=== gate_seq_ctrl_flat ===
### Power grid, gate_seq_ctrl_flat

Bar = 20 µm. Pins as bars on the die edge. Tap cells in gray.
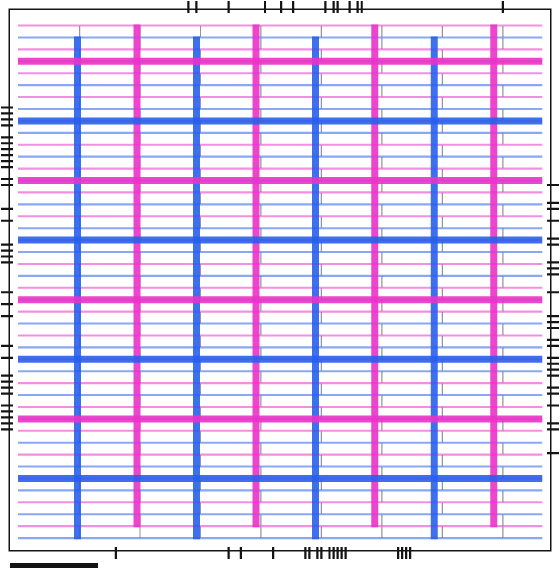

`src/rtl/gate_seq_pkg.sv`:
```
// rtl/gate_seq_pkg.sv - shared types and defaults for the gate sequencer
package gate_seq_pkg;

    localparam int N_GATE_DEF  = 5;
    localparam int CNT_W_DEF   = 32;
    localparam int SYNC_TO_DEF = 16;

    typedef enum logic [2:0] {
        ST_IDLE,
        ST_STAGGER,
        ST_OPEN,
        ST_CLOSE,
        ST_DONE,
        ST_ERROR
    } gate_seq_state_t;

endpackage

```
`src/rtl/gate_seq_ctrl_if.sv`:
```
// rtl/gate_seq_ctrl_if.sv - control, config and gate feedback bundle of the sequencer
interface gate_seq_ctrl_if
    import gate_seq_pkg::*;
#(
    parameter int N_GATE = N_GATE_DEF,
    parameter int CNT_W  = CNT_W_DEF
);
    logic              start_i;
    logic              stop_i;
    logic [N_GATE-1:0] chan_mask_i;
    logic [CNT_W-1:0]  gate_shift_i;
    logic [CNT_W-1:0]  gate_time_i;
    logic [N_GATE-1:0] gate_sync_i;
    logic [N_GATE-1:0] gate_en_o;
    logic              busy_o;
    logic              done_o;
    logic              abort_o;
    logic              err_o;

    modport master (
        output start_i, stop_i, chan_mask_i, gate_shift_i, gate_time_i, gate_sync_i,
        input  gate_en_o, busy_o, done_o, abort_o, err_o
    );

    modport slave (
        input  start_i, stop_i, chan_mask_i, gate_shift_i, gate_time_i, gate_sync_i,
        output gate_en_o, busy_o, done_o, abort_o, err_o
    );
endinterface

```
`src/rtl/gate_next_sel.sv`:
```
// rtl/gate_next_sel.sv - finds the lowest set mask bit strictly above idx
module gate_next_sel #(
    parameter int N_GATE = 5,
    parameter int IDX_W  = (N_GATE > 1) ? $clog2(N_GATE) : 1
) (
    input  logic [N_GATE-1:0] mask,
    input  logic [IDX_W-1:0]  idx,
    output logic [IDX_W-1:0]  next_idx,
    output logic              none_left
);
    // Scan downwards so the lowest qualifying bit is the last one written.
    always_comb begin
        next_idx  = '0;
        none_left = 1'b1;
        for (int k = N_GATE - 1; k >= 0; k--) begin
            if (mask[k] && (k > int'(idx))) begin
                next_idx  = IDX_W'(k);
                none_left = 1'b0;
            end
        end
    end
endmodule

```
`src/rtl/gate_seq_ctrl.sv`:
```
// rtl/gate_seq_ctrl.sv - staggered open / timed hold / close sequencer for the gate bank
module gate_seq_ctrl
    import gate_seq_pkg::*;
#(
    parameter int N_GATE  = N_GATE_DEF,
    parameter int CNT_W   = CNT_W_DEF,
    parameter int SYNC_TO = SYNC_TO_DEF
) (
    input  logic           clk_i,
    input  logic           rst_i,
    gate_seq_ctrl_if.slave bus
);
    localparam int IDX_W = (N_GATE > 1) ? $clog2(N_GATE) : 1;
    localparam int SC_W  = $clog2(SYNC_TO + 1);
    localparam logic [SC_W-1:0] SYNC_LIM = SC_W'(SYNC_TO - 1);

    gate_seq_state_t   state_q, state_d;
    logic [N_GATE-1:0] en_q, en_d;
    logic [N_GATE-1:0] mask_q, mask_d;
    logic [CNT_W-1:0]  shift_q, shift_d;
    logic [CNT_W-1:0]  time_m1_q, time_m1_d;
    logic [CNT_W-1:0]  cnt_q, cnt_d;
    logic [SC_W-1:0]   sync_cnt_q, sync_cnt_d;
    logic [IDX_W-1:0]  idx_q, idx_d;
    logic              err_q, err_d;
    logic              abort_q, abort_d;

    logic [IDX_W-1:0]  first_idx;
    logic [IDX_W-1:0]  next_idx;
    logic              none_left;
    logic              start_ok;
    logic              cur_sync;
    logic [CNT_W-1:0]  cnt_inc;

    gate_next_sel #(.N_GATE(N_GATE), .IDX_W(IDX_W)) u_next_sel (
        .mask      (mask_q),
        .idx       (idx_q),
        .next_idx  (next_idx),
        .none_left (none_left)
    );

    always_comb begin
        first_idx = '0;
        for (int k = N_GATE - 1; k >= 0; k--) begin
            if (bus.chan_mask_i[k]) first_idx = IDX_W'(k);
        end
    end

    assign start_ok = bus.start_i && !bus.stop_i && (bus.chan_mask_i != '0);
    assign cur_sync = bus.gate_sync_i[idx_q];
    assign cnt_inc  = (cnt_q == '1) ? cnt_q : cnt_q + CNT_W'(1);

    always_comb begin
        state_d    = state_q;
        en_d       = en_q;
        mask_d     = mask_q;
        shift_d    = shift_q;
        time_m1_d  = time_m1_q;
        cnt_d      = cnt_q;
        sync_cnt_d = sync_cnt_q;
        idx_d      = idx_q;
        err_d      = err_q;
        abort_d    = abort_q;

        case (state_q)
            ST_IDLE, ST_ERROR: begin
                if (start_ok) begin
                    state_d    = ST_STAGGER;
                    mask_d     = bus.chan_mask_i;
                    shift_d    = bus.gate_shift_i;
                    time_m1_d  = (bus.gate_time_i == '0) ? '0 : bus.gate_time_i - CNT_W'(1);
                    err_d      = 1'b0;
                    abort_d    = 1'b0;
                    idx_d      = first_idx;
                    en_d       = N_GATE'(1) << first_idx;
                    cnt_d      = '0;
                    sync_cnt_d = '0;
                end
            end
            ST_STAGGER: begin
                if (bus.stop_i) begin
                    state_d    = ST_CLOSE;
                    en_d       = '0;
                    abort_d    = 1'b1;
                    sync_cnt_d = '0;
                end else if (cur_sync && (cnt_q >= shift_q)) begin
                    cnt_d      = '0;
                    sync_cnt_d = '0;
                    if (none_left) begin
                        state_d = ST_OPEN;
                    end else begin
                        idx_d = next_idx;
                        en_d  = en_q | (N_GATE'(1) << next_idx);
                    end
                end else begin
                    cnt_d = cnt_inc;
                    if (!cur_sync) begin
                        if (sync_cnt_q >= SYNC_LIM) begin
                            state_d = ST_ERROR;
                            en_d    = '0;
                            err_d   = 1'b1;
                        end else begin
                            sync_cnt_d = sync_cnt_q + SC_W'(1);
                        end
                    end
                end
            end
            ST_OPEN: begin
                if (bus.stop_i) begin
                    state_d    = ST_CLOSE;
                    en_d       = '0;
                    abort_d    = 1'b1;
                    sync_cnt_d = '0;
                end else if ((bus.gate_sync_i & mask_q) != mask_q) begin
                    state_d = ST_ERROR;
                    en_d    = '0;
                    err_d   = 1'b1;
                end else if (cnt_q >= time_m1_q) begin
                    state_d    = ST_CLOSE;
                    en_d       = '0;
                    cnt_d      = '0;
                    sync_cnt_d = '0;
                end else begin
                    cnt_d = cnt_inc;
                end
            end
            ST_CLOSE: begin
                if ((bus.gate_sync_i & mask_q) == '0) begin
                    state_d = ST_DONE;
                end else if (sync_cnt_q >= SYNC_LIM) begin
                    state_d = ST_ERROR;
                    err_d   = 1'b1;
                end else begin
                    sync_cnt_d = sync_cnt_q + SC_W'(1);
                end
            end
            ST_DONE: state_d = ST_IDLE;
            default: begin
                state_d = ST_IDLE;
                en_d    = '0;
            end
        endcase
    end

    always_ff @(posedge clk_i or posedge rst_i) begin
        if (rst_i) begin
            state_q    <= ST_IDLE;
            en_q       <= '0;
            mask_q     <= '0;
            shift_q    <= '0;
            time_m1_q  <= '0;
            cnt_q      <= '0;
            sync_cnt_q <= '0;
            idx_q      <= '0;
            err_q      <= 1'b0;
            abort_q    <= 1'b0;
        end else begin
            state_q    <= state_d;
            en_q       <= en_d;
            mask_q     <= mask_d;
            shift_q    <= shift_d;
            time_m1_q  <= time_m1_d;
            cnt_q      <= cnt_d;
            sync_cnt_q <= sync_cnt_d;
            idx_q      <= idx_d;
            err_q      <= err_d;
            abort_q    <= abort_d;
        end
    end

    assign bus.gate_en_o = en_q;
    assign bus.busy_o    = (state_q != ST_IDLE) && (state_q != ST_ERROR);
    assign bus.done_o    = (state_q == ST_DONE);
    assign bus.abort_o   = abort_q;
    assign bus.err_o     = err_q;
endmodule
```
`src/flat_wrapper.sv`:
```
// flat-port wrapper written by rule: the top's interface ports become plain ports
module gate_seq_ctrl_flat import gate_seq_pkg::*;
#(
    parameter int N_GATE  = N_GATE_DEF,
    parameter int CNT_W   = CNT_W_DEF,
    parameter int SYNC_TO = SYNC_TO_DEF
)
  (clk_i, rst_i, bus_start_i, bus_stop_i, bus_chan_mask_i, bus_gate_shift_i, bus_gate_time_i, bus_gate_sync_i, bus_gate_en_o, bus_busy_o, bus_done_o, bus_abort_o, bus_err_o);
  gate_seq_ctrl_if #(.N_GATE(N_GATE), .CNT_W(CNT_W)) bus_i ();
  input  logic clk_i;
  input  logic rst_i;
  input wire logic [$bits(bus_i.start_i)-1:0] bus_start_i;
  input wire logic [$bits(bus_i.stop_i)-1:0] bus_stop_i;
  input wire logic [$bits(bus_i.chan_mask_i)-1:0] bus_chan_mask_i;
  input wire logic [$bits(bus_i.gate_shift_i)-1:0] bus_gate_shift_i;
  input wire logic [$bits(bus_i.gate_time_i)-1:0] bus_gate_time_i;
  input wire logic [$bits(bus_i.gate_sync_i)-1:0] bus_gate_sync_i;
  output wire logic [$bits(bus_i.gate_en_o)-1:0] bus_gate_en_o;
  output wire logic [$bits(bus_i.busy_o)-1:0] bus_busy_o;
  output wire logic [$bits(bus_i.done_o)-1:0] bus_done_o;
  output wire logic [$bits(bus_i.abort_o)-1:0] bus_abort_o;
  output wire logic [$bits(bus_i.err_o)-1:0] bus_err_o;
  assign bus_i.start_i = bus_start_i;
  assign bus_i.stop_i = bus_stop_i;
  assign bus_i.chan_mask_i = bus_chan_mask_i;
  assign bus_i.gate_shift_i = bus_gate_shift_i;
  assign bus_i.gate_time_i = bus_gate_time_i;
  assign bus_i.gate_sync_i = bus_gate_sync_i;
  assign bus_gate_en_o = bus_i.gate_en_o;
  assign bus_busy_o = bus_i.busy_o;
  assign bus_done_o = bus_i.done_o;
  assign bus_abort_o = bus_i.abort_o;
  assign bus_err_o = bus_i.err_o;
  gate_seq_ctrl #(.N_GATE(N_GATE), .CNT_W(CNT_W), .SYNC_TO(SYNC_TO)) u_core (.clk_i(clk_i), .rst_i(rst_i), .bus(bus_i));
endmodule
```
`config.mk`:
```
export PLATFORM = sky130hd
export DESIGN_NAME = gate_seq_ctrl_flat
export DESIGN_NICKNAME = d
export VERILOG_FILES = /design/src/rtl/gate_seq_pkg.sv /design/src/rtl/gate_seq_ctrl_if.sv /design/src/rtl/gate_next_sel.sv /design/src/rtl/gate_seq_ctrl.sv /design/src/flat_wrapper.sv
export SDC_FILE = /design/constraint.sdc
export NUM_CORES = 1
export LEC_CHECK = 0
export CAP_MARGIN = 15
export CORE_MARGIN = 1.5
export CORE_UTILIZATION = 55
export DETAILED_ROUTE_END_ITERATION = 12
export HOLD_SLACK_MARGIN = 0.03
export PLACE_DENSITY = 0.89
export SLEW_MARGIN = 30
export SYNTH_ARGS = -nofsm -noshare
export SYNTH_HDL_FRONTEND = slang
export SYNTH_HIERARCHICAL = 1
export SYNTH_SLANG_ARGS = --single-unit
```
`constraint.sdc`:
```
create_clock -name clk_i -period 4.9 [get_ports clk_i]
set_input_delay 1.225 -clock clk_i [delete_from_list [all_inputs] [get_ports clk_i]]
set_output_delay 1.225 -clock clk_i [all_outputs]
set_load 0.01 [all_outputs]
```
=== tone_generator_flat ===
==> src/rtl/tone_generator_if.sv <==
// Tone generator port bundle: timebase tick, key and octave in; square wave
// and note status out. The controller side drives the inputs (master); the
// generator consumes them (slave).
interface tone_generator_if;
  logic       tick;
  logic [7:0] key;
  logic [1:0] octave;
  logic       audio;
  logic       note_active;
  logic [2:0] note_idx;

  modport master (
    output tick,
    output key,
    output octave,
    input  audio,
    input  note_active,
    input  note_idx
  );

  modport slave (
    input  tick,
    input  key,
    input  octave,
    output audio,
    output note_active,
    output note_idx
  );
endinterface

==> src/rtl/tone_generator.sv <==
// Square-wave tone generator. Counts rising edges of the divided timebase
// tick and toggles audio every 'half' events. Note, octave and release
// decisions are taken only at full-period boundaries (the low-to-high toggle),
// so the waveform never carries a runt pulse.
//
// state | meaning
// IDLE  | no note; audio low, waiting for any key bit
// PLAY  | note sounding; cnt counts tick events within the current half-period
module tone_generator #(
  parameter int W = 14
) (
  input logic          clk,
  input logic          rst,
  tone_generator_if.slave bus
);

  typedef enum logic {IDLE, PLAY} state_t;

  state_t         state;
  logic           tick_d;
  logic [W-1:0]   cnt;
  logic [W-1:0]   half;
  logic           audio_q;
  logic           active_q;
  logic [2:0]     idx_q;

  logic           tick_ev;
  logic           key_any;
  logic [2:0]     enc_idx;
  logic [W-1:0]   next_half;
  logic [W-1:0]   half_m1;

  // Base half-periods in tick events, C4..C5.
  function automatic logic [W-1:0] base_half(input logic [2:0] idx);
    logic [W-1:0] h;
    case (idx)
      3'd0:    h = W'(5972);
      3'd1:    h = W'(5321);
      3'd2:    h = W'(4740);
      3'd3:    h = W'(4474);
      3'd4:    h = W'(3986);
      3'd5:    h = W'(3551);
      3'd6:    h = W'(3164);
      default: h = W'(2986);
    endcase
    return h;
  endfunction

  // Lowest set key bit wins.
  function automatic logic [2:0] lowest_idx(input logic [7:0] k);
    logic [2:0] r;
    r = 3'd0;
    for (int i = 7; i >= 0; i--) begin
      if (k[i]) r = 3'(i);
    end
    return r;
  endfunction

  assign tick_ev   = bus.tick & ~tick_d;
  assign key_any   = |bus.key;
  assign enc_idx   = lowest_idx(bus.key);
  // Octave is folded into half at load time, so half alone carries the
  // latched octave for the rest of the period.
  assign next_half = base_half(enc_idx) >> bus.octave;
  assign half_m1   = half - W'(1);

  assign bus.audio       = audio_q;
  assign bus.note_active = active_q;
  assign bus.note_idx    = idx_q;

  // Tick edge detect, half-period counter and note sequencing.
  always_ff @(posedge clk or negedge rst) begin
    if (!rst) begin
      state    <= IDLE;
      tick_d   <= 1'b0;
      cnt      <= '0;
      half     <= '0;
      audio_q  <= 1'b0;
      active_q <= 1'b0;
      idx_q    <= 3'd0;
    end else begin
      tick_d <= bus.tick;
      case (state)
        IDLE: begin
          audio_q <= 1'b0;
          cnt     <= '0;
          if (key_any) begin
            idx_q    <= enc_idx;
            half     <= next_half;
            audio_q  <= 1'b1;
            active_q <= 1'b1;
            state    <= PLAY;
          end
        end
        PLAY: begin
          if (tick_ev) begin
            if (cnt != half_m1) begin
              cnt <= cnt + W'(1);
            end else begin
              cnt <= '0;
              if (audio_q) begin
                audio_q <= 1'b0;
              end else if (key_any) begin
                // Full period done: pick up whatever key/octave is present now.
                idx_q   <= enc_idx;
                half    <= next_half;
                audio_q <= 1'b1;
              end else begin
                active_q <= 1'b0;
                state    <= IDLE;
              end
            end
          end
        end
        default: state <= IDLE;
      endcase
    end
  end

endmodule

==> src/flat_wrapper.sv <==
// flat-port wrapper written by rule: the top's interface ports become plain ports
module tone_generator_flat 
#(
  parameter int W = 14
)
  (clk, rst, bus_tick, bus_key, bus_octave, bus_audio, bus_note_active, bus_note_idx);
  tone_generator_if bus_i ();
  input logic clk;
  input logic rst;
  input wire logic [$bits(bus_i.tick)-1:0] bus_tick;
  input wire logic [$bits(bus_i.key)-1:0] bus_key;
  input wire logic [$bits(bus_i.octave)-1:0] bus_octave;
  output wire logic [$bits(bus_i.audio)-1:0] bus_audio;
  output wire logic [$bits(bus_i.note_active)-1:0] bus_note_active;
  output wire logic [$bits(bus_i.note_idx)-1:0] bus_note_idx;
  assign bus_i.tick = bus_tick;
  assign bus_i.key = bus_key;
  assign bus_i.octave = bus_octave;
  assign bus_audio = bus_i.audio;
  assign bus_note_active = bus_i.note_active;
  assign bus_note_idx = bus_i.note_idx;
  tone_generator #(.W(W)) u_core (.clk(clk), .rst(rst), .bus(bus_i));
endmodule
==> config.mk <==
export PLATFORM = sky130hd
export DESIGN_NAME = tone_generator_flat
export DESIGN_NICKNAME = d
export VERILOG_FILES = /design/src/rtl/tone_generator_if.sv /design/src/rtl/tone_generator.sv /design/src/flat_wrapper.sv
export SDC_FILE = /design/constraint.sdc
export NUM_CORES = 1
export LEC_CHECK = 0
export ABC_AREA = 1
export CAP_MARGIN = 30
export CORE_ASPECT_RATIO = 0.5
export CORE_UTILIZATION = 65
export DETAILED_ROUTE_END_ITERATION = 10
export DONT_BUFFER_PORTS = 1
export GPL_TIMING_DRIVEN = 0
export PLACE_DENSITY = 0.79
export SLEW_MARGIN = 30
export SYNTH_ARGS = -nofsm -noshare
export SYNTH_HDL_FRONTEND = slang
export SYNTH_SLANG_ARGS = --single-unit
==> constraint.sdc <==
create_clock -name clk -period 3.3 [get_ports clk]
set_input_delay 0.495 -clock clk [delete_from_list [all_inputs] [get_ports clk]]
set_output_delay 0.495 -clock clk [all_outputs]
set_load 0.01 [all_outputs]

## Gallery

Placement by cell class.
Fill, decap, tap and diode cells in gray.
shot_01.png
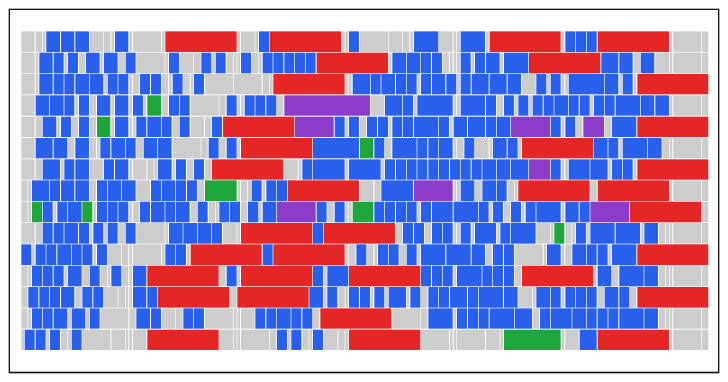
shot_02.png
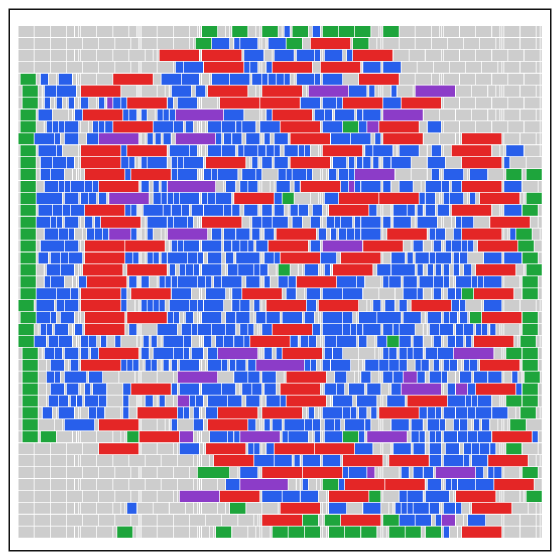
shot_02.png -> gate_seq_ctrl_flat
shot_01.png -> tone_generator_flat
- most cells: shot_02.png
- most sequential cells: shot_02.png

Key to shot_02.png:
legend:
  all other logic:
    color: blue
    cells: 730
  clock drivers and dummy loads:
    color: purple
    cells: 31
  other buffers and delay cells:
    color: green
    cells: 94
  flip-flops:
    color: red
    cells: 119

### Cell outlines without signal wires, tone_generator_flat

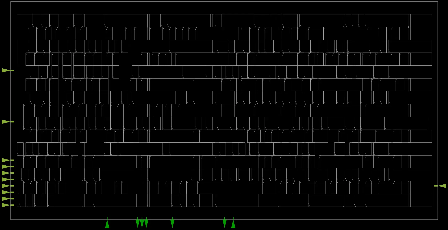
post-layout util: 76.4%
# rows: 15
TAP cells: 51
fillers: 284

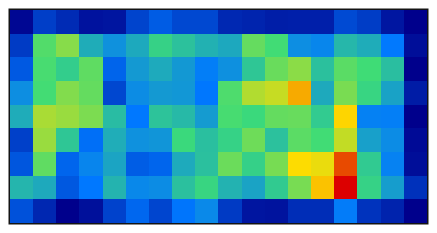
*Signal metal coverage by tile, tone_generator_flat*
The die is cut into 18 by 9 equal tiles; dark blue is low, red is high, scaled to the fullest tile. Values are wire area over tile area, all layers added.
tiles over half the peak: 24%
fullest tile: 0.70
densest ninth of the die: center
gr usage total: 32.6%
Total Wirelength: 6100 µm
Avg WL per Cell: 13.5 µm

==> flow_summary.toml, tone_generator_flat <==
# synthesis and place-and-route metrics
[power]
total_power_mw = 1.18
p_leak_nw = 1.50
comb_power_share_pct = 24.2
internal_power_uw = 789

[grt]
grt_max_degree = 35
use_met2_pct = 55.1
grtUsageMet1_pct = 41.2

[route]
vias_per_cell = 5.67
wl_met2_um = 2730

[synthesis]
common_cells = "141 x nand2_1, 52 x nand3_1, 40 x inv_1, 38 x nor2_1, 34 x dfrtp_1"
synthTopLogicFamily = "simple AND/OR/NAND/NOR gates"

[sta]
tightest_slew_ps = 621

[placed_design]
place_congestion = 0.892

[run_status]
status = "complete, no violations"

[clock_tree]
ctsLongestPathBuffers = 2
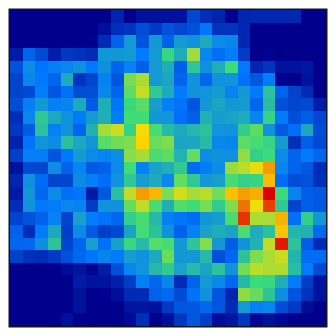
*Signal metal coverage by tile, gate_seq_ctrl_flat*
The die is cut into 25 by 25 equal tiles; dark blue is low, red is high, scaled to the fullest tile. Values are wire area over tile area, all layers added.
fullest tile: 0.74
emptiest ninth of the die: south-west
mean over tiles: 0.19
tiles over half the peak: 13%
gr usage total: 25.8%
Avg WL per Cell: 15.9 µm
via count: 6,828

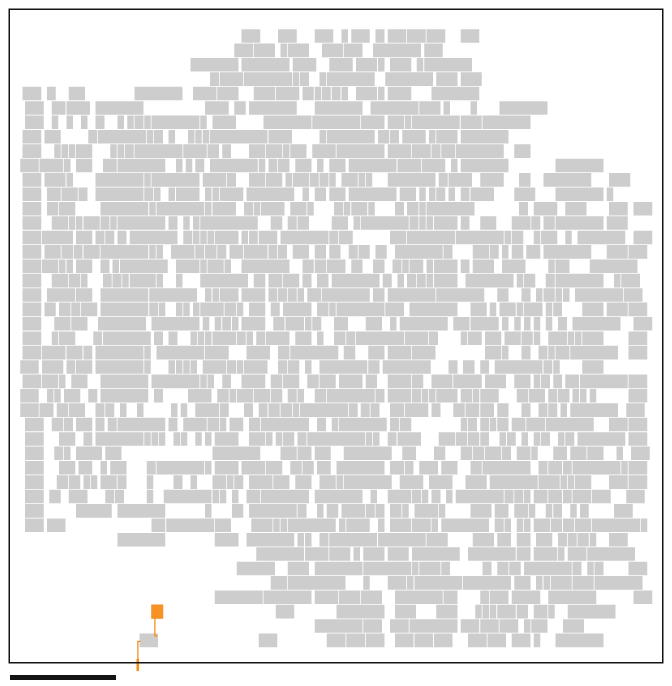
*Nets reached from selected ports, gate_seq_ctrl_flat*
Bar = 20 µm.
legend:
  rst_i:
    color: orange
    bits: 1
    direction: input
    edge: south
    end_cells: 1
    buffers: 1
    wire: 8.90 µm
IO Count: 87
Port Buf Inserts: 86

About 'Power grid' of gate_seq_ctrl_flat:
legend:
  VSS:
    color: blue
  VDD:
    color: magenta
met4 straps: 8
tap cells: 180
signal pins: 87
DIE WIDTH: 123 µm
Core ar.: 0.0140 mm²
die y size: 123 µm
Worst VDD drop: 0.295 mV

==> flow_summary.toml, gate_seq_ctrl_flat <==
# synthesis and place-and-route metrics
[min_path]
hold_start = "u_core/time_m1_q[2]"

[grt]
grtUsageMet1_pct = 33.0
grt_antenna_before_repair = 0
grt_first_pass_wirelength_um = 30900
grt_pass1_vias = 6733

[synthesis]
synth_chip_area_mm2 = 0.00795
avgSynthCellArea_um2 = 9.15
common_cells = "119 x dfrtp_1, 90 x inv_1, 84 x nand2_1, 68 x ha_1, 60 x nor2_1"

[finish]
seq_area_mm2 = 0.00298
lay_top_cells = "119 x dfrtp_1, 89 x inv_1, 86 x clkdlybuf4s50_1, 83 x nand2_1, 68 x ha_1"
clock_area_share_pct = 6.44

[setup_path]
startpoint = "u_core/state_q[0]"
worstPathRequired_ps = 3670

[clock_tree]
cts_resized = 0
cts_tree = "done"

[power]
comb_cell_power_mw = 1.98

[run_status]
status = "complete, no violations"

[sta]
setup_slack_ps = 1120

=== sha_msg_arbiter ===
===== config.mk =====
export PLATFORM = sky130hd
export DESIGN_NAME = sha_msg_arbiter
export DESIGN_NICKNAME = d
export VERILOG_FILES = /design/src/rtl/sha_arb_pkg.sv /design/src/rtl/sha_rr_pick.sv /design/src/rtl/sha_msg_arbiter.sv
export SDC_FILE = /design/constraint.sdc
export NUM_CORES = 1
export LEC_CHECK = 0
export ABC_AREA = 1
export CORE_ASPECT_RATIO = 0.8
export CORE_MARGIN = 8
export CORE_UTILIZATION = 41
export CTS_CLUSTER_DIAMETER = 80
export DETAILED_ROUTE_END_ITERATION = 7
export PLACE_DENSITY = 0.86
export SYNTH_ARGS = -nofsm -noshare
export SYNTH_HDL_FRONTEND = slang
export SYNTH_SLANG_ARGS = --single-unit

===== constraint.sdc =====
create_clock -name ACLK -period 2.1 [get_ports ACLK]
set_clock_uncertainty 0.1 [all_clocks]
set_input_delay 0.42 -clock ACLK [delete_from_list [all_inputs] [get_ports ACLK]]
set_output_delay 0.42 -clock ACLK [all_outputs]
set_load 0.02 [all_outputs]

===== src/rtl/sha_arb_pkg.sv =====
// Shared types and constants for the two-requester SHA message arbiter.
//   arb_state_t      : arbiter FSM states
//   DEF_DATA_WIDTH   : default stream data width
//   DEF_USER_WIDTH   : default TUSER (mode/padding tag) width
//   sat_inc16()      : 16-bit increment that sticks at all-ones
package sha_arb_pkg;

  localparam int DEF_DATA_WIDTH = 16;
  localparam int DEF_USER_WIDTH = 2;

  localparam logic [15:0] BEATS_MAX = 16'hFFFF;

  typedef enum logic [1:0] {
    ST_IDLE        = 2'd0,
    ST_STREAM      = 2'd1,
    ST_WAIT_DIGEST = 2'd2
  } arb_state_t;

  function automatic logic [15:0] sat_inc16(input logic [15:0] value);
    return (value == BEATS_MAX) ? value : value + 16'd1;
  endfunction

endpackage


===== src/rtl/sha_rr_pick.sv =====
// Combinational two-way round-robin picker.
//   req[1:0]    : request vector
//   last_winner : index granted most recently
//   grant       : chosen index (only meaningful when any=1)
//   any         : at least one request present
// With both requests present, the requester that did not win last time is
// chosen; with a single request, that requester is chosen.
module sha_rr_pick
  import sha_arb_pkg::*;
(
  input  logic [1:0] req,
  input  logic       last_winner,
  output logic       grant,
  output logic       any
);

  always_comb begin
    any   = |req;
    grant = 1'b0;
    case (req)
      2'b01:   grant = 1'b0;
      2'b10:   grant = 1'b1;
      2'b11:   grant = ~last_winner;
      default: grant = 1'b0;
    endcase
  end

endmodule


===== src/rtl/sha_msg_arbiter.sv =====
// Arbitrates two AXI-Stream message sources onto one shared hash core.
// A grant is held for a whole message (through the TLAST beat), then the
// arbiter waits for the core's CORE_DONE before granting again.
//   ACLK, ARESET         : clock, asynchronous active-high reset
//   S_TDATA/TVALID/TLAST/TUSER/TREADY : two packed requester streams
//   M_TDATA/TVALID/TLAST/TUSER/TID/TREADY : stream to the hash core
//   CORE_DONE            : core pulse, digest of last message ready
//   DONE_VALID, DONE_ID  : registered completion pulse and its owner
//   BUSY                 : arbiter not idle
//   MSG_BEATS            : saturating beat count of current/last message
//   ERR                  : sticky flag, CORE_DONE seen outside WAIT_DIGEST
module sha_msg_arbiter
  import sha_arb_pkg::*;
#(
  parameter int DATA_WIDTH = DEF_DATA_WIDTH,
  parameter int USER_WIDTH = DEF_USER_WIDTH
) (
  input  logic                    ACLK,
  input  logic                    ARESET,
  input  logic [2*DATA_WIDTH-1:0] S_TDATA,
  input  logic [1:0]              S_TVALID,
  input  logic [1:0]              S_TLAST,
  input  logic [2*USER_WIDTH-1:0] S_TUSER,
  output logic [1:0]              S_TREADY,
  output logic [DATA_WIDTH-1:0]   M_TDATA,
  output logic                    M_TVALID,
  output logic                    M_TLAST,
  output logic [USER_WIDTH-1:0]   M_TUSER,
  output logic                    M_TID,
  input  logic                    M_TREADY,
  input  logic                    CORE_DONE,
  output logic                    DONE_ID,
  output logic                    DONE_VALID,
  output logic                    BUSY,
  output logic [15:0]             MSG_BEATS,
  output logic                    ERR
);

  arb_state_t        state_reg;
  logic              grant_reg;
  logic              last_winner_reg;
  logic [15:0]       msg_beats_reg;
  logic              done_valid_reg;
  logic              done_id_reg;
  logic              err_reg;

  logic              pick_grant;
  logic              pick_any;
  logic              in_stream;
  logic              beat_fire;

  logic [DATA_WIDTH-1:0] s_data [2];
  logic [USER_WIDTH-1:0] s_user [2];

  assign in_stream = (state_reg == ST_STREAM);

  // Unpack the requester lanes and route TREADY only to the owner while
  // streaming; everything else sees back-pressure.
  generate
    for (genvar gi = 0; gi < 2; gi++) begin : g_lane
      assign s_data[gi]   = S_TDATA[gi*DATA_WIDTH +: DATA_WIDTH];
      assign s_user[gi]   = S_TUSER[gi*USER_WIDTH +: USER_WIDTH];
      assign S_TREADY[gi] = in_stream & (grant_reg == 1'(gi)) & M_TREADY;
    end
  endgenerate

  sha_rr_pick u_pick (
    .req         (S_TVALID),
    .last_winner (last_winner_reg),
    .grant       (pick_grant),
    .any         (pick_any)
  );

  // Master side is a straight pass-through of the owner lane, gated by
  // state so nothing leaks out while idle, waiting, or held in reset.
  assign M_TVALID   = in_stream & S_TVALID[grant_reg];
  assign M_TLAST    = in_stream & S_TLAST[grant_reg];
  assign M_TDATA    = in_stream ? s_data[grant_reg] : '0;
  assign M_TUSER    = in_stream ? s_user[grant_reg] : '0;
  assign M_TID      = grant_reg;
  assign beat_fire  = M_TVALID & M_TREADY;

  assign BUSY       = (state_reg != ST_IDLE);
  assign MSG_BEATS  = msg_beats_reg;
  assign DONE_VALID = done_valid_reg;
  assign DONE_ID    = done_id_reg;
  assign ERR        = err_reg;

  always_ff @(posedge ACLK or posedge ARESET) begin
    if (ARESET) begin
      state_reg       <= ST_IDLE;
      grant_reg       <= 1'b0;
      // Starting at 1 lets requester 0 win the first tie.
      last_winner_reg <= 1'b1;
      msg_beats_reg   <= 16'd0;
      done_valid_reg  <= 1'b0;
      done_id_reg     <= 1'b0;
      err_reg         <= 1'b0;
    end else begin
      done_valid_reg <= 1'b0;
      case (state_reg)
        ST_IDLE: begin
          if (CORE_DONE) begin
            err_reg <= 1'b1;
          end
          if (pick_any) begin
            grant_reg     <= pick_grant;
            msg_beats_reg <= 16'd0;
            state_reg     <= ST_STREAM;
          end
        end
        ST_STREAM: begin
          // A digest cannot be ready before the message has ended, even
          // if it coincides with the TLAST beat.
          if (CORE_DONE) begin
            err_reg <= 1'b1;
          end
          if (beat_fire) begin
            msg_beats_reg <= sat_inc16(msg_beats_reg);
            if (M_TLAST) begin
              state_reg <= ST_WAIT_DIGEST;
            end
          end
        end
        ST_WAIT_DIGEST: begin
          if (CORE_DONE) begin
            state_reg       <= ST_IDLE;
            last_winner_reg <= grant_reg;
            done_valid_reg  <= 1'b1;
            done_id_reg     <= grant_reg;
          end
        end
        default: begin
          state_reg <= ST_IDLE;
        end
      endcase
    end
  end

endmodule


=== datapath_pipe_flat ===
$ cat config.mk
export PLATFORM = sky130hd
export DESIGN_NAME = datapath_pipe_flat
export DESIGN_NICKNAME = d
export VERILOG_FILES = /design/src/rtl/datapath_pipe_if.sv /design/src/rtl/datapath_pipe.sv /design/src/flat_wrapper.sv
export SDC_FILE = /design/constraint.sdc
export NUM_CORES = 1
export LEC_CHECK = 0
export CAP_MARGIN = 40
export CORE_MARGIN = 5
export CORE_UTILIZATION = 32
export DETAILED_ROUTE_END_ITERATION = 16
export GPL_TIMING_DRIVEN = 0
export PLACE_DENSITY_LB_ADDON = 0.2
export SETUP_SLACK_MARGIN = 0.1
export SLEW_MARGIN = 20
export SYNTH_ARGS = -nofsm -noshare
export SYNTH_HDL_FRONTEND = slang
export SYNTH_SLANG_ARGS = --single-unit
$ cat constraint.sdc
create_clock -name clk -period 5.06 [get_ports clk]
set_clock_uncertainty 0.1 [all_clocks]
set_input_delay 1.012 -clock clk [delete_from_list [all_inputs] [get_ports clk]]
set_output_delay 1.012 -clock clk [all_outputs]
set_load 0.01 [all_outputs]
$ cat src/rtl/datapath_pipe_if.sv
// Issue/result bundle for datapath_pipe.
// The controller side drives ops and mdata; the datapath side returns ready, results and flags.
interface datapath_pipe_if #(
  parameter int WIDTH = 16,
  parameter int NREGS = 8,
  parameter int PCW   = 8
);
  localparam int RW = (NREGS > 1) ? $clog2(NREGS) : 1;

  logic             in_valid;
  logic             in_ready;
  logic [RW-1:0]    rd_a;
  logic [RW-1:0]    rd_b;
  logic [RW-1:0]    wr_num;
  logic             wr_en;
  logic [1:0]       alu_op;
  logic [1:0]       shift;
  logic             shift_ctrl;
  logic             asel;
  logic             bsel;
  logic [1:0]       vsel;
  logic             loads;
  logic [WIDTH-1:0] sximm5;
  logic [WIDTH-1:0] sximm8;
  logic [PCW-1:0]   pc;
  logic [WIDTH-1:0] mdata;
  logic             out_valid;
  logic [WIDTH-1:0] datapath_out;
  logic [2:0]       status_out;

  modport master (
    output in_valid, rd_a, rd_b, wr_num, wr_en, alu_op, shift, shift_ctrl,
           asel, bsel, vsel, loads, sximm5, sximm8, pc, mdata,
    input  in_ready, out_valid, datapath_out, status_out
  );

  modport slave (
    input  in_valid, rd_a, rd_b, wr_num, wr_en, alu_op, shift, shift_ctrl,
           asel, bsel, vsel, loads, sximm5, sximm8, pc, mdata,
    output in_ready, out_valid, datapath_out, status_out
  );
endinterface

$ cat src/rtl/datapath_pipe.sv
// Three-stage (read / execute / writeback) register-file datapath with WB forwarding,
// EX-stage RAW stall, and {V,N,Z} status flags.
module datapath_pipe #(
  parameter int WIDTH = 16,
  parameter int NREGS = 8,
  parameter int PCW   = 8
) (
  input  logic           clk,
  input  logic           rst_n,
  datapath_pipe_if.slave dp_if
);
  localparam int RW = (NREGS > 1) ? $clog2(NREGS) : 1;

  typedef logic signed [WIDTH-1:0] word_t;

  function automatic word_t shift_b(input word_t b, input logic [1:0] sh);
    case (sh)
      2'b01:   return b <<< 1;
      2'b10:   return b >> 1;
      2'b11:   return b >>> 1;
      default: return b;
    endcase
  endfunction

  function automatic logic add_sub_ovf(input word_t a, input word_t b, input word_t r,
                                       input logic sub);
    logic b_msb;
    b_msb = sub ? ~b[WIDTH-1] : b[WIDTH-1];
    return (a[WIDTH-1] == b_msb) && (r[WIDTH-1] != a[WIDTH-1]);
  endfunction

  word_t          regs_q [NREGS];

  // p1: execute stage
  logic           vld_p1_q;
  word_t          a_p1_q, b_p1_q, imm5_p1_q, imm8_p1_q;
  logic [RW-1:0]  wr_num_p1_q;
  logic           wr_en_p1_q, asel_p1_q, bsel_p1_q, loads_p1_q;
  logic [1:0]     alu_op_p1_q, shift_p1_q, vsel_p1_q;
  logic [PCW-1:0] pc_p1_q;

  // p2: writeback stage
  logic           vld_p2_q;
  word_t          c_p2_q, imm8_p2_q;
  logic [2:0]     status_q;
  logic [RW-1:0]  wr_num_p2_q;
  logic           wr_en_p2_q;
  logic [1:0]     vsel_p2_q;
  logic [PCW-1:0] pc_p2_q;

  word_t          wb_val, a_d, b_d, ain, bin, c_d;
  logic [2:0]     status_d;
  logic           ovf, wb_wr, hazard, fire;

  always_comb begin
    case (vsel_p2_q)
      2'b00:   wb_val = c_p2_q;
      2'b01:   wb_val = $signed(WIDTH'(pc_p2_q));
      2'b10:   wb_val = imm8_p2_q;
      default: wb_val = $signed(dp_if.mdata);
    endcase
  end

  // The WB write lands on the same edge as this read, so bypass the regfile.
  assign wb_wr = vld_p2_q && wr_en_p2_q;
  assign a_d   = (wb_wr && wr_num_p2_q == dp_if.rd_a) ? wb_val : regs_q[dp_if.rd_a];
  assign b_d   = (wb_wr && wr_num_p2_q == dp_if.rd_b) ? wb_val : regs_q[dp_if.rd_b];

  assign hazard = vld_p1_q && wr_en_p1_q &&
                  (wr_num_p1_q == dp_if.rd_a || wr_num_p1_q == dp_if.rd_b);
  assign fire   = dp_if.in_valid && !hazard;

  always_comb begin
    ain = asel_p1_q ? word_t'(0) : a_p1_q;
    bin = bsel_p1_q ? imm5_p1_q : shift_b(b_p1_q, shift_p1_q);
    ovf = 1'b0;
    case (alu_op_p1_q)
      2'b00: begin
        c_d = ain + bin;
        ovf = add_sub_ovf(ain, bin, c_d, 1'b0);
      end
      2'b01: begin
        c_d = ain - bin;
        ovf = add_sub_ovf(ain, bin, c_d, 1'b1);
      end
      2'b10:   c_d = ain & bin;
      default: c_d = ~bin;
    endcase
    status_d = {ovf, c_d[WIDTH-1], (c_d == word_t'(0))};
  end

  always_ff @(posedge clk) begin
    if (!rst_n) begin
      vld_p1_q    <= 1'b0;
      vld_p2_q    <= 1'b0;
      a_p1_q      <= '0;
      b_p1_q      <= '0;
      imm5_p1_q   <= '0;
      imm8_p1_q   <= '0;
      wr_num_p1_q <= '0;
      wr_en_p1_q  <= 1'b0;
      asel_p1_q   <= 1'b0;
      bsel_p1_q   <= 1'b0;
      loads_p1_q  <= 1'b0;
      alu_op_p1_q <= '0;
      shift_p1_q  <= '0;
      vsel_p1_q   <= '0;
      pc_p1_q     <= '0;
      c_p2_q      <= '0;
      status_q    <= '0;
      imm8_p2_q   <= '0;
      wr_num_p2_q <= '0;
      wr_en_p2_q  <= 1'b0;
      vsel_p2_q   <= '0;
      pc_p2_q     <= '0;
    end else begin
      vld_p1_q <= fire;
      vld_p2_q <= vld_p1_q;
      if (fire) begin
        a_p1_q      <= a_d;
        b_p1_q      <= b_d;
        imm5_p1_q   <= dp_if.sximm5;
        imm8_p1_q   <= dp_if.sximm8;
        wr_num_p1_q <= dp_if.wr_num;
        wr_en_p1_q  <= dp_if.wr_en;
        asel_p1_q   <= dp_if.asel;
        bsel_p1_q   <= dp_if.bsel;
        loads_p1_q  <= dp_if.loads;
        alu_op_p1_q <= dp_if.alu_op;
        shift_p1_q  <= dp_if.shift_ctrl ? 2'b00 : dp_if.shift;
        vsel_p1_q   <= dp_if.vsel;
        pc_p1_q     <= dp_if.pc;
      end
      if (vld_p1_q) begin
        c_p2_q      <= c_d;
        if (loads_p1_q) status_q <= status_d;
        imm8_p2_q   <= imm8_p1_q;
        wr_num_p2_q <= wr_num_p1_q;
        wr_en_p2_q  <= wr_en_p1_q;
        vsel_p2_q   <= vsel_p1_q;
        pc_p2_q     <= pc_p1_q;
      end
    end
  end

  always_ff @(posedge clk) begin
    if (!rst_n) begin
      for (int i = 0; i < NREGS; i++) regs_q[i] <= '0;
    end else if (wb_wr) begin
      regs_q[wr_num_p2_q] <= wb_val;
    end
  end

  assign dp_if.in_ready     = !hazard;
  assign dp_if.out_valid    = vld_p2_q;
  assign dp_if.datapath_out = c_p2_q;
  assign dp_if.status_out   = status_q;
endmodule

$ cat src/flat_wrapper.sv
// flat-port wrapper written by rule: the top's interface ports become plain ports
module datapath_pipe_flat 
#(
  parameter int WIDTH = 16,
  parameter int NREGS = 8,
  parameter int PCW   = 8
)
  (clk, rst_n, dp_if_in_valid, dp_if_rd_a, dp_if_rd_b, dp_if_wr_num, dp_if_wr_en, dp_if_alu_op, dp_if_shift, dp_if_shift_ctrl, dp_if_asel, dp_if_bsel, dp_if_vsel, dp_if_loads, dp_if_sximm5, dp_if_sximm8, dp_if_pc, dp_if_mdata, dp_if_in_ready, dp_if_out_valid, dp_if_datapath_out, dp_if_status_out);
  datapath_pipe_if #(.WIDTH(WIDTH), .NREGS(NREGS), .PCW(PCW)) dp_if_i ();
  input  logic clk;
  input  logic rst_n;
  input wire logic [$bits(dp_if_i.in_valid)-1:0] dp_if_in_valid;
  input wire logic [$bits(dp_if_i.rd_a)-1:0] dp_if_rd_a;
  input wire logic [$bits(dp_if_i.rd_b)-1:0] dp_if_rd_b;
  input wire logic [$bits(dp_if_i.wr_num)-1:0] dp_if_wr_num;
  input wire logic [$bits(dp_if_i.wr_en)-1:0] dp_if_wr_en;
  input wire logic [$bits(dp_if_i.alu_op)-1:0] dp_if_alu_op;
  input wire logic [$bits(dp_if_i.shift)-1:0] dp_if_shift;
  input wire logic [$bits(dp_if_i.shift_ctrl)-1:0] dp_if_shift_ctrl;
  input wire logic [$bits(dp_if_i.asel)-1:0] dp_if_asel;
  input wire logic [$bits(dp_if_i.bsel)-1:0] dp_if_bsel;
  input wire logic [$bits(dp_if_i.vsel)-1:0] dp_if_vsel;
  input wire logic [$bits(dp_if_i.loads)-1:0] dp_if_loads;
  input wire logic [$bits(dp_if_i.sximm5)-1:0] dp_if_sximm5;
  input wire logic [$bits(dp_if_i.sximm8)-1:0] dp_if_sximm8;
  input wire logic [$bits(dp_if_i.pc)-1:0] dp_if_pc;
  input wire logic [$bits(dp_if_i.mdata)-1:0] dp_if_mdata;
  output wire logic [$bits(dp_if_i.in_ready)-1:0] dp_if_in_ready;
  output wire logic [$bits(dp_if_i.out_valid)-1:0] dp_if_out_valid;
  output wire logic [$bits(dp_if_i.datapath_out)-1:0] dp_if_datapath_out;
  output wire logic [$bits(dp_if_i.status_out)-1:0] dp_if_status_out;
  assign dp_if_i.in_valid = dp_if_in_valid;
  assign dp_if_i.rd_a = dp_if_rd_a;
  assign dp_if_i.rd_b = dp_if_rd_b;
  assign dp_if_i.wr_num = dp_if_wr_num;
  assign dp_if_i.wr_en = dp_if_wr_en;
  assign dp_if_i.alu_op = dp_if_alu_op;
  assign dp_if_i.shift = dp_if_shift;
  assign dp_if_i.shift_ctrl = dp_if_shift_ctrl;
  assign dp_if_i.asel = dp_if_asel;
  assign dp_if_i.bsel = dp_if_bsel;
  assign dp_if_i.vsel = dp_if_vsel;
  assign dp_if_i.loads = dp_if_loads;
  assign dp_if_i.sximm5 = dp_if_sximm5;
  assign dp_if_i.sximm8 = dp_if_sximm8;
  assign dp_if_i.pc = dp_if_pc;
  assign dp_if_i.mdata = dp_if_mdata;
  assign dp_if_in_ready = dp_if_i.in_ready;
  assign dp_if_out_valid = dp_if_i.out_valid;
  assign dp_if_datapath_out = dp_if_i.datapath_out;
  assign dp_if_status_out = dp_if_i.status_out;
  datapath_pipe #(.WIDTH(WIDTH), .NREGS(NREGS), .PCW(PCW)) u_core (.clk(clk), .rst_n(rst_n), .dp_if(dp_if_i));
endmodule
=== mult_arbiter ===
**src/rtl/mult_arbiter.sv**
```systemverilog
// Two-requester round-robin front end sharing one 32x32 multiplier (low 32 bits kept).
// Optional MULT_ARB_ZERO_BYPASS_EN: a zero operand finishes one cycle after accept.
module mult (
  input  logic [31:0] a,
  input  logic [31:0] b,
  output logic [31:0] p
);
  assign p = a * b;
endmodule

module mult_arbiter #(
  parameter int MULT_CYCLES = 2
) (
  input  logic        clk,
  input  logic        rst_n,
  input  logic [1:0]  req_valid,
  input  logic [31:0] req_a0,
  input  logic [31:0] req_b0,
  input  logic [31:0] req_a1,
  input  logic [31:0] req_b1,
  output logic [1:0]  req_ready,
  output logic [1:0]  resp_valid,
  output logic [31:0] resp_result,
  input  logic [1:0]  resp_ready,
  output logic        busy
);
  typedef enum logic [1:0] {IDLE, CALC, DONE} state_t;

  localparam logic [3:0] CNT_INIT = 4'(MULT_CYCLES - 1);

  state_t      state;
  logic [3:0]  cnt;
  logic        gnt, last_gnt, sel;
  logic [31:0] op_a, op_b, prod, in_a, in_b;
  logic [3:0]  cnt_load;

  mult u_mult (.a(op_a), .b(op_b), .p(prod));

  // Contention goes to whoever was not served last; otherwise the lone requester.
  assign sel  = (req_valid == 2'b11) ? ~last_gnt : req_valid[1];
  assign in_a = sel ? req_a1 : req_a0;
  assign in_b = sel ? req_b1 : req_b0;

`ifdef MULT_ARB_ZERO_BYPASS_EN
  // A zero operand needs no settle time; the product register still yields 0.
  assign cnt_load = ((in_a == 32'd0) || (in_b == 32'd0)) ? 4'd0 : CNT_INIT;
`else
  assign cnt_load = CNT_INIT;
`endif

  always_comb begin
    req_ready = 2'b00;
    if (rst_n && state == IDLE && req_valid[sel]) req_ready = {sel, ~sel};
  end

  assign resp_valid = (state == DONE) ? {gnt, ~gnt} : 2'b00;
  assign busy       = (state != IDLE);

  always_ff @(posedge clk or negedge rst_n) begin
    if (!rst_n) begin
      state       <= IDLE;
      cnt         <= 4'd0;
      gnt         <= 1'b0;
      last_gnt    <= 1'b1;
      op_a        <= 32'd0;
      op_b        <= 32'd0;
      resp_result <= 32'd0;
    end else begin
      case (state)
        IDLE: if (|req_valid) begin
          op_a     <= in_a;
          op_b     <= in_b;
          gnt      <= sel;
          last_gnt <= sel;
          cnt      <= cnt_load;
          state    <= CALC;
        end
        CALC: if (cnt == 4'd0) begin
          resp_result <= prod;
          state       <= DONE;
        end else begin
          cnt <= cnt - 4'd1;
        end
        DONE: if (resp_ready[gnt]) state <= IDLE;
        default: state <= IDLE;
      endcase
    end
  end
endmodule

```
**config.mk**
```make
export PLATFORM = sky130hd
export DESIGN_NAME = mult_arbiter
export DESIGN_NICKNAME = d
export VERILOG_FILES = /design/src/rtl/mult_arbiter.sv
export SDC_FILE = /design/constraint.sdc
export NUM_CORES = 1
export LEC_CHECK = 0
export ABC_CLOCK_PERIOD_IN_PS = 18000
export CAP_MARGIN = 10
export CORE_ASPECT_RATIO = 0.75
export CORE_MARGIN = 4
export CORE_UTILIZATION = 65
export DETAILED_ROUTE_END_ITERATION = 6
export HOLD_SLACK_MARGIN = 0.08
export PLACE_DENSITY_LB_ADDON = 0.12
export SLEW_MARGIN = 20
export SYNTH_ARGS = -nofsm -noshare
export SYNTH_HDL_FRONTEND = slang
export SYNTH_SLANG_ARGS = --single-unit
```
**constraint.sdc**
```tcl
create_clock -name clk -period 18 [get_ports clk]
set_clock_uncertainty 0.2 [all_clocks]
set_input_delay 2.7 -clock clk [delete_from_list [all_inputs] [get_ports clk]]
set_output_delay 2.7 -clock clk [all_outputs]
set_load 0.02 [all_outputs]
```
=== vec_streamer ===
==> config.mk <==
export PLATFORM = sky130hd
export DESIGN_NAME = vec_streamer
export DESIGN_NICKNAME = d
export VERILOG_FILES = /design/src/rtl/vec_streamer_pkg.sv /design/src/rtl/vec_streamer_fifo2.sv /design/src/rtl/vec_streamer.sv
export SDC_FILE = /design/constraint.sdc
export NUM_CORES = 1
export LEC_CHECK = 0
export ABC_AREA = 1
export CORE_MARGIN = 1.5
export CORE_UTILIZATION = 47
export CTS_CLUSTER_DIAMETER = 120
export CTS_CLUSTER_SIZE = 16
export DETAILED_ROUTE_END_ITERATION = 8
export GPL_ROUTABILITY_DRIVEN = 0
export PLACE_DENSITY = 0.79
export SETUP_SLACK_MARGIN = 0.1
export SYNTH_ARGS = -nofsm -noshare
export SYNTH_HDL_FRONTEND = slang
export SYNTH_SLANG_ARGS = --single-unit
==> constraint.sdc <==
create_clock -name clk -period 2.9 [get_ports clk]
set_clock_uncertainty 0.1 [all_clocks]
set_input_delay 0.58 -clock clk [delete_from_list [all_inputs] [get_ports clk]]
set_output_delay 0.58 -clock clk [all_outputs]
set_load 0.005 [all_outputs]
==> src/rtl/vec_streamer_pkg.sv <==
// ---------------------------------------------------------------------------
// vec_pkg
// Shared definitions for the vector streamer: default widths and the
// sequencing FSM state encoding.
// ---------------------------------------------------------------------------
package vec_pkg;

  localparam int DEF_DATAW = 32;
  localparam int DEF_ADDRW = 9;
  localparam int DEF_LENW  = 10;

  // Output buffer depth; the issue throttle is built around this value.
  localparam int FIFO_DEPTH = 2;

  typedef enum logic [1:0] {
    ST_IDLE  = 2'd0,
    ST_ISSUE = 2'd1,
    ST_DRAIN = 2'd2
  } vec_state_t;

endpackage

==> src/rtl/vec_streamer_fifo2.sv <==
// ---------------------------------------------------------------------------
// stream_fifo2
// Two-entry FIFO holding one returned element plus its first/last tags.
// A push is accepted while full only if the head is popped in the same cycle.
//
// Ports
//   clk, rst   clock, synchronous active-high reset (flushes all entries)
//   i_push     write i_data this cycle
//   i_data     payload
//   i_pop      discard the head entry this cycle
//   o_data     head entry (stable until popped)
//   o_full     both entries occupied
//   o_empty    no entries
//   o_count    number of occupied entries (0..2)
// ---------------------------------------------------------------------------
module stream_fifo2 #(
  parameter int W = 34
) (
  input  logic         clk,
  input  logic         rst,
  input  logic         i_push,
  input  logic [W-1:0] i_data,
  input  logic         i_pop,
  output logic [W-1:0] o_data,
  output logic         o_full,
  output logic         o_empty,
  output logic [1:0]   o_count
);

  logic [W-1:0] r_mem [2];
  logic         r_wr_ptr;
  logic         r_rd_ptr;
  logic [1:0]   r_count;

  logic         w_do_push;
  logic         w_do_pop;

  assign o_empty   = (r_count == 2'd0);
  assign o_full    = (r_count == 2'd2);
  assign o_count   = r_count;
  assign o_data    = r_mem[r_rd_ptr];

  assign w_do_pop  = i_pop && !o_empty;
  // When full the write lands in the slot being vacated by the pop.
  assign w_do_push = i_push && (!o_full || w_do_pop);

  always_ff @(posedge clk) begin
    if (rst) begin
      r_mem[0] <= '0;
      r_mem[1] <= '0;
      r_wr_ptr <= 1'b0;
      r_rd_ptr <= 1'b0;
      r_count  <= 2'd0;
    end else begin
      if (w_do_push) begin
        r_mem[r_wr_ptr] <= i_data;
        r_wr_ptr        <= ~r_wr_ptr;
      end
      if (w_do_pop) begin
        r_rd_ptr <= ~r_rd_ptr;
      end
      case ({w_do_push, w_do_pop})
        2'b10:   r_count <= r_count + 2'd1;
        2'b01:   r_count <= r_count - 2'd1;
        default: r_count <= r_count;
      endcase
    end
  end

endmodule

==> src/rtl/vec_streamer.sv <==
// ---------------------------------------------------------------------------
// vec_streamer
// Reads a vector of cmd_len elements starting at cmd_base from a RAM with a
// one-cycle read latency and streams them out under valid/ready flow
// control, tagging the first and last element.
//
// state    | meaning
// ---------+---------------------------------------------------------------
// ST_IDLE  | waiting for a command; cmd_ready high
// ST_ISSUE | issuing RAM reads, throttled so returned data always fits
// ST_DRAIN | all reads issued; waiting for the last element to transfer
//
// Ports
//   clk, rst          clock, synchronous active-high reset
//   cmd_valid/ready   command handshake
//   cmd_base, cmd_len first RAM address and element count (0 = no-op)
//   rd_en, rd_addr    RAM read strobe/address (address wraps)
//   rd_data           RAM data, one cycle after rd_en
//   odata, ovalid     element stream out
//   oready            downstream ready
//   ofirst, olast     element is index 0 / index cmd_len-1
//   busy              command in progress or elements still buffered
// ---------------------------------------------------------------------------
module vec_streamer
  import vec_pkg::*;
#(
  parameter int DATAW = DEF_DATAW,
  parameter int ADDRW = DEF_ADDRW,
  parameter int LENW  = DEF_LENW
) (
  input  logic             clk,
  input  logic             rst,
  input  logic             cmd_valid,
  output logic             cmd_ready,
  input  logic [ADDRW-1:0] cmd_base,
  input  logic [LENW-1:0]  cmd_len,
  output logic             rd_en,
  output logic [ADDRW-1:0] rd_addr,
  input  logic [DATAW-1:0] rd_data,
  output logic [DATAW-1:0] odata,
  output logic             ovalid,
  input  logic             oready,
  output logic             ofirst,
  output logic             olast,
  output logic             busy
);

  localparam int PW = DATAW + 2;

  vec_state_t       r_state;
  vec_state_t       w_state_nxt;

  logic [ADDRW-1:0] r_base;
  logic [LENW-1:0]  r_len;
  logic [LENW-1:0]  r_issue_cnt;

  // One read can be outstanding at a time per cycle of latency; these carry
  // its tags until the data returns.
  logic             r_inflight;
  logic             r_inflight_first;
  logic             r_inflight_last;

  logic             w_cmd_ready;
  logic             w_rd_en;
  logic             w_issue_last;
  logic             w_pop;
  logic             w_push;
  logic [2:0]       w_occ;

  logic [PW-1:0]    w_fifo_head;
  logic             w_fifo_full;
  logic             w_fifo_empty;
  logic [1:0]       w_fifo_count;

  assign w_issue_last = (r_issue_cnt == (r_len - LENW'(1)));

  assign ovalid = !w_fifo_empty && !rst;
  assign w_pop  = ovalid && oready;

  // Occupancy seen by the next returned element: buffered plus in-flight,
  // less the entry leaving this cycle. Counting the pop is what allows a
  // sustained one element per cycle with a two-deep buffer.
  assign w_occ  = 3'(w_fifo_count) + 3'(r_inflight) - 3'(w_pop);

  // The throttle guarantees room; the guard keeps a full buffer intact.
  assign w_push = r_inflight && (!w_fifo_full || w_pop);

  always_ff @(posedge clk) begin
    if (rst) begin
      r_state <= ST_IDLE;
    end else begin
      r_state <= w_state_nxt;
    end
  end

  always_comb begin
    w_state_nxt = r_state;
    w_cmd_ready = 1'b0;
    w_rd_en     = 1'b0;
    case (r_state)
      ST_IDLE: begin
        w_cmd_ready = 1'b1;
        // Zero-length commands are consumed without leaving IDLE.
        if (cmd_valid && (cmd_len != '0)) begin
          w_state_nxt = ST_ISSUE;
        end
      end
      ST_ISSUE: begin
        w_rd_en = (w_occ < 3'(FIFO_DEPTH));
        if (w_rd_en && w_issue_last) begin
          w_state_nxt = ST_DRAIN;
        end
      end
      ST_DRAIN: begin
        if (w_pop && w_fifo_head[0]) begin
          w_state_nxt = ST_IDLE;
        end
      end
      default: begin
        w_state_nxt = ST_IDLE;
      end
    endcase
    if (rst) begin
      w_cmd_ready = 1'b0;
      w_rd_en     = 1'b0;
    end
  end

  always_ff @(posedge clk) begin
    if (rst) begin
      r_base           <= '0;
      r_len            <= '0;
      r_issue_cnt      <= '0;
      r_inflight       <= 1'b0;
      r_inflight_first <= 1'b0;
      r_inflight_last  <= 1'b0;
    end else begin
      r_inflight <= w_rd_en;
      if (cmd_valid && w_cmd_ready && (cmd_len != '0)) begin
        r_base      <= cmd_base;
        r_len       <= cmd_len;
        r_issue_cnt <= '0;
      end
      if (w_rd_en) begin
        r_issue_cnt      <= r_issue_cnt + LENW'(1);
        r_inflight_first <= (r_issue_cnt == '0);
        r_inflight_last  <= w_issue_last;
      end
    end
  end

  // Address arithmetic is ADDRW bits wide so it wraps modulo the RAM size.
  assign rd_addr   = r_base + ADDRW'(r_issue_cnt);
  assign rd_en     = w_rd_en;
  assign cmd_ready = w_cmd_ready;

  stream_fifo2 #(
    .W (PW)
  ) u_fifo (
    .clk     (clk),
    .rst     (rst),
    .i_push  (w_push),
    .i_data  ({rd_data, r_inflight_first, r_inflight_last}),
    .i_pop   (w_pop),
    .o_data  (w_fifo_head),
    .o_full  (w_fifo_full),
    .o_empty (w_fifo_empty),
    .o_count (w_fifo_count)
  );

  assign odata  = w_fifo_head[PW-1:2];
  assign ofirst = w_fifo_head[1] && ovalid;
  assign olast  = w_fifo_head[0] && ovalid;
  assign busy   = !rst && ((r_state != ST_IDLE) || !w_fifo_empty);

endmodule

### Nets reached from selected ports, vec_streamer

Bar = 20 µm.
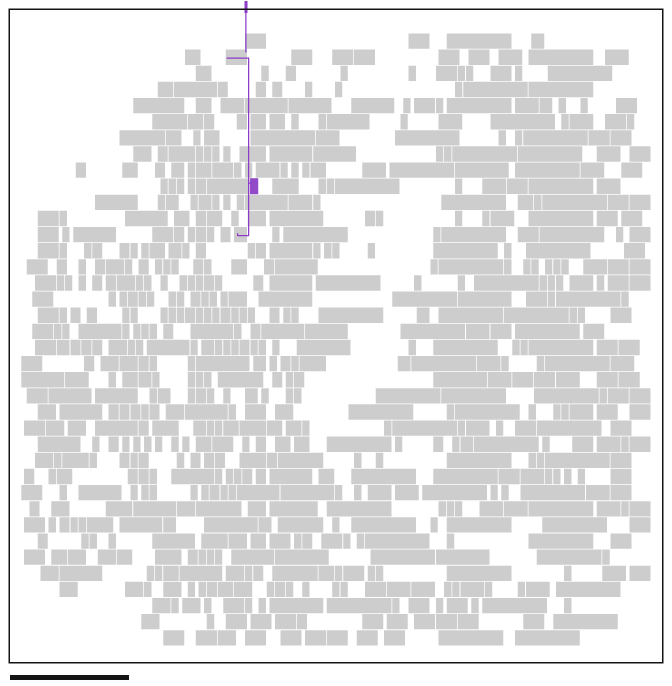
legend:
  cmd_ready:
    color: purple
    bits: 1
    direction: output
    edge: north
    end_cells: 1
    buffers: 1
    wire: 43.1 µm
IO Count: 102
Port Buf Inserts: 101

==> flow_summary.toml, vec_streamer <==
# synthesis and place-and-route metrics
[route]
top_layer = "met4"
avgRoutedWirePerCell_um = 13.8
wl_met3_um = 735
drtPass1Iterations = 4

[synthesis]
synth_warnings = 0
simple_gate_area_share_pct = 19.4
synthTopLogicFamily = "simple AND/OR/NAND/NOR gates"

[setup_path]
worstReg2RegStart = "u_fifo.o_count[1]"
cp-start-kind = "register"
critPathBufInv = 3

[finish]
lay_top_cells = "93 x clkdlybuf4s50_1, 91 x nand2_1, 89 x nor2_1, 79 x inv_1, 68 x edfxtp_1"
seq_area_mm2 = 0.00283
regMostFlops = "u_fifo.r_mem"
nonClkBufAreaFrac_pct = 17.5

[sta]
final-setup-viol-count = 1
tightest_slew_ps = 385
setup_slack_ps = -50.6
slew_violations = 0

[clock_tree]
cts-buffers-inserted = 9
clock-sinks = 107

[run_status]
status = "finished, violations left"
violations = "negative setup slack"
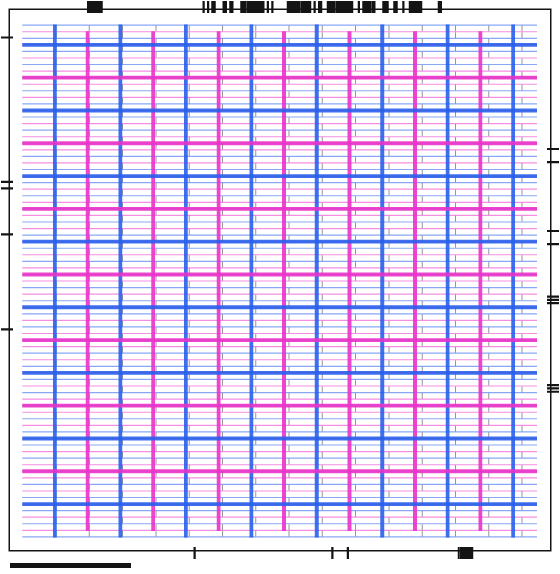
*Power grid, datapath_pipe_flat*
Bar = 50 µm. Pins as bars on the die edge. Tap cells in gray.
legend:
  VDD:
    color: magenta
  VSS:
    color: blue
rows: 78
signal pins: 100
tap cells: 600
die y size: 224 µm
Core ar.: 0.0453 mm²
DIE WIDTH: 224 µm

==> flow_summary.toml, datapath_pipe_flat <==
# synthesis and place-and-route metrics
[finish]
fin_util_pct = 38.5
dominant-cell-class = "combinational gates"
regMostFlops = "u_core.regs_q"
nets = 1774

[sta]
hold_ws_ps = 351
fin_tns_setup_ps = 0
hold_violations = 0

[placed_design]
placedCellCount = 2225

[synthesis]
synth_chip_area_mm2 = 0.0146
adder_share_pct = 3.01

[setup_path]
worstReg2RegStart = "u_core.shift_p1_q[0]"
end_kind = "register"

[clock_tree]
cts_hold_buf = 0
cts-buffers-inserted = 29

[run_status]
status = "complete, no violations"
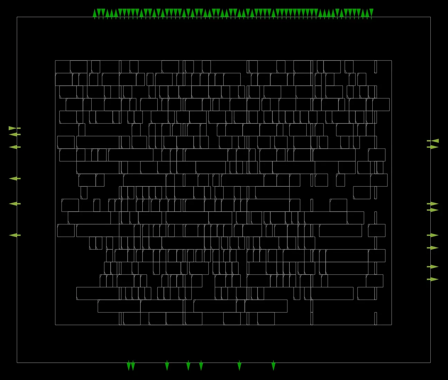
*Cell outlines without signal wires, sha_msg_arbiter*
fillers: 392
Core ar.: 0.00415 mm²

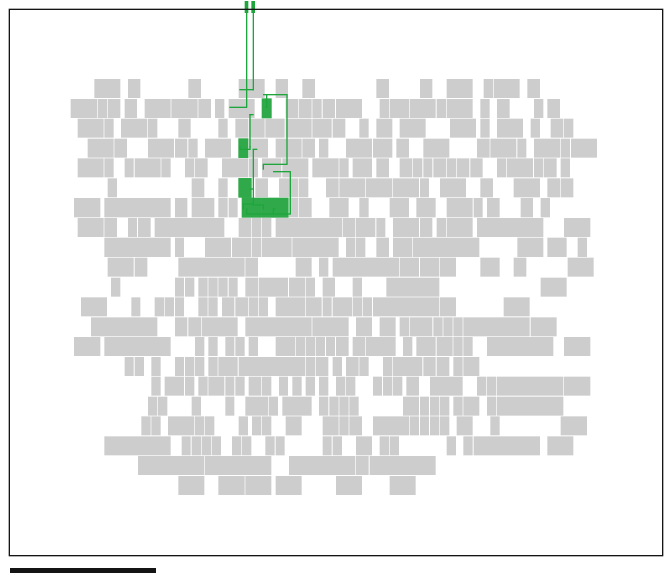
*Nets reached from selected ports, sha_msg_arbiter*
Bar = 20 µm.
legend:
  S_TVALID:
    color: green
    bits: 2
    direction: input
    edge: north
    end_cells: 5
    buffers: 4
    wire: 81.5 µm
Port Buf Inserts: 86
IO Count: 87

==> flow_summary.toml, sha_msg_arbiter <==
# synthesis and place-and-route metrics
[run_status]
status = "complete, no violations"

[finish]
nonClkBufAreaFrac_pct = 33.2
finalNonFillerCells = 428
fin_util_pct = 65.1
seq_area_share_pct = 21.3
lay_top_cells = "108 x nand2_1, 63 x clkdlybuf4s50_1, 30 x nor2_1, 23 x a21oi_1, 22 x dfrtp_1"
areaGrowthSynthToFinish_pct = 53.1

[route]
vias_per_cell = 4.70
avgRoutedWirePerCell_um = 14.1
vias = 2012

[synthesis]
yosysCellCount = 274
compound_area_share_pct = 12.3
synthTopLogicFamily = "simple AND/OR/NAND/NOR gates"

[clock_tree]
cts.clk_slew.worst_paths_ps = 80

[job]
cap_violations = 0

[setup_path]
reg2reg_slack_ps = 200

[placed_design]
place_congestion = 0.887

[floorplan]
die_w_um = 89.4
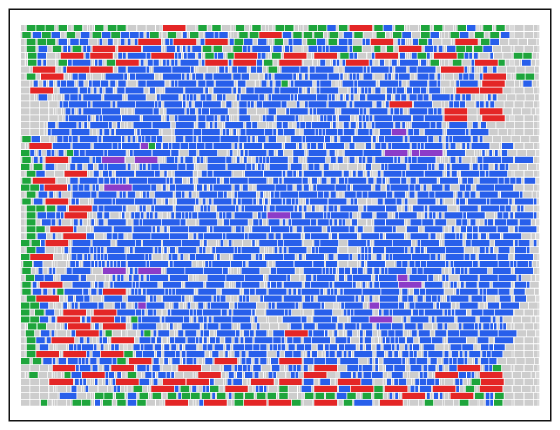
*Placement by cell class, mult_arbiter*
Fill, decap, tap and diode cells in gray.
legend:
  all other logic:
    color: blue
    cells: 1,930
  clock drivers and dummy loads:
    color: purple
    cells: 16
  other buffers and delay cells:
    color: green
    cells: 184
  flip-flops:
    color: red
    cells: 104
Core ar.: 0.0304 mm²
# rows: 55

==> flow_summary.toml, mult_arbiter <==
# synthesis and place-and-route metrics
[route]
vias = 14900
top_layer = "met4"
avgRoutedWirePerCell_um = 19.3
wl_met3_um = 5120
vias_per_cell = 5.65
postRouteAntennaNets = 0
met1Wirelength_um = 20100

[run_status]
status = "complete, no violations"

[synthesis]
synthArstFlopShare_pct = 100
top_area_cell = "fa_1"

[sta]
final-setup-viol-count = 0
post-route-period-util_pct = 43.4

[setup_path]
reg2regPathDepth = 23
crit_cells = 23
crit_top_cell = "fa_1"

[finish]
clock_area_share_pct = 1.43
finalNonFillerCells = 2633
comb_share_pct = 70.3

[clock_tree]
cts_hold_buf = 0
clk_latency_ps = 380

[grt]
grt_overflow = 0

[placed_design]
pre_cts_slack_ps = 10300

=== fetch_stage ===
### Power grid, fetch_stage

Bar = 20 µm. Pins as bars on the die edge. Tap cells in gray.
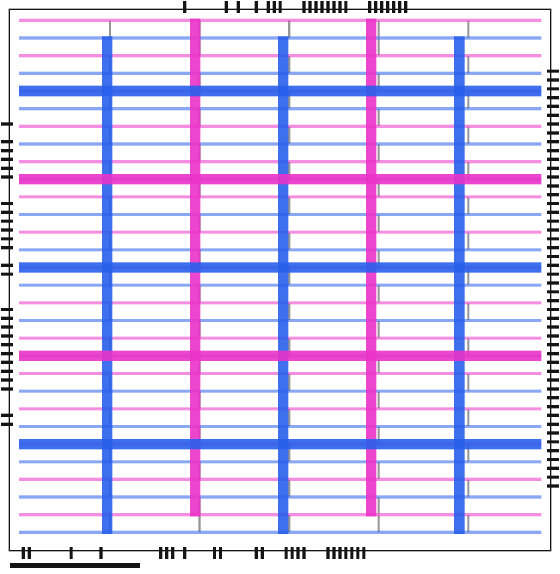

--- src/rtl/fetch_stage.sv ---
// fetch_stage: instruction fetch stage plus IF/ID pipeline register.
// Owns the program counter, drives the instruction address bus, and captures
// each fetched word together with its PC for the decode stage. Supports stall,
// flush, branch/jump redirect and a HALT word that freezes fetch until the
// next redirect or reset.
// Optional build macro FETCH_STAGE_PERF_COUNTER_EN adds o_fetch_count, a
// 32-bit count of cycles in which an instruction was advanced into IF/ID.
module fetch_stage #(
  parameter int                     PC_WIDTH    = 16,
  parameter int                     INSTR_WIDTH = 32,
  parameter logic [PC_WIDTH-1:0]    RESET_PC    = '0,
  parameter int                     PC_STEP     = 4,
  parameter logic [INSTR_WIDTH-1:0] NOP_INSTR   = 32'h0000_0000,
  parameter logic [INSTR_WIDTH-1:0] HALT_INSTR  = 32'hFFFF_FFFF
) (
  input  logic                   i_clk,
  input  logic                   i_reset,
  output logic [PC_WIDTH-1:0]    o_pc,
  input  logic [INSTR_WIDTH-1:0] i_instruction,
  input  logic                   i_stall,
  input  logic                   i_flush,
  input  logic                   i_redirect,
  input  logic [PC_WIDTH-1:0]    i_redirect_pc,
  output logic                   o_id_valid,
  output logic [INSTR_WIDTH-1:0] o_id_instruction,
  output logic [PC_WIDTH-1:0]    o_id_pc,
`ifdef FETCH_STAGE_PERF_COUNTER_EN
  output logic [31:0]            o_fetch_count,
`endif
  output logic                   o_halted
);

  typedef enum logic {
    RUN    = 1'b0,
    HALTED = 1'b1
  } state_e;

  localparam logic [PC_WIDTH-1:0] PcStep = PC_WIDTH'(PC_STEP);

  state_e                 state_q, state_d;
  logic [PC_WIDTH-1:0]    pc_q, pc_d;
  logic                   idValid_q, idValid_d;
  logic [INSTR_WIDTH-1:0] idInstr_q, idInstr_d;
  logic [PC_WIDTH-1:0]    idPc_q, idPc_d;
`ifdef FETCH_STAGE_PERF_COUNTER_EN
  logic [31:0]            fetchCount_q, fetchCount_d;
`endif

  // Next-state selection: redirect beats flush beats stall, then HALTED bubbles, else advance.
  always_comb begin
    state_d   = state_q;
    pc_d      = pc_q;
    idValid_d = idValid_q;
    idInstr_d = idInstr_q;
    idPc_d    = idPc_q;
`ifdef FETCH_STAGE_PERF_COUNTER_EN
    fetchCount_d = fetchCount_q;
`endif
    if (i_redirect) begin
      pc_d      = {i_redirect_pc[PC_WIDTH-1:2], 2'b00};
      idValid_d = 1'b0;
      idInstr_d = NOP_INSTR;
      state_d   = RUN;
    end else if (i_flush) begin
      idValid_d = 1'b0;
      idInstr_d = NOP_INSTR;
    end else if (i_stall) begin
      state_d = state_q;
    end else if (state_q == HALTED) begin
      idValid_d = 1'b0;
      idInstr_d = NOP_INSTR;
    end else begin
      idValid_d = 1'b1;
      idInstr_d = i_instruction;
      idPc_d    = pc_q;
`ifdef FETCH_STAGE_PERF_COUNTER_EN
      fetchCount_d = fetchCount_q + 32'd1;
`endif
      if (i_instruction == HALT_INSTR) begin
        state_d = HALTED;
      end else begin
        pc_d = pc_q + PcStep;
      end
    end
  end

  // State and pipeline registers with synchronous reset.
  always_ff @(posedge i_clk) begin
    if (i_reset) begin
      state_q   <= RUN;
      pc_q      <= RESET_PC;
      idValid_q <= 1'b0;
      idInstr_q <= NOP_INSTR;
      idPc_q    <= '0;
`ifdef FETCH_STAGE_PERF_COUNTER_EN
      fetchCount_q <= 32'd0;
`endif
    end else begin
      state_q   <= state_d;
      pc_q      <= pc_d;
      idValid_q <= idValid_d;
      idInstr_q <= idInstr_d;
      idPc_q    <= idPc_d;
`ifdef FETCH_STAGE_PERF_COUNTER_EN
      fetchCount_q <= fetchCount_d;
`endif
    end
  end

  assign o_pc             = pc_q;
  assign o_id_valid       = idValid_q;
  assign o_id_instruction = idInstr_q;
  assign o_id_pc          = idPc_q;
  assign o_halted         = (state_q == HALTED);
`ifdef FETCH_STAGE_PERF_COUNTER_EN
  assign o_fetch_count    = fetchCount_q;
`endif

endmodule
--- config.mk ---
export PLATFORM = sky130hd
export DESIGN_NAME = fetch_stage
export DESIGN_NICKNAME = d
export VERILOG_FILES = /design/src/rtl/fetch_stage.sv
export SDC_FILE = /design/constraint.sdc
export NUM_CORES = 1
export LEC_CHECK = 0
export ABC_AREA = 1
export CORE_UTILIZATION = 43
export CTS_BUF_LIST = sky130_fd_sc_hd__clkbuf_16
export CTS_CLUSTER_DIAMETER = 150
export DETAILED_ROUTE_END_ITERATION = 12
export PLACE_DENSITY = 0.81
export SETUP_SLACK_MARGIN = 0.3
export SYNTH_ARGS = -nofsm -noshare
export SYNTH_HDL_FRONTEND = slang
export SYNTH_SLANG_ARGS = --single-unit
--- constraint.sdc ---
create_clock -name i_clk -period 1.7 [get_ports i_clk]
set_input_delay 0.17 -clock i_clk [delete_from_list [all_inputs] [get_ports i_clk]]
set_output_delay 0.17 -clock i_clk [all_outputs]
set_load 0.005 [all_outputs]
=== if_prefetch_stage ===
[src/rtl/if_pkg.sv]
// Shared constants and the prefetch queue entry layout for the instruction-fetch stage.
package if_pkg;
  localparam int INSTR_BYTES = 4;
  localparam int ADDR_W_DEF = 32;
  localparam int INSTR_W_DEF = 32;
  localparam logic [ADDR_W_DEF-1:0] RESET_PC_DEF = '0;

  typedef struct packed {
    logic [ADDR_W_DEF-1:0]  pc_plus4;
    logic [INSTR_W_DEF-1:0] instr;
  } if_entry_t;
endpackage

[src/rtl/if_instr_fifo.sv]
// Synchronous FIFO holding prefetched {pc_plus4, instr} entries; flush beats push.
module if_instr_fifo #(
  parameter int W = 64,
  parameter int DEPTH = 4
) (
  input  logic                       clk,
  input  logic                       rst,
  input  logic                       push,
  input  logic                       pop,
  input  logic                       flush,
  input  logic [W-1:0]               din,
  output logic [W-1:0]               dout,
  output logic [$clog2(DEPTH):0]     count
);
  localparam int AW = $clog2(DEPTH);

  logic [W-1:0] mem [DEPTH];
  logic [AW:0]  wptr;
  logic [AW:0]  rptr;

  // Pointers carry one extra wrap bit so full and empty are distinguishable.
  always_ff @(posedge clk) begin
    if (!rst || flush) begin
      wptr <= '0;
      rptr <= '0;
    end else begin
      if (push) wptr <= wptr + (AW+1)'(1);
      if (pop)  rptr <= rptr + (AW+1)'(1);
    end
  end

  always_ff @(posedge clk) begin
    if (rst && !flush && push) mem[wptr[AW-1:0]] <= din;
  end

  assign dout  = mem[rptr[AW-1:0]];
  assign count = wptr - rptr;
endmodule

[src/rtl/if_prefetch_stage.sv]
// Instruction-fetch stage: sequential prefetch into a small queue ahead of IF/ID,
// with branch redirect that flushes the queue and drops the outstanding read.
module if_prefetch_stage
  import if_pkg::*;
#(
  parameter int ADDR_W = ADDR_W_DEF,
  parameter int INSTR_W = INSTR_W_DEF,
  parameter int DEPTH = 4,
  parameter logic [ADDR_W-1:0] RESET_PC = ADDR_W'(RESET_PC_DEF)
) (
  input  logic               clk,
  input  logic               rst,
  input  logic               freeze,
  input  logic               Branch_taken,
  input  logic [ADDR_W-1:0]  Branch_Address,
  output logic               imem_req,
  output logic [ADDR_W-1:0]  imem_addr,
  input  logic [INSTR_W-1:0] imem_rdata,
  output logic               instr_valid,
  output logic [INSTR_W-1:0] Instruction,
  output logic [ADDR_W-1:0]  PC_IF_stage
);
  localparam int CW = $clog2(DEPTH) + 1;
  localparam int EW = ADDR_W + INSTR_W;

  logic [ADDR_W-1:0] fetch_pc;
  logic [ADDR_W-1:0] inflight_pc;
  logic              inflight;
  logic              cancel;
  logic [CW-1:0]     count;
  logic [CW:0]       credit;
  logic              push;
  logic              pop;
  logic              flush;
  logic [EW-1:0]     head;
  logic [EW-1:0]     push_entry;
  logic [EW-1:0]     shown;
  logic [EW-1:0]     last_q;

  // Queued entries plus the outstanding read may never exceed the queue size,
  // so a response always has a free slot.
  assign credit   = {1'b0, count} + {{CW{1'b0}}, inflight};
  assign imem_req = rst & ~Branch_taken & (credit < (CW+1)'(DEPTH));
  assign imem_addr = fetch_pc;

  // A redirect in the response cycle kills that response.
  assign cancel     = Branch_taken;
  assign push       = rst & inflight & ~cancel;
  assign flush      = ~rst | Branch_taken;
  assign pop        = instr_valid & ~freeze & ~Branch_taken;
  assign push_entry = {inflight_pc + ADDR_W'(INSTR_BYTES), imem_rdata};

  if_instr_fifo #(
    .W     (EW),
    .DEPTH (DEPTH)
  ) u_fifo (
    .clk   (clk),
    .rst   (rst),
    .push  (push),
    .pop   (pop),
    .flush (flush),
    .din   (push_entry),
    .dout  (head),
    .count (count)
  );

  always_ff @(posedge clk) begin
    if (!rst) begin
      fetch_pc    <= RESET_PC;
      inflight_pc <= '0;
      inflight    <= 1'b0;
      last_q      <= '0;
    end else begin
      if (instr_valid) last_q <= head;
      if (Branch_taken) begin
        fetch_pc <= {Branch_Address[ADDR_W-1:2], 2'b00};
        inflight <= 1'b0;
      end else begin
        inflight <= imem_req;
        if (imem_req) begin
          inflight_pc <= fetch_pc;
          fetch_pc    <= fetch_pc + ADDR_W'(INSTR_BYTES);
        end
      end
    end
  end

  // With an empty queue the outputs keep showing the last head entry.
  assign instr_valid = (count != '0);
  assign shown       = instr_valid ? head : last_q;
  assign Instruction = shown[INSTR_W-1:0];
  assign PC_IF_stage = shown[EW-1:INSTR_W];
endmodule
[config.mk]
export PLATFORM = sky130hd
export DESIGN_NAME = if_prefetch_stage
export DESIGN_NICKNAME = d
export VERILOG_FILES = /design/src/rtl/if_pkg.sv /design/src/rtl/if_instr_fifo.sv /design/src/rtl/if_prefetch_stage.sv
export SDC_FILE = /design/constraint.sdc
export NUM_CORES = 1
export LEC_CHECK = 0
export CAP_MARGIN = 20
export CORE_UTILIZATION = 38
export DETAILED_ROUTE_END_ITERATION = 10
export PLACE_DENSITY = 0.7
export SLEW_MARGIN = 20
export SYNTH_ARGS = -nofsm -noshare
export SYNTH_HDL_FRONTEND = slang
export SYNTH_SLANG_ARGS = --single-unit
[constraint.sdc]
create_clock -name clk -period 7.04 [get_ports clk]
set_clock_uncertainty 0.05 [all_clocks]
set_input_delay 2.112 -clock clk [delete_from_list [all_inputs] [get_ports clk]]
set_output_delay 2.112 -clock clk [all_outputs]
set_load 0.03 [all_outputs]
### Nets reached from selected ports, if_prefetch_stage

Bar = 50 µm.
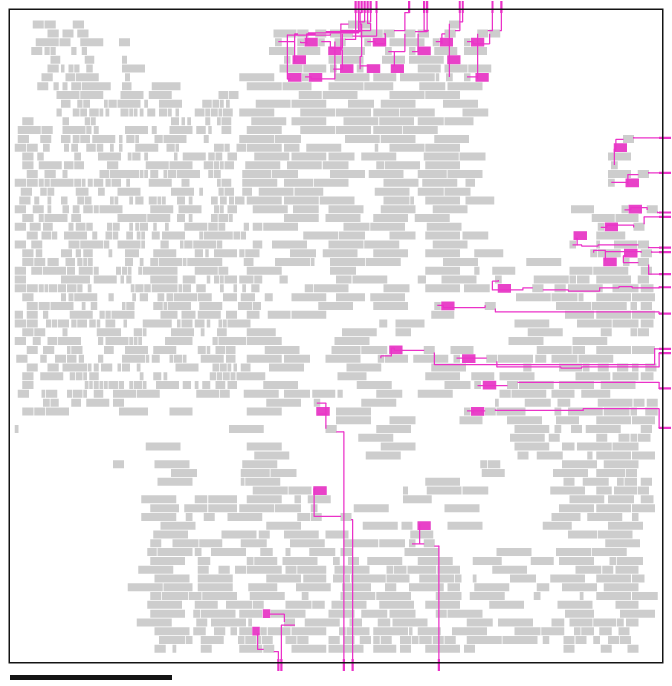
legend:
  PC_IF_stage:
    color: magenta
    bits: 32
    direction: output
    edge: 14 north, 13 east, 5 south
    end_cells: 32
    buffers: 32
    wire: 1,110 µm
IO Count: 166
Port Buf Inserts: 161

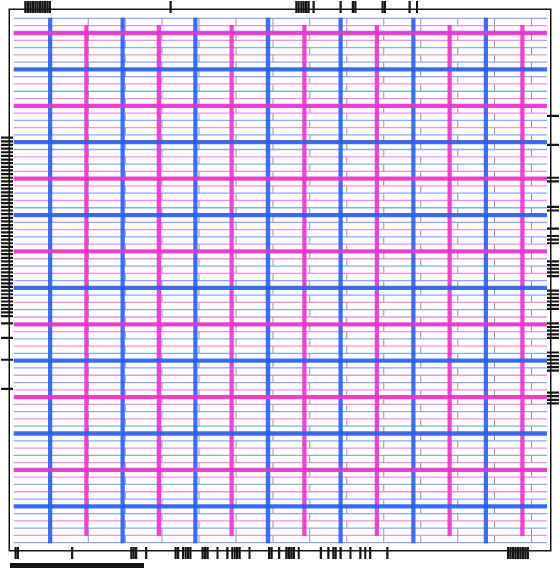
*Power grid, if_prefetch_stage*
Bar = 50 µm. Pins as bars on the die edge. Tap cells in gray.
legend:
  VSS:
    color: blue
  VDD:
    color: magenta
rows: 72
met4 straps: 14
die y size: 202 µm
Worst VDD drop: 0.182 mV

==> flow_summary.toml, if_prefetch_stage <==
# synthesis and place-and-route metrics
[setup_path]
reg2reg_to = "last_q[35]"
reg2regPathDepth = 8
cp_top_family = "buffers and inverters"
end_kind = "primary output"
cp_max_fo = 45

[synthesis]
xor_share_pct = 3.54
top_cells_by_area = "edfxtp_1 49%, dfxtp_1 18%, mux4_2 9.2%"
postSynthSeqShare_pct = 66.7
synth_chip_area_mm2 = 0.0152

[job]
warning_count = 31

[power]
p_sw_share_pct = 22.0
clock_power_mw = 2.17
comb_power_share_pct = 6.7

[clock_tree]
clock-root-buffer = "clkbuf_16"

[sta]
hold_violations = 0
setup_slack_ps = 920
fin_tns_setup_ps = 0

[route]
wl_met3_um = 1420

[placed_design]
hpwlAfterDp_um = 19200

[finish]
antenna_cells = 0
finalNonFillerCells = 1704
dominant-cell-class = "flip-flops and latches"
ff_count = 381
seq_area_share_pct = 54.1
clock_buffers = 54
inv_count = 11

[run_status]
status = "complete, no violations"

[grt]
grt_antenna_before_repair = 0
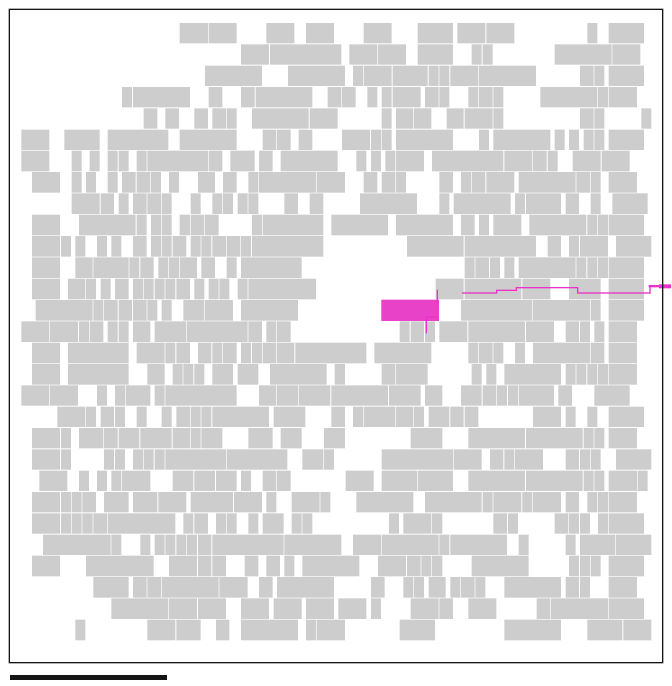
*Nets reached from selected ports, fetch_stage*
Bar = 20 µm.
legend:
  o_id_valid:
    color: magenta
    bits: 1
    direction: output
    edge: east
    end_cells: 1
    buffers: 1
    wire: 32.4 µm
Port Buf Inserts: 112
IO Count: 119

Notes on 'Power grid' of fetch_stage above:
legend:
  VDD:
    color: magenta
  VSS:
    color: blue
met1 rails: 30
met4 straps: 5
tap cells: 77
met5 straps: 5
Worst VDD drop: 0.549 mV
DIE WIDTH: 83.2 µm
Core ar.: 0.00635 mm²
die y size: 83.2 µm

==> flow_summary.toml, fetch_stage <==
# synthesis and place-and-route metrics
[clock_tree]
cts_hold_buf = 0
cts_resized = 14
cts.clk_slew.worst_paths_ps = 60

[finish]
mostFrequentLayoutCell = "nand2_1"
comb_share_pct = 31.6
post-route-cell-area_mm2 = 0.00449
lay_top_cells = "119 x nand2_1, 82 x clkdlybuf4s50_1, 54 x nor2_1, 51 x a21oi_1, 49 x dfxtp_1"
finalNonFillerCells = 610

[synthesis]
yosys.area.top_type_share_pct = 43.8
synthFlopType = "dfxtp_1"
adder_share_pct = 0.441
synth_cell_types = 28
yosys.cell_count.top_type = "nand2_1"

[setup_path]
worstReg2RegStart = "o_pc[3]"
slowest_stage = "clkdlybuf4s50_1"
critPathBufInv = 1
startpoint = "o_pc[6]"

[min_path]
hold_start = "i_instruction[31]"
min_to = "o_id_instruction[31]"

[route]
wl_met3_um = 684
vias_per_cell = 5.03

[grt]
use_met2_pct = 37.6
grt_usage_pct = 22.6

[run_status]
status = "complete, no violations"

[floorplan]
rows = 29

[power]
power.switching_uw = 917
p_leak_nw = 2.07

=== ps_window_accum_flat ===
<file path="src/rtl/ps_pkg.sv">
// Shared definitions for the power-sense chain: default widths and the
// window fill-state encoding also used by the status register block.
package ps_pkg;

    localparam int unsigned PS_IN_W     = 32'd16;
    localparam int unsigned PS_SQ_W     = 32'd32;
    localparam int unsigned PS_LOG2_WIN = 32'd6;

    typedef enum logic [1:0] {
        PS_EMPTY   = 2'd0,
        PS_FILLING = 2'd1,
        PS_FULL    = 2'd2
    } ps_fill_state_e;

    // Fill counts are passed at 11 bits, enough for the largest legal window.
    function automatic ps_fill_state_e ps_fill_state(input logic [10:0] fill,
                                                     input logic [10:0] depth);
        ps_fill_state_e st;
        if (fill == 11'd0) begin
            st = PS_EMPTY;
        end else if (fill >= depth) begin
            st = PS_FULL;
        end else begin
            st = PS_FILLING;
        end
        return st;
    endfunction

endpackage

</file>
<file path="src/rtl/ps_window_accum_if.sv">
// Sample-in / energy-out bundle between the squaring stage, the window
// accumulator and the downstream detector.
interface ps_window_accum_if
    import ps_pkg::*;
#(
    parameter int unsigned input_width = PS_SQ_W,
    parameter int unsigned log2_win    = PS_LOG2_WIN,
    parameter int unsigned sum_width   = input_width + log2_win
);
    logic                   clr;
    logic [input_width-1:0] din;
    logic                   din_valid;
    logic [sum_width-1:0]   sum;
    logic [input_width-1:0] avg;
    logic                   dout_valid;
    logic                   full;

    modport master (output clr, din, din_valid,
                    input  sum, avg, dout_valid, full);
    modport slave  (input  clr, din, din_valid,
                    output sum, avg, dout_valid, full);
endinterface

</file>
<file path="src/rtl/ps_delay_ram.sv">
// Circular sample store: synchronous write, asynchronous read of the entry
// at the write pointer, which is the oldest sample in the window.
module ps_delay_ram #(
    parameter int unsigned input_width = 32'd32,
    parameter int unsigned log2_win    = 32'd6
) (
    input  logic                   clk,
    input  logic                   we,
    input  logic [log2_win-1:0]    addr,
    input  logic [input_width-1:0] wdata,
    output logic [input_width-1:0] rdata
);
    localparam int unsigned DEPTH = 32'd1 << log2_win;

    logic [input_width-1:0] mem_r [0:DEPTH-1];

    // Storage has no reset: stale entries are masked by the fill counter.
    always_ff @(posedge clk) begin
        if (we) begin
            mem_r[addr] <= wdata;
        end
    end

    assign rdata = mem_r[addr];

endmodule

</file>
<file path="src/rtl/ps_window_accum.sv">
// Sliding-window energy accumulator: running sum over the last 2**log2_win
// accepted squared samples plus the truncated mean power.
module ps_window_accum
    import ps_pkg::*;
#(
    parameter int unsigned input_width = PS_SQ_W,
    parameter int unsigned log2_win    = PS_LOG2_WIN,
    parameter int unsigned sum_width   = input_width + log2_win
) (
    input  logic              clk,
    input  logic              rst,
    ps_window_accum_if.slave  bus
);
    localparam int unsigned N  = 32'd1 << log2_win;
    localparam int unsigned FW = log2_win + 32'd1;
    localparam logic [FW-1:0] FILL_MAX = FW'(N);

    logic [1:0]             rst_sync_r;
    logic                   rst_n_s;
    logic [log2_win-1:0]    wptr_r;
    logic [FW-1:0]          fill_r;
    logic [sum_width-1:0]   sum_r;
    logic [input_width-1:0] avg_r;
    logic                   dout_valid_r;
    logic                   full_r;

    ps_fill_state_e         state_s;
    logic                   accept_s;
    logic [input_width-1:0] old_s;
    logic [sum_width-1:0]   out_s;
    logic [sum_width-1:0]   sum_nxt_s;
    logic [FW-1:0]          fill_nxt_s;

    // Reset asserts straight through, releases two clocks later.
    always_ff @(posedge clk or negedge rst) begin
        if (!rst) begin
            rst_sync_r <= 2'b00;
        end else begin
            rst_sync_r <= {rst_sync_r[0], 1'b1};
        end
    end

    assign rst_n_s = rst_sync_r[1];

    ps_delay_ram #(
        .input_width (input_width),
        .log2_win    (log2_win)
    ) u_ram (
        .clk   (clk),
        .we    (accept_s),
        .addr  (wptr_r),
        .wdata (bus.din),
        .rdata (old_s)
    );

    // Next running sum and saturating fill count for an accepted sample.
    always_comb begin
        state_s  = ps_fill_state(11'(fill_r), 11'(N));
        accept_s = bus.din_valid & ~bus.clr;
        if (state_s == PS_FULL) begin
            out_s = sum_width'(old_s);
        end else begin
            out_s = '0;
        end
        sum_nxt_s = sum_r + sum_width'(bus.din) - out_s;
        if (fill_r == FILL_MAX) begin
            fill_nxt_s = fill_r;
        end else begin
            fill_nxt_s = fill_r + FW'(1);
        end
    end

    // Window state and output registers; clr wins over a same-cycle sample.
    always_ff @(posedge clk or negedge rst_n_s) begin
        if (!rst_n_s) begin
            wptr_r       <= '0;
            fill_r       <= '0;
            sum_r        <= '0;
            avg_r        <= '0;
            dout_valid_r <= 1'b0;
            full_r       <= 1'b0;
        end else if (bus.clr) begin
            wptr_r       <= '0;
            fill_r       <= '0;
            sum_r        <= '0;
            avg_r        <= '0;
            dout_valid_r <= 1'b0;
            full_r       <= 1'b0;
        end else if (accept_s) begin
            wptr_r       <= wptr_r + log2_win'(1);
            fill_r       <= fill_nxt_s;
            sum_r        <= sum_nxt_s;
            avg_r        <= input_width'(sum_nxt_s >> log2_win);
            dout_valid_r <= (fill_nxt_s == FILL_MAX);
            full_r       <= (fill_nxt_s == FILL_MAX);
        end else begin
            dout_valid_r <= 1'b0;
        end
    end

    assign bus.sum        = sum_r;
    assign bus.avg        = avg_r;
    assign bus.dout_valid = dout_valid_r;
    assign bus.full       = full_r;

endmodule
</file>
<file path="src/flat_wrapper.sv">
// flat-port wrapper written by rule: the top's interface ports become plain ports
module ps_window_accum_flat import ps_pkg::*;
#(
    parameter int unsigned input_width = PS_SQ_W,
    parameter int unsigned log2_win    = PS_LOG2_WIN,
    parameter int unsigned sum_width   = input_width + log2_win
)
  (clk, rst, bus_clr, bus_din, bus_din_valid, bus_sum, bus_avg, bus_dout_valid, bus_full);
  ps_window_accum_if #(.input_width(input_width), .log2_win(log2_win), .sum_width(sum_width)) bus_i ();
  input  logic clk;
  input  logic rst;
  input wire logic [$bits(bus_i.clr)-1:0] bus_clr;
  input wire logic [$bits(bus_i.din)-1:0] bus_din;
  input wire logic [$bits(bus_i.din_valid)-1:0] bus_din_valid;
  output wire logic [$bits(bus_i.sum)-1:0] bus_sum;
  output wire logic [$bits(bus_i.avg)-1:0] bus_avg;
  output wire logic [$bits(bus_i.dout_valid)-1:0] bus_dout_valid;
  output wire logic [$bits(bus_i.full)-1:0] bus_full;
  assign bus_i.clr = bus_clr;
  assign bus_i.din = bus_din;
  assign bus_i.din_valid = bus_din_valid;
  assign bus_sum = bus_i.sum;
  assign bus_avg = bus_i.avg;
  assign bus_dout_valid = bus_i.dout_valid;
  assign bus_full = bus_i.full;
  ps_window_accum #(.input_width(input_width), .log2_win(log2_win), .sum_width(sum_width)) u_core (.clk(clk), .rst(rst), .bus(bus_i));
endmodule
</file>
<file path="config.mk">
export PLATFORM = sky130hd
export DESIGN_NAME = ps_window_accum_flat
export DESIGN_NICKNAME = d
export VERILOG_FILES = /design/src/rtl/ps_pkg.sv /design/src/rtl/ps_window_accum_if.sv /design/src/rtl/ps_delay_ram.sv /design/src/rtl/ps_window_accum.sv /design/src/flat_wrapper.sv
export SDC_FILE = /design/constraint.sdc
export NUM_CORES = 2
export LEC_CHECK = 0
export ABC_CLOCK_PERIOD_IN_PS = 2700
export CAP_MARGIN = 10
export CORE_ASPECT_RATIO = 0.7
export CORE_UTILIZATION = 35
export DETAILED_ROUTE_END_ITERATION = 10
export PLACE_DENSITY = 0.5
export SLEW_MARGIN = 0
export SYNTH_ARGS = -nofsm -noshare
export SYNTH_HDL_FRONTEND = slang
export SYNTH_SLANG_ARGS = --single-unit
</file>
<file path="constraint.sdc">
create_clock -name clk -period 2.7 [get_ports clk]
set_input_delay 0.27 -clock clk [delete_from_list [all_inputs] [get_ports clk]]
set_output_delay 0.27 -clock clk [all_outputs]
set_load 0.005 [all_outputs]
</file>
=== regfile_wb_arbiter ===
File: src/rtl/regfile_wb_arbiter.sv
// regfile_wb_arbiter
// Write-port arbiter for the 32-entry integer register file. Two writeback
// sources (ALU result, memory load) each own a one-entry holding buffer; the
// single register-file write port is granted to the older buffered write,
// with a round-robin pointer settling same-edge ties. Writes to x0 are
// accepted and dropped. A pending-write mask is exported for hazard checks.
//
// Optional feature: define REGFILE_WB_FWD_EN to enable the forwarding lookup
// (fwd_rs -> fwd_hit/fwd_data). Without it fwd_hit/fwd_data are tied to 0.
//
// Ports:
//   clock, reset                : single clock, synchronous active-high reset
//   alu_valid/alu_ready/alu_rd/alu_data : ALU writeback request handshake
//   mem_valid/mem_ready/mem_rd/mem_data : load writeback request handshake
//   rf_we/rf_waddr/rf_wdata     : register-file write port (written next edge)
//   pend_mask                   : bit i set while a buffered write targets xi
//   fwd_rs/fwd_hit/fwd_data     : forwarding lookup against buffered writes
module regfile_wb_arbiter #(
    parameter int XLEN   = 32,
    parameter int REG_AW = 5
) (
    input  logic                   clock,
    input  logic                   reset,
    input  logic                   alu_valid,
    output logic                   alu_ready,
    input  logic [REG_AW-1:0]      alu_rd,
    input  logic [XLEN-1:0]        alu_data,
    input  logic                   mem_valid,
    output logic                   mem_ready,
    input  logic [REG_AW-1:0]      mem_rd,
    input  logic [XLEN-1:0]        mem_data,
    output logic                   rf_we,
    output logic [REG_AW-1:0]      rf_waddr,
    output logic [XLEN-1:0]        rf_wdata,
    output logic [2**REG_AW-1:0]   pend_mask,
    input  logic [REG_AW-1:0]      fwd_rs,
    output logic                   fwd_hit,
    output logic [XLEN-1:0]        fwd_data
);

    localparam int NREG = 2**REG_AW;

    logic              alu_occ_q, alu_occ_d;
    logic [REG_AW-1:0] alu_rd_q, alu_rd_d;
    logic [XLEN-1:0]   alu_data_q, alu_data_d;
    logic              mem_occ_q, mem_occ_d;
    logic [REG_AW-1:0] mem_rd_q, mem_rd_d;
    logic [XLEN-1:0]   mem_data_q, mem_data_d;
    // age: 1 = ALU entry older; tie: both entries were loaded on the same edge
    logic              age_q, age_d;
    logic              tie_q, tie_d;
    logic              rr_q, rr_d;

    logic              alu_older_s;
    logic              grant_alu_s;
    logic              grant_mem_s;
    logic              load_alu_s;
    logic              load_mem_s;

    // Arbitration, handshake and buffer-load decode from registered state
    always_comb begin
        alu_older_s = 1'b0;
        if (alu_occ_q && mem_occ_q) begin
            if (tie_q) begin
                alu_older_s = !rr_q;
            end else begin
                alu_older_s = age_q;
            end
        end else begin
            alu_older_s = alu_occ_q;
        end
        // No grant while in reset so nothing reaches the register file
        grant_alu_s = !reset && alu_occ_q && alu_older_s;
        grant_mem_s = !reset && mem_occ_q && !alu_older_s;
        // A draining entry can take a new request on the same edge
        alu_ready   = !reset && (!alu_occ_q || grant_alu_s);
        mem_ready   = !reset && (!mem_occ_q || grant_mem_s);
        // Accepted writes to x0 are consumed without loading a buffer
        load_alu_s  = alu_valid && alu_ready && (alu_rd != {REG_AW{1'b0}});
        load_mem_s  = mem_valid && mem_ready && (mem_rd != {REG_AW{1'b0}});
    end

    // Next-state for both holding buffers, age tracking and round-robin pointer
    always_comb begin
        alu_occ_d  = alu_occ_q;
        alu_rd_d   = alu_rd_q;
        alu_data_d = alu_data_q;
        mem_occ_d  = mem_occ_q;
        mem_rd_d   = mem_rd_q;
        mem_data_d = mem_data_q;
        age_d      = age_q;
        tie_d      = tie_q;

        if (load_alu_s) begin
            alu_occ_d  = 1'b1;
            alu_rd_d   = alu_rd;
            alu_data_d = alu_data;
        end else if (grant_alu_s) begin
            alu_occ_d  = 1'b0;
        end else begin
            alu_occ_d  = alu_occ_q;
        end

        if (load_mem_s) begin
            mem_occ_d  = 1'b1;
            mem_rd_d   = mem_rd;
            mem_data_d = mem_data;
        end else if (grant_mem_s) begin
            mem_occ_d  = 1'b0;
        end else begin
            mem_occ_d  = mem_occ_q;
        end

        // The entry loaded later is the younger one; a surviving entry is older
        if (load_alu_s && load_mem_s) begin
            tie_d = 1'b1;
        end else if (load_alu_s) begin
            tie_d = 1'b0;
            age_d = 1'b0;
        end else if (load_mem_s) begin
            tie_d = 1'b0;
            age_d = 1'b1;
        end else begin
            tie_d = tie_q;
            age_d = age_q;
        end

        // Each resolved tie hands the next tie to the other source
        rr_d = rr_q ^ (tie_q && alu_occ_q && mem_occ_q && !reset);
    end

    // Write-port and pending-mask outputs
    always_comb begin
        rf_we    = grant_alu_s || grant_mem_s;
        rf_waddr = {REG_AW{1'b0}};
        rf_wdata = {XLEN{1'b0}};
        if (grant_alu_s) begin
            rf_waddr = alu_rd_q;
            rf_wdata = alu_data_q;
        end else if (grant_mem_s) begin
            rf_waddr = mem_rd_q;
            rf_wdata = mem_data_q;
        end else begin
            rf_waddr = {REG_AW{1'b0}};
            rf_wdata = {XLEN{1'b0}};
        end

        pend_mask = {NREG{1'b0}};
        if (alu_occ_q) begin
            pend_mask[alu_rd_q] = 1'b1;
        end else begin
            pend_mask = pend_mask;
        end
        if (mem_occ_q) begin
            pend_mask[mem_rd_q] = 1'b1;
        end else begin
            pend_mask = pend_mask;
        end
        pend_mask[0] = 1'b0;
    end

`ifdef REGFILE_WB_FWD_EN
    logic alu_match_s;
    logic mem_match_s;

    // Forwarding lookup; on a double match the younger (non-older) entry wins
    always_comb begin
        alu_match_s = alu_occ_q && (alu_rd_q == fwd_rs) && (fwd_rs != {REG_AW{1'b0}});
        mem_match_s = mem_occ_q && (mem_rd_q == fwd_rs) && (fwd_rs != {REG_AW{1'b0}});
        fwd_hit     = alu_match_s || mem_match_s;
        fwd_data    = {XLEN{1'b0}};
        if (alu_match_s && mem_match_s) begin
            fwd_data = alu_older_s ? mem_data_q : alu_data_q;
        end else if (alu_match_s) begin
            fwd_data = alu_data_q;
        end else if (mem_match_s) begin
            fwd_data = mem_data_q;
        end else begin
            fwd_data = {XLEN{1'b0}};
        end
    end
`else
    logic unused_fwd_rs_s;
    assign unused_fwd_rs_s = ^fwd_rs;
    assign fwd_hit         = 1'b0;
    assign fwd_data        = {XLEN{1'b0}};
`endif

    // State registers with synchronous reset
    always_ff @(posedge clock) begin
        if (reset) begin
            alu_occ_q  <= 1'b0;
            alu_rd_q   <= {REG_AW{1'b0}};
            alu_data_q <= {XLEN{1'b0}};
            mem_occ_q  <= 1'b0;
            mem_rd_q   <= {REG_AW{1'b0}};
            mem_data_q <= {XLEN{1'b0}};
            age_q      <= 1'b0;
            tie_q      <= 1'b0;
            rr_q       <= 1'b0;
        end else begin
            alu_occ_q  <= alu_occ_d;
            alu_rd_q   <= alu_rd_d;
            alu_data_q <= alu_data_d;
            mem_occ_q  <= mem_occ_d;
            mem_rd_q   <= mem_rd_d;
            mem_data_q <= mem_data_d;
            age_q      <= age_d;
            tie_q      <= tie_d;
            rr_q       <= rr_d;
        end
    end

endmodule

File: config.mk
export PLATFORM = sky130hd
export DESIGN_NAME = regfile_wb_arbiter
export DESIGN_NICKNAME = d
export VERILOG_FILES = /design/src/rtl/regfile_wb_arbiter.sv
export SDC_FILE = /design/constraint.sdc
export NUM_CORES = 1
export LEC_CHECK = 0
export CAP_MARGIN = 40
export CORE_AREA = 2 2 72 143
export CTS_CLUSTER_DIAMETER = 40
export DETAILED_ROUTE_END_ITERATION = 12
export DIE_AREA = 0 0 74 145
export DONT_BUFFER_PORTS = 1
export GPL_TIMING_DRIVEN = 0
export PLACE_DENSITY_LB_ADDON = 0.1
export SLEW_MARGIN = 25
export SYNTH_ARGS = -nofsm -noshare
export SYNTH_HDL_FRONTEND = slang
export SYNTH_SLANG_ARGS = --single-unit
File: constraint.sdc
create_clock -name clock -period 2.75 [get_ports clock]
set_clock_uncertainty 0.2 [all_clocks]
set_input_delay 0.55 -clock clock [delete_from_list [all_inputs] [get_ports clock]]
set_output_delay 0.55 -clock clock [all_outputs]
set_load 0.01 [all_outputs]

==> gallery <==
Nets reached from selected ports.
picture 1
Bar = 200 µm.
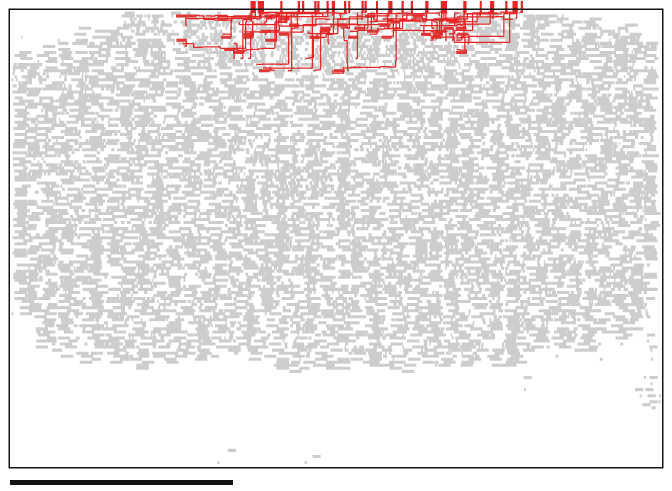
picture 2
Bar = 20 µm.
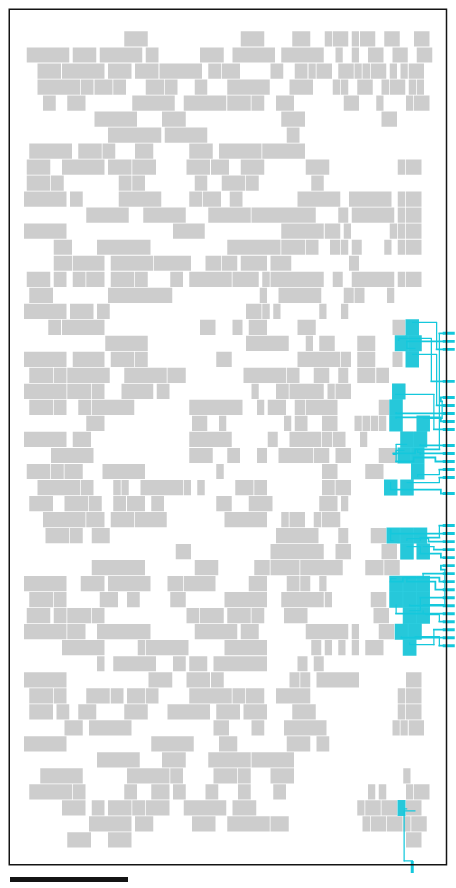
| from | picture |
|---|---|
| ps_window_accum_flat | picture 1 |
| regfile_wb_arbiter | picture 2 |
The one with the largest die is picture 1.
The one with the most cells is picture 1.

### Signal metal coverage by tile, regfile_wb_arbiter

The die is cut into 15 by 29 equal tiles; dark blue is low, red is high, scaled to the fullest tile. Values are wire area over tile area, all layers added.
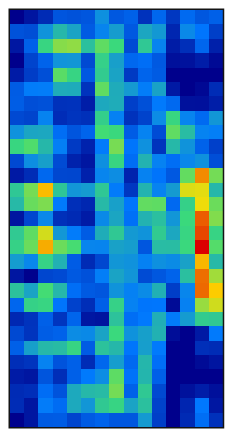
fullest tile: 0.62
mean over tiles: 0.17
nearly empty tiles: 5.1%
densest ninth of the die: east
tiles over half the peak: 9.9%
via count: 3,221
Avg WL per Cell: 18.4 µm
gr usage total: 20.5%
Total Wirelength: 11,200 µm

==> flow_summary.toml, regfile_wb_arbiter <==
# synthesis and place-and-route metrics
[run_status]
status = "complete, no violations"

[synthesis]
top_cells_by_area = "dfxtp_1 37%, mux2_2 15%, nor2b_1 10%"
common_cells = "79 x dfxtp_1, 69 x nor2b_1, 55 x mux2_2, 39 x buf_4, 37 x a22o_1"
syn_area_mm2 = 0.00424
avgSynthCellArea_um2 = 9.88

[setup_path]
slowest_stage = "a311oi_2"

[clock_tree]
cts_tree = "done"
cts_hold_buf = 0
cts_resized = 9

[finish]
inv_count = 5

[grt]
grtUsageMet3_pct = 5.76

[route]
drtPass1Iterations = 4
postRouteAntennaNets = 0

[job]
cap_violations = 0

[placed_design]
placedCellCount = 594

[power]
comb_cell_power_uw = 446
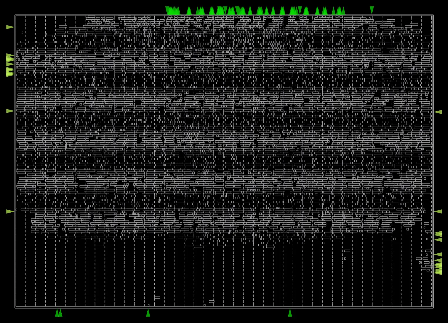
*Cell outlines without signal wires, ps_window_accum_flat*
post-layout util: 45.8%
sequential share of cell area: 58.2%
Core ar.: 0.236 mm²

==> flow_summary.toml, ps_window_accum_flat <==
# synthesis and place-and-route metrics
[synthesis]
synth_warnings = 0
ys_ff = 2103

[finish]
n_all_buffers = 1264
fillCellCount = 20400
clock_area_share_pct = 5.53

[sta]
fin_tns_setup_ps = -89870
setup_slack_ps = -2770
tightest_slew_ps = 955
final-setup-viol-count = 38

[setup_path]
end_kind = "register"
cp_top_family = "AND-OR/OR-AND gates"
reg2reg_to = "u_core.bus.avg[25]"
endpoint = "u_core.bus.avg[25]"

[floorplan]
die_h_um = 409
die_area_mm2 = 0.239

[run_status]
status = "finished, violations left"
violations = "negative setup slack"

[placed_design]
place_congestion = 0.878

[power]
power.switching_mw = 20.8

[clock_tree]
cts_hold_buf = 8

[route]
vias_per_cell = 5.79
wl_um = 321000

[grt]
grt_overflow = 0

=== program_loader ===
### Cell outlines without signal wires, program_loader

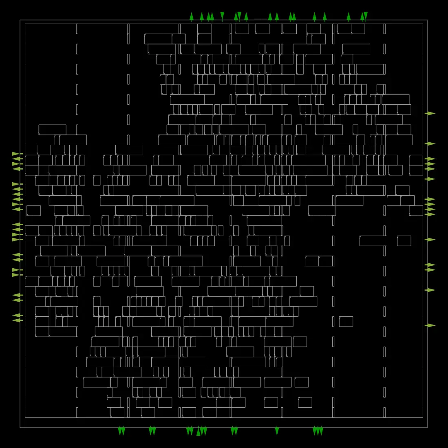

<file path="src/rtl/program_loader.sv">
`default_nettype none
// ============================================================================
// program_loader : assembles serial bytes into 32-bit words, writes them into
//                  instruction memory and holds the CPU pipeline in reset until
//                  the halt word has been stored.
// Revision 1.0 : initial release
// ============================================================================
module program_loader #(
    parameter int          ADDR_WIDTH = 10,
    parameter logic [31:0] HALT_WORD  = 32'hFFFFFFFF
) (
    input  logic                  clk,
    input  logic                  rst,
    input  logic                  inStart,
    input  logic [7:0]            inByte,
    input  logic                  inByteValid,
    output logic                  outMemWrEn,
    output logic [ADDR_WIDTH-1:0] outMemAddr,
    output logic [31:0]           outMemData,
    output logic                  outCpuRst,
    output logic                  outDone,
    output logic                  outError,
    output logic [ADDR_WIDTH:0]   outWordCount
);

    localparam logic [ADDR_WIDTH-1:0] C_ADDR_MAX = {ADDR_WIDTH{1'b1}};

    typedef enum logic [2:0] {
        ST_IDLE  = 3'd0,
        ST_LOAD  = 3'd1,
        ST_WRITE = 3'd2,
        ST_DONE  = 3'd3,
        ST_ERROR = 3'd4
    } state_t;

    state_t                state_q, state_d;
    logic [1:0]            byte_cnt_q, byte_cnt_d;
    logic [31:0]           asm_q, asm_d;
    logic [ADDR_WIDTH-1:0] addr_q, addr_d;
    logic [ADDR_WIDTH:0]   word_count_q, word_count_d;
    logic [31:0]           mem_data_q, mem_data_d;
    logic                  mem_wr_en_q, mem_wr_en_d;
    logic                  cpu_rst_q, cpu_rst_d;
    logic                  done_q, done_d;
    logic                  error_q, error_d;

    always_comb begin
        state_d      = state_q;
        byte_cnt_d   = byte_cnt_q;
        asm_d        = asm_q;
        addr_d       = addr_q;
        word_count_d = word_count_q;
        mem_data_d   = mem_data_q;

        if (inStart) begin
            // Restart wins over any byte or pending write in the same cycle.
            state_d      = ST_LOAD;
            byte_cnt_d   = 2'd0;
            asm_d        = 32'd0;
            addr_d       = '0;
            word_count_d = '0;
        end else begin
            case (state_q)
                ST_LOAD: begin
                    if (inByteValid) begin
                        asm_d      = {asm_q[23:0], inByte};
                        byte_cnt_d = byte_cnt_q + 2'd1;
                        if (byte_cnt_q == 2'd3) begin
                            state_d      = ST_WRITE;
                            mem_data_d   = {asm_q[23:0], inByte};
                            word_count_d = word_count_q + 1'b1;
                        end
                    end
                end
                ST_WRITE: begin
                    // Bytes arriving during the write cycle start the next word.
                    if (inByteValid) begin
                        asm_d      = {asm_q[23:0], inByte};
                        byte_cnt_d = byte_cnt_q + 2'd1;
                    end
                    if (mem_data_q == HALT_WORD) begin
                        state_d = ST_DONE;
                    end else if (addr_q == C_ADDR_MAX) begin
                        state_d = ST_ERROR;
                    end else begin
                        addr_d  = addr_q + 1'b1;
                        state_d = ST_LOAD;
                    end
                end
                default: begin
                    state_d = state_q;
                end
            endcase
        end

        mem_wr_en_d = (state_d == ST_WRITE);
        done_d      = (state_d == ST_DONE);
        error_d     = (state_d == ST_ERROR);
        cpu_rst_d   = (state_d != ST_DONE);
    end

    always_ff @(posedge clk) begin
        if (!rst) begin
            state_q      <= ST_IDLE;
            byte_cnt_q   <= 2'd0;
            asm_q        <= 32'd0;
            addr_q       <= '0;
            word_count_q <= '0;
            mem_data_q   <= 32'd0;
            mem_wr_en_q  <= 1'b0;
            cpu_rst_q    <= 1'b1;
            done_q       <= 1'b0;
            error_q      <= 1'b0;
        end else begin
            state_q      <= state_d;
            byte_cnt_q   <= byte_cnt_d;
            asm_q        <= asm_d;
            addr_q       <= addr_d;
            word_count_q <= word_count_d;
            mem_data_q   <= mem_data_d;
            mem_wr_en_q  <= mem_wr_en_d;
            cpu_rst_q    <= cpu_rst_d;
            done_q       <= done_d;
            error_q      <= error_d;
        end
    end

    assign outMemWrEn   = mem_wr_en_q;
    assign outMemAddr   = addr_q;
    assign outMemData   = mem_data_q;
    assign outCpuRst    = cpu_rst_q;
    assign outDone      = done_q;
    assign outError     = error_q;
    assign outWordCount = word_count_q;

endmodule
`default_nettype wire

</file>
<file path="config.mk">
export PLATFORM = sky130hd
export DESIGN_NAME = program_loader
export DESIGN_NICKNAME = d
export VERILOG_FILES = /design/src/rtl/program_loader.sv
export SDC_FILE = /design/constraint.sdc
export NUM_CORES = 1
export LEC_CHECK = 0
export ABC_AREA = 1
export CAP_MARGIN = 20
export CORE_MARGIN = 1
export CORE_UTILIZATION = 30
export DETAILED_ROUTE_END_ITERATION = 10
export GPL_ROUTABILITY_DRIVEN = 0
export PLACE_DENSITY = 0.59
export SLEW_MARGIN = 30
export SYNTH_ARGS = -nofsm -noshare
export SYNTH_HDL_FRONTEND = slang
export SYNTH_SLANG_ARGS = --single-unit
</file>
<file path="constraint.sdc">
create_clock -name clk -period 3.5 [get_ports clk]
set_input_delay 1.05 -clock clk [delete_from_list [all_inputs] [get_ports clk]]
set_output_delay 1.05 -clock clk [all_outputs]
set_load 0.03 [all_outputs]
</file>
=== alu_op_sequencer_flat ===
**src/rtl/alu_op_sequencer_if.sv**
```systemverilog
// alu_op_sequencer_if: buttons, switches, ALU mux hookup and display outputs of the sequencer
interface alu_op_sequencer_if #(parameter int WIDTH = 8);
  logic             btn_go;
  logic             btn_clr;
  logic [WIDTH-1:0] sw_data;
  logic [3:0]       sw_op;
  logic [WIDTH-1:0] alu_y;
  logic [3:0]       alu_sel;
  logic [WIDTH-1:0] reg_a;
  logic [WIDTH-1:0] reg_b;
  logic [WIDTH-1:0] result;
  logic [1:0]       state;
  logic             busy;
  logic             done;
  modport master (
    output btn_go, btn_clr, sw_data, sw_op, alu_y,
    input  alu_sel, reg_a, reg_b, result, state, busy, done
  );
  modport slave (
    input  btn_go, btn_clr, sw_data, sw_op, alu_y,
    output alu_sel, reg_a, reg_b, result, state, busy, done
  );
endinterface

```
**src/rtl/alu_op_sequencer.sv**
```systemverilog
// alu_op_sequencer: debounced operand load, op issue, result capture and write-back for the ALU
module alu_op_sequencer #(
  parameter int WIDTH           = 8,
  parameter int DEBOUNCE_CYCLES = 1000000
) (
  input logic              clk,
  input logic              rst_n,
  alu_op_sequencer_if.slave bus
);
  localparam int CW = $clog2(DEBOUNCE_CYCLES) + 1;
  localparam logic [CW-1:0] LAST = CW'(DEBOUNCE_CYCLES - 1);
  typedef enum logic [1:0] {LOAD_A, LOAD_B, READY, CAPTURE} state_t;
  state_t           st;
  logic [WIDTH-1:0] ra, rb, res;
  logic [3:0]       sel;
  logic             busy_q, done_q;
  logic [1:0]       btn_raw, pulse;
  logic             go_p, clr_p;
  assign btn_raw = {bus.btn_clr, bus.btn_go};
  assign go_p    = pulse[0];
  assign clr_p   = pulse[1];
  for (genvar i = 0; i < 2; i++) begin : g_btn
    logic          s1, s2, stable, p;
    logic [CW-1:0] cnt;
    assign pulse[i] = p;
    // synchronise the raw button, accept a level only after it holds long enough, pulse on press
    always_ff @(posedge clk or negedge rst_n)
      if (!rst_n) begin
        s1     <= 1'b0;
        s2     <= 1'b0;
        stable <= 1'b0;
        cnt    <= '0;
        p      <= 1'b0;
      end else begin
        s1 <= btn_raw[i];
        s2 <= s1;
        p  <= 1'b0;
        if (s2 == stable) cnt <= '0;
        else if (cnt == LAST) begin
          stable <= s2;
          cnt    <= '0;
          p      <= s2;
        end else cnt <= cnt + 1'b1;
      end
  end
  // operand load, op issue and one-cycle capture with data-movement write-back
  always_ff @(posedge clk or negedge rst_n)
    if (!rst_n) begin
      st     <= LOAD_A;
      ra     <= '0;
      rb     <= '0;
      res    <= '0;
      sel    <= '0;
      busy_q <= 1'b0;
      done_q <= 1'b0;
    end else begin
      done_q <= 1'b0;
      if (clr_p) begin
        st     <= LOAD_A;
        ra     <= '0;
        rb     <= '0;
        res    <= '0;
        sel    <= '0;
        busy_q <= 1'b0;
      end else case (st)
        LOAD_A: if (go_p) begin
          ra <= bus.sw_data;
          st <= LOAD_B;
        end
        LOAD_B: if (go_p) begin
          rb <= bus.sw_data;
          st <= READY;
        end
        READY: if (go_p) begin
          sel    <= bus.sw_op;
          busy_q <= 1'b1;
          st     <= CAPTURE;
        end
        CAPTURE: begin
          res    <= bus.alu_y;
          done_q <= 1'b1;
          busy_q <= 1'b0;
          st     <= READY;
          if (sel == 4'd13) ra <= bus.alu_y;
          else if (sel == 4'd14) begin
            ra <= rb;
            rb <= ra;
          end else if (sel == 4'd15) ra <= bus.sw_data;
        end
      endcase
    end
  assign bus.alu_sel = sel;
  assign bus.reg_a   = ra;
  assign bus.reg_b   = rb;
  assign bus.result  = res;
  assign bus.state   = st;
  assign bus.busy    = busy_q;
  assign bus.done    = done_q;
endmodule

```
**src/flat_wrapper.sv**
```systemverilog
// flat-port wrapper written by rule: the top's interface ports become plain ports
module alu_op_sequencer_flat 
#(
  parameter int WIDTH           = 8,
  parameter int DEBOUNCE_CYCLES = 1000000
)
  (clk, rst_n, bus_btn_go, bus_btn_clr, bus_sw_data, bus_sw_op, bus_alu_y, bus_alu_sel, bus_reg_a, bus_reg_b, bus_result, bus_state, bus_busy, bus_done);
  alu_op_sequencer_if #(.WIDTH(WIDTH)) bus_i ();
  input logic clk;
  input logic rst_n;
  input wire logic [$bits(bus_i.btn_go)-1:0] bus_btn_go;
  input wire logic [$bits(bus_i.btn_clr)-1:0] bus_btn_clr;
  input wire logic [$bits(bus_i.sw_data)-1:0] bus_sw_data;
  input wire logic [$bits(bus_i.sw_op)-1:0] bus_sw_op;
  input wire logic [$bits(bus_i.alu_y)-1:0] bus_alu_y;
  output wire logic [$bits(bus_i.alu_sel)-1:0] bus_alu_sel;
  output wire logic [$bits(bus_i.reg_a)-1:0] bus_reg_a;
  output wire logic [$bits(bus_i.reg_b)-1:0] bus_reg_b;
  output wire logic [$bits(bus_i.result)-1:0] bus_result;
  output wire logic [$bits(bus_i.state)-1:0] bus_state;
  output wire logic [$bits(bus_i.busy)-1:0] bus_busy;
  output wire logic [$bits(bus_i.done)-1:0] bus_done;
  assign bus_i.btn_go = bus_btn_go;
  assign bus_i.btn_clr = bus_btn_clr;
  assign bus_i.sw_data = bus_sw_data;
  assign bus_i.sw_op = bus_sw_op;
  assign bus_i.alu_y = bus_alu_y;
  assign bus_alu_sel = bus_i.alu_sel;
  assign bus_reg_a = bus_i.reg_a;
  assign bus_reg_b = bus_i.reg_b;
  assign bus_result = bus_i.result;
  assign bus_state = bus_i.state;
  assign bus_busy = bus_i.busy;
  assign bus_done = bus_i.done;
  alu_op_sequencer #(.WIDTH(WIDTH), .DEBOUNCE_CYCLES(DEBOUNCE_CYCLES)) u_core (.clk(clk), .rst_n(rst_n), .bus(bus_i));
endmodule
```
**config.mk**
```make
export PLATFORM = sky130hd
export DESIGN_NAME = alu_op_sequencer_flat
export DESIGN_NICKNAME = d
export VERILOG_FILES = /design/src/rtl/alu_op_sequencer_if.sv /design/src/rtl/alu_op_sequencer.sv /design/src/flat_wrapper.sv
export SDC_FILE = /design/constraint.sdc
export NUM_CORES = 1
export LEC_CHECK = 0
export CORE_MARGIN = 3
export CORE_UTILIZATION = 51
export CTS_BUF_LIST = sky130_fd_sc_hd__clkbuf_2 sky130_fd_sc_hd__clkbuf_4 sky130_fd_sc_hd__clkbuf_8
export DETAILED_ROUTE_END_ITERATION = 6
export GPL_TIMING_DRIVEN = 0
export HOLD_SLACK_MARGIN = 0.12
export PLACE_DENSITY_LB_ADDON = 0.15
export RECOVER_POWER = 25
export SYNTH_ARGS = -nofsm -noshare
export SYNTH_HDL_FRONTEND = slang
export SYNTH_SLANG_ARGS = --single-unit
```
**constraint.sdc**
```tcl
create_clock -name clk -period 2.1 [get_ports clk]
set_clock_uncertainty 0.1 [all_clocks]
set_input_delay 0.525 -clock clk [delete_from_list [all_inputs] [get_ports clk]]
set_output_delay 0.525 -clock clk [all_outputs]
set_load 0.02 [all_outputs]
```

==> gallery <==
Power grid.
Bar = 20 µm. Pins as bars on the die edge. Tap cells in gray.
Plate I
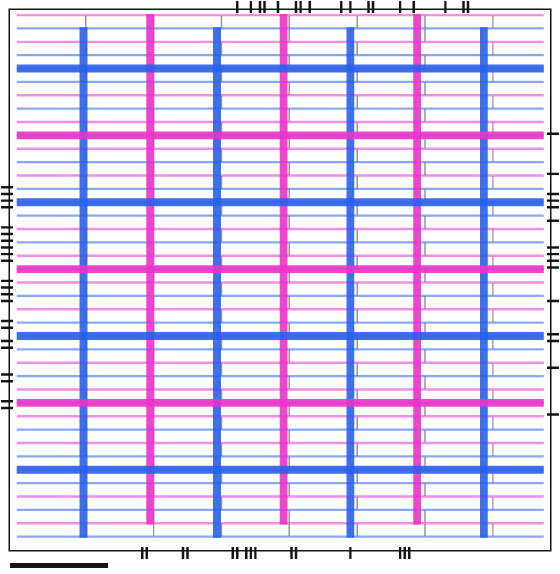
Plate II
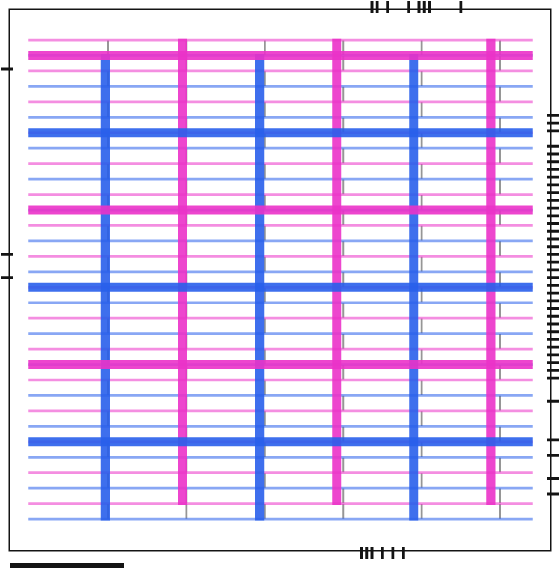
Plate I comes from program_loader.
Plate II comes from alu_op_sequencer_flat.
The one with the most pins is Plate I.
The one with the largest die is Plate I.

Key to Plate I:
legend:
  VSS:
    color: blue
  VDD:
    color: magenta
met5 straps: 7
signal pins: 69
met4 straps: 7
met1 rails: 40

### Nets reached from selected ports, alu_op_sequencer_flat

Bar = 20 µm.
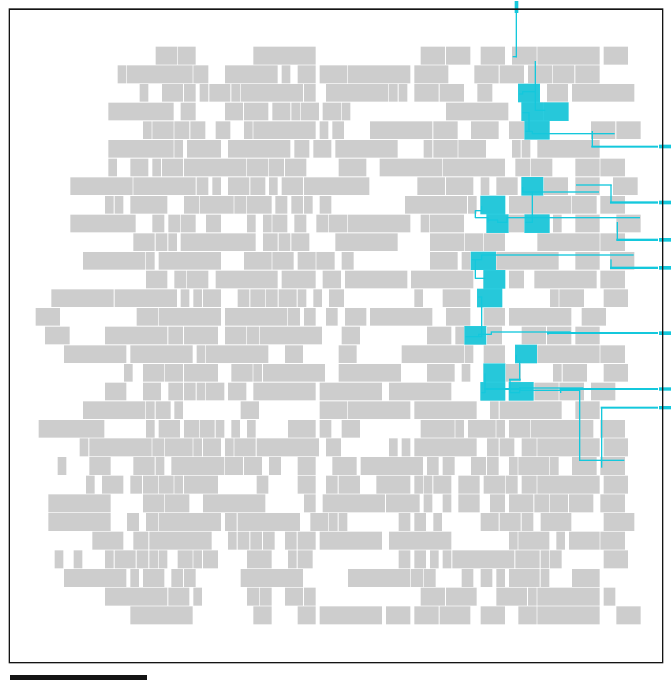
legend:
  bus_sw_data:
    color: cyan
    bits: 8
    direction: input
    edge: 7 east, 1 north
    end_cells: 16
    buffers: 8
    wire: 273 µm
IO Count: 56
Port Buf Inserts: 55

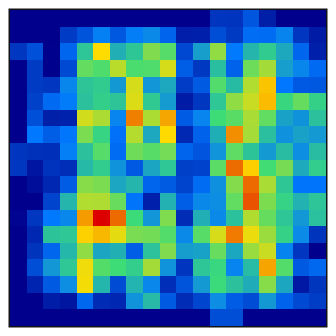
*Signal metal coverage by tile, alu_op_sequencer_flat*
The die is cut into 19 by 19 equal tiles; dark blue is low, red is high, scaled to the fullest tile. Values are wire area over tile area, all layers added.
mean over tiles: 0.16
tiles over half the peak: 24%
emptiest ninth of the die: north-west
fullest tile: 0.49
nearly empty tiles: 15%
densest ninth of the die: east
Total Wirelength: 8860 µm
via count: 3,280

==> flow_summary.toml, alu_op_sequencer_flat <==
# synthesis and place-and-route metrics
[run_status]
status = "complete, no violations"

[setup_path]
endpoint = "u_core.g_btn[0].cnt[17]"
startpoint = "u_core.g_btn[0].cnt[12]"
reg2reg_to = "u_core.g_btn[0].cnt[17]"
cp_max_fo = 10
cp_top_family = "simple AND/OR/NAND/NOR gates"

[placed_design]
placed_area_mm2 = 0.00474

[power]
total_power_mw = 2.99
pg_seq_mw = 1.62
clock_power_mw = 1.20
power_density_mw_per_mm2 = 589

[sta]
post-route-period-util_pct = 99.0
hold_violations = 0

[clock_tree]
clk_latency_ps = 350
cts_resized = 8

[synthesis]
top_area_cell = "dfrtp_1"
syn_area_mm2 = 0.00404

[route]
wl_met2_um = 4280
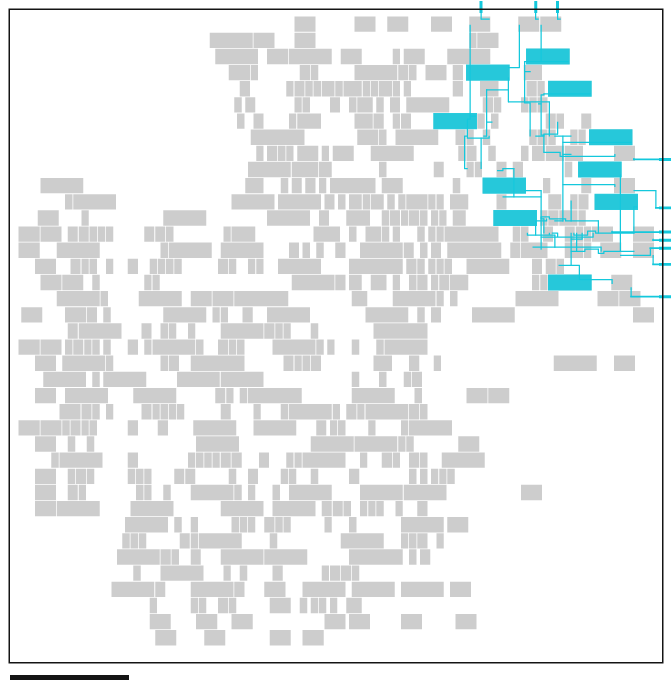
*Nets reached from selected ports, program_loader*
Bar = 20 µm.
legend:
  outMemAddr:
    color: cyan
    bits: 10
    direction: output
    edge: 7 east, 3 north
    end_cells: 10
    buffers: 10
    wire: 371 µm
IO Count: 69
Port Buf Inserts: 68

## Picture notes: 'Cell outlines without signal wires' of program_loader
TAP cells: 143
fillers: 1,173
sequential share of cell area: 37.8%
# rows: 39

==> flow_summary.toml, program_loader <==
# synthesis and place-and-route metrics
[floorplan]
die_area_mm2 = 0.0121
core_mm2 = 0.0114

[sta]
slew_violations = 0
rsz0062_at_grt = "false"

[grt]
grt_antenna_before_repair = 0
grtUsageMet3_pct = 2.61

[clock_tree]
clk_latency_ps = 330

[finish]
logic_gate_count = 342
mostFrequentLayoutCell = "nor2_1"
finalNonFillerCells = 684

[setup_path]
cp.arrival_ps = 1490
endpoint = "outMemAddr[2]"

[synthesis]
yosys.area.top_type_share_pct = 49.4
adder_share_pct = 1.08

[run_status]
status = "complete, no violations"


==> gallery <==
Power grid.
(a)
Bar = 50 µm. Pins as bars on the die edge. Tap cells in gray.
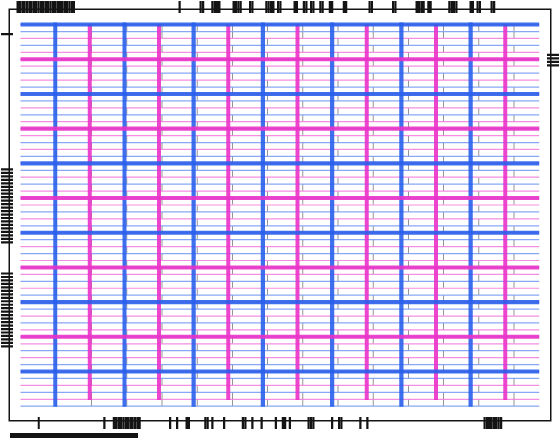
(b)
Bar = 20 µm. Pins as bars on the die edge. Tap cells in gray.
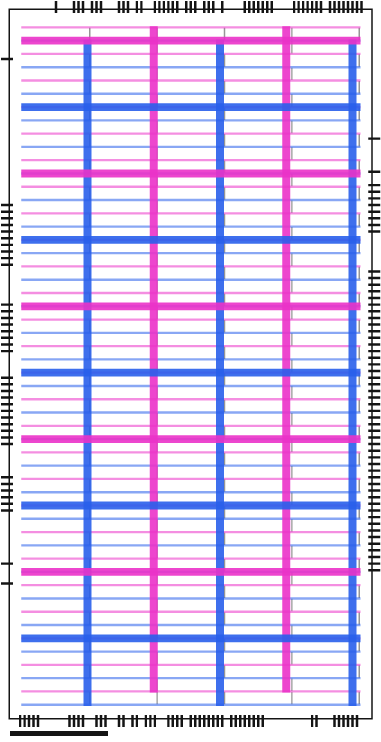
(c)
Bar = 20 µm. Pins as bars on the die edge. Tap cells in gray.
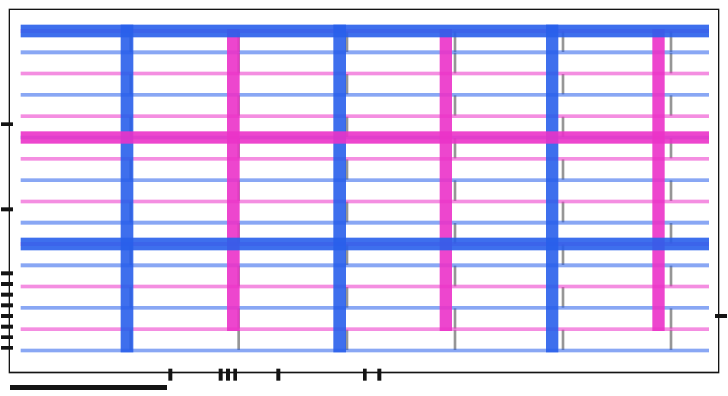
(d)
Bar = 20 µm. Pins as bars on the die edge. Tap cells in gray.
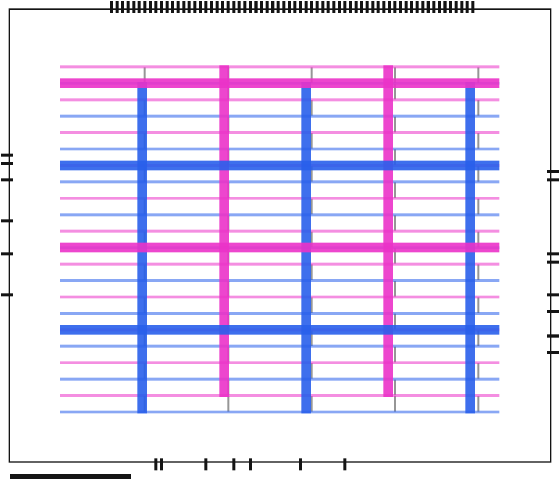
(e)
Bar = 200 µm. Pins as bars on the die edge. Tap cells in gray.
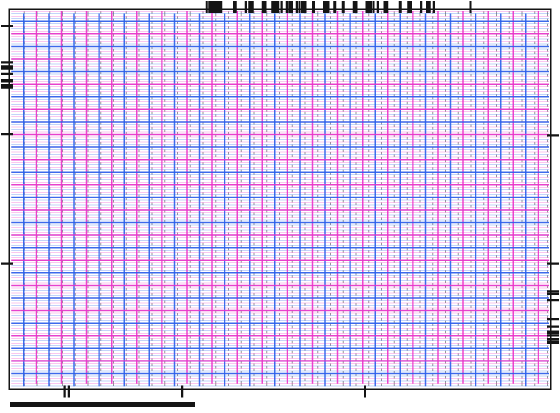
(f)
Bar = 20 µm. Pins as bars on the die edge. Tap cells in gray.
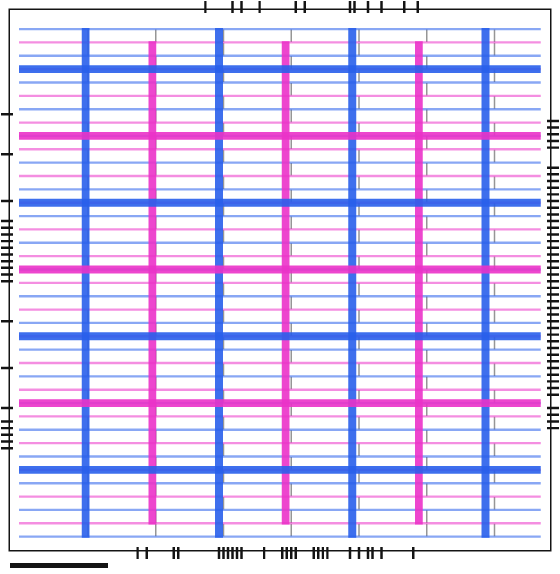
(c) comes from tone_generator_flat.
(a) comes from mult_arbiter.
(d) comes from sha_msg_arbiter.
(e) comes from ps_window_accum_flat.
(b) comes from regfile_wb_arbiter.
(f) comes from vec_streamer.
The one with the fewest pins is (c).
The one with the smallest die is (c).


==> screenshots <==
Cell outlines without signal wires.
panel A
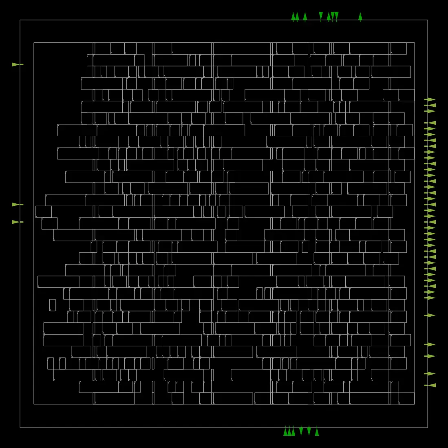
panel B
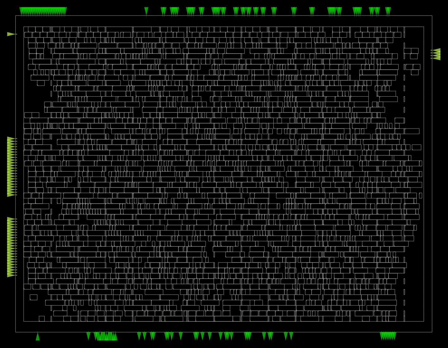
panel C
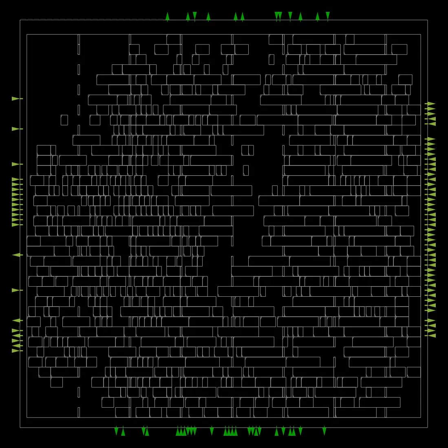
panel D
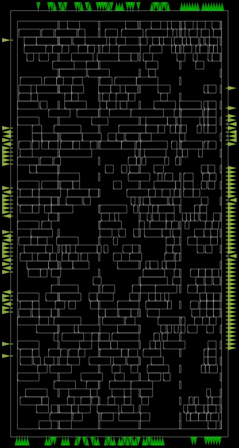
panel E
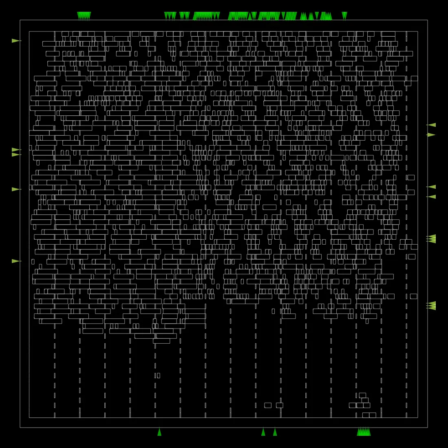
panel F
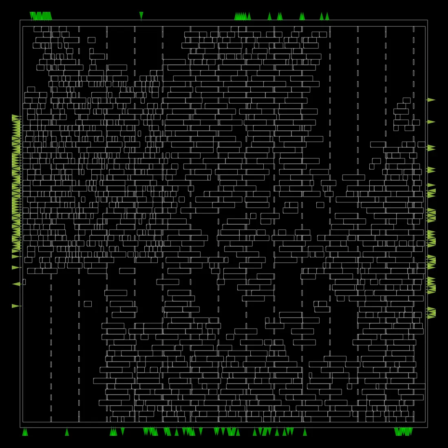
Panel B comes from mult_arbiter.
Panel D comes from regfile_wb_arbiter.
Panel E comes from datapath_pipe_flat.
Panel A comes from alu_op_sequencer_flat.
Panel C comes from vec_streamer.
Panel F comes from if_prefetch_stage.

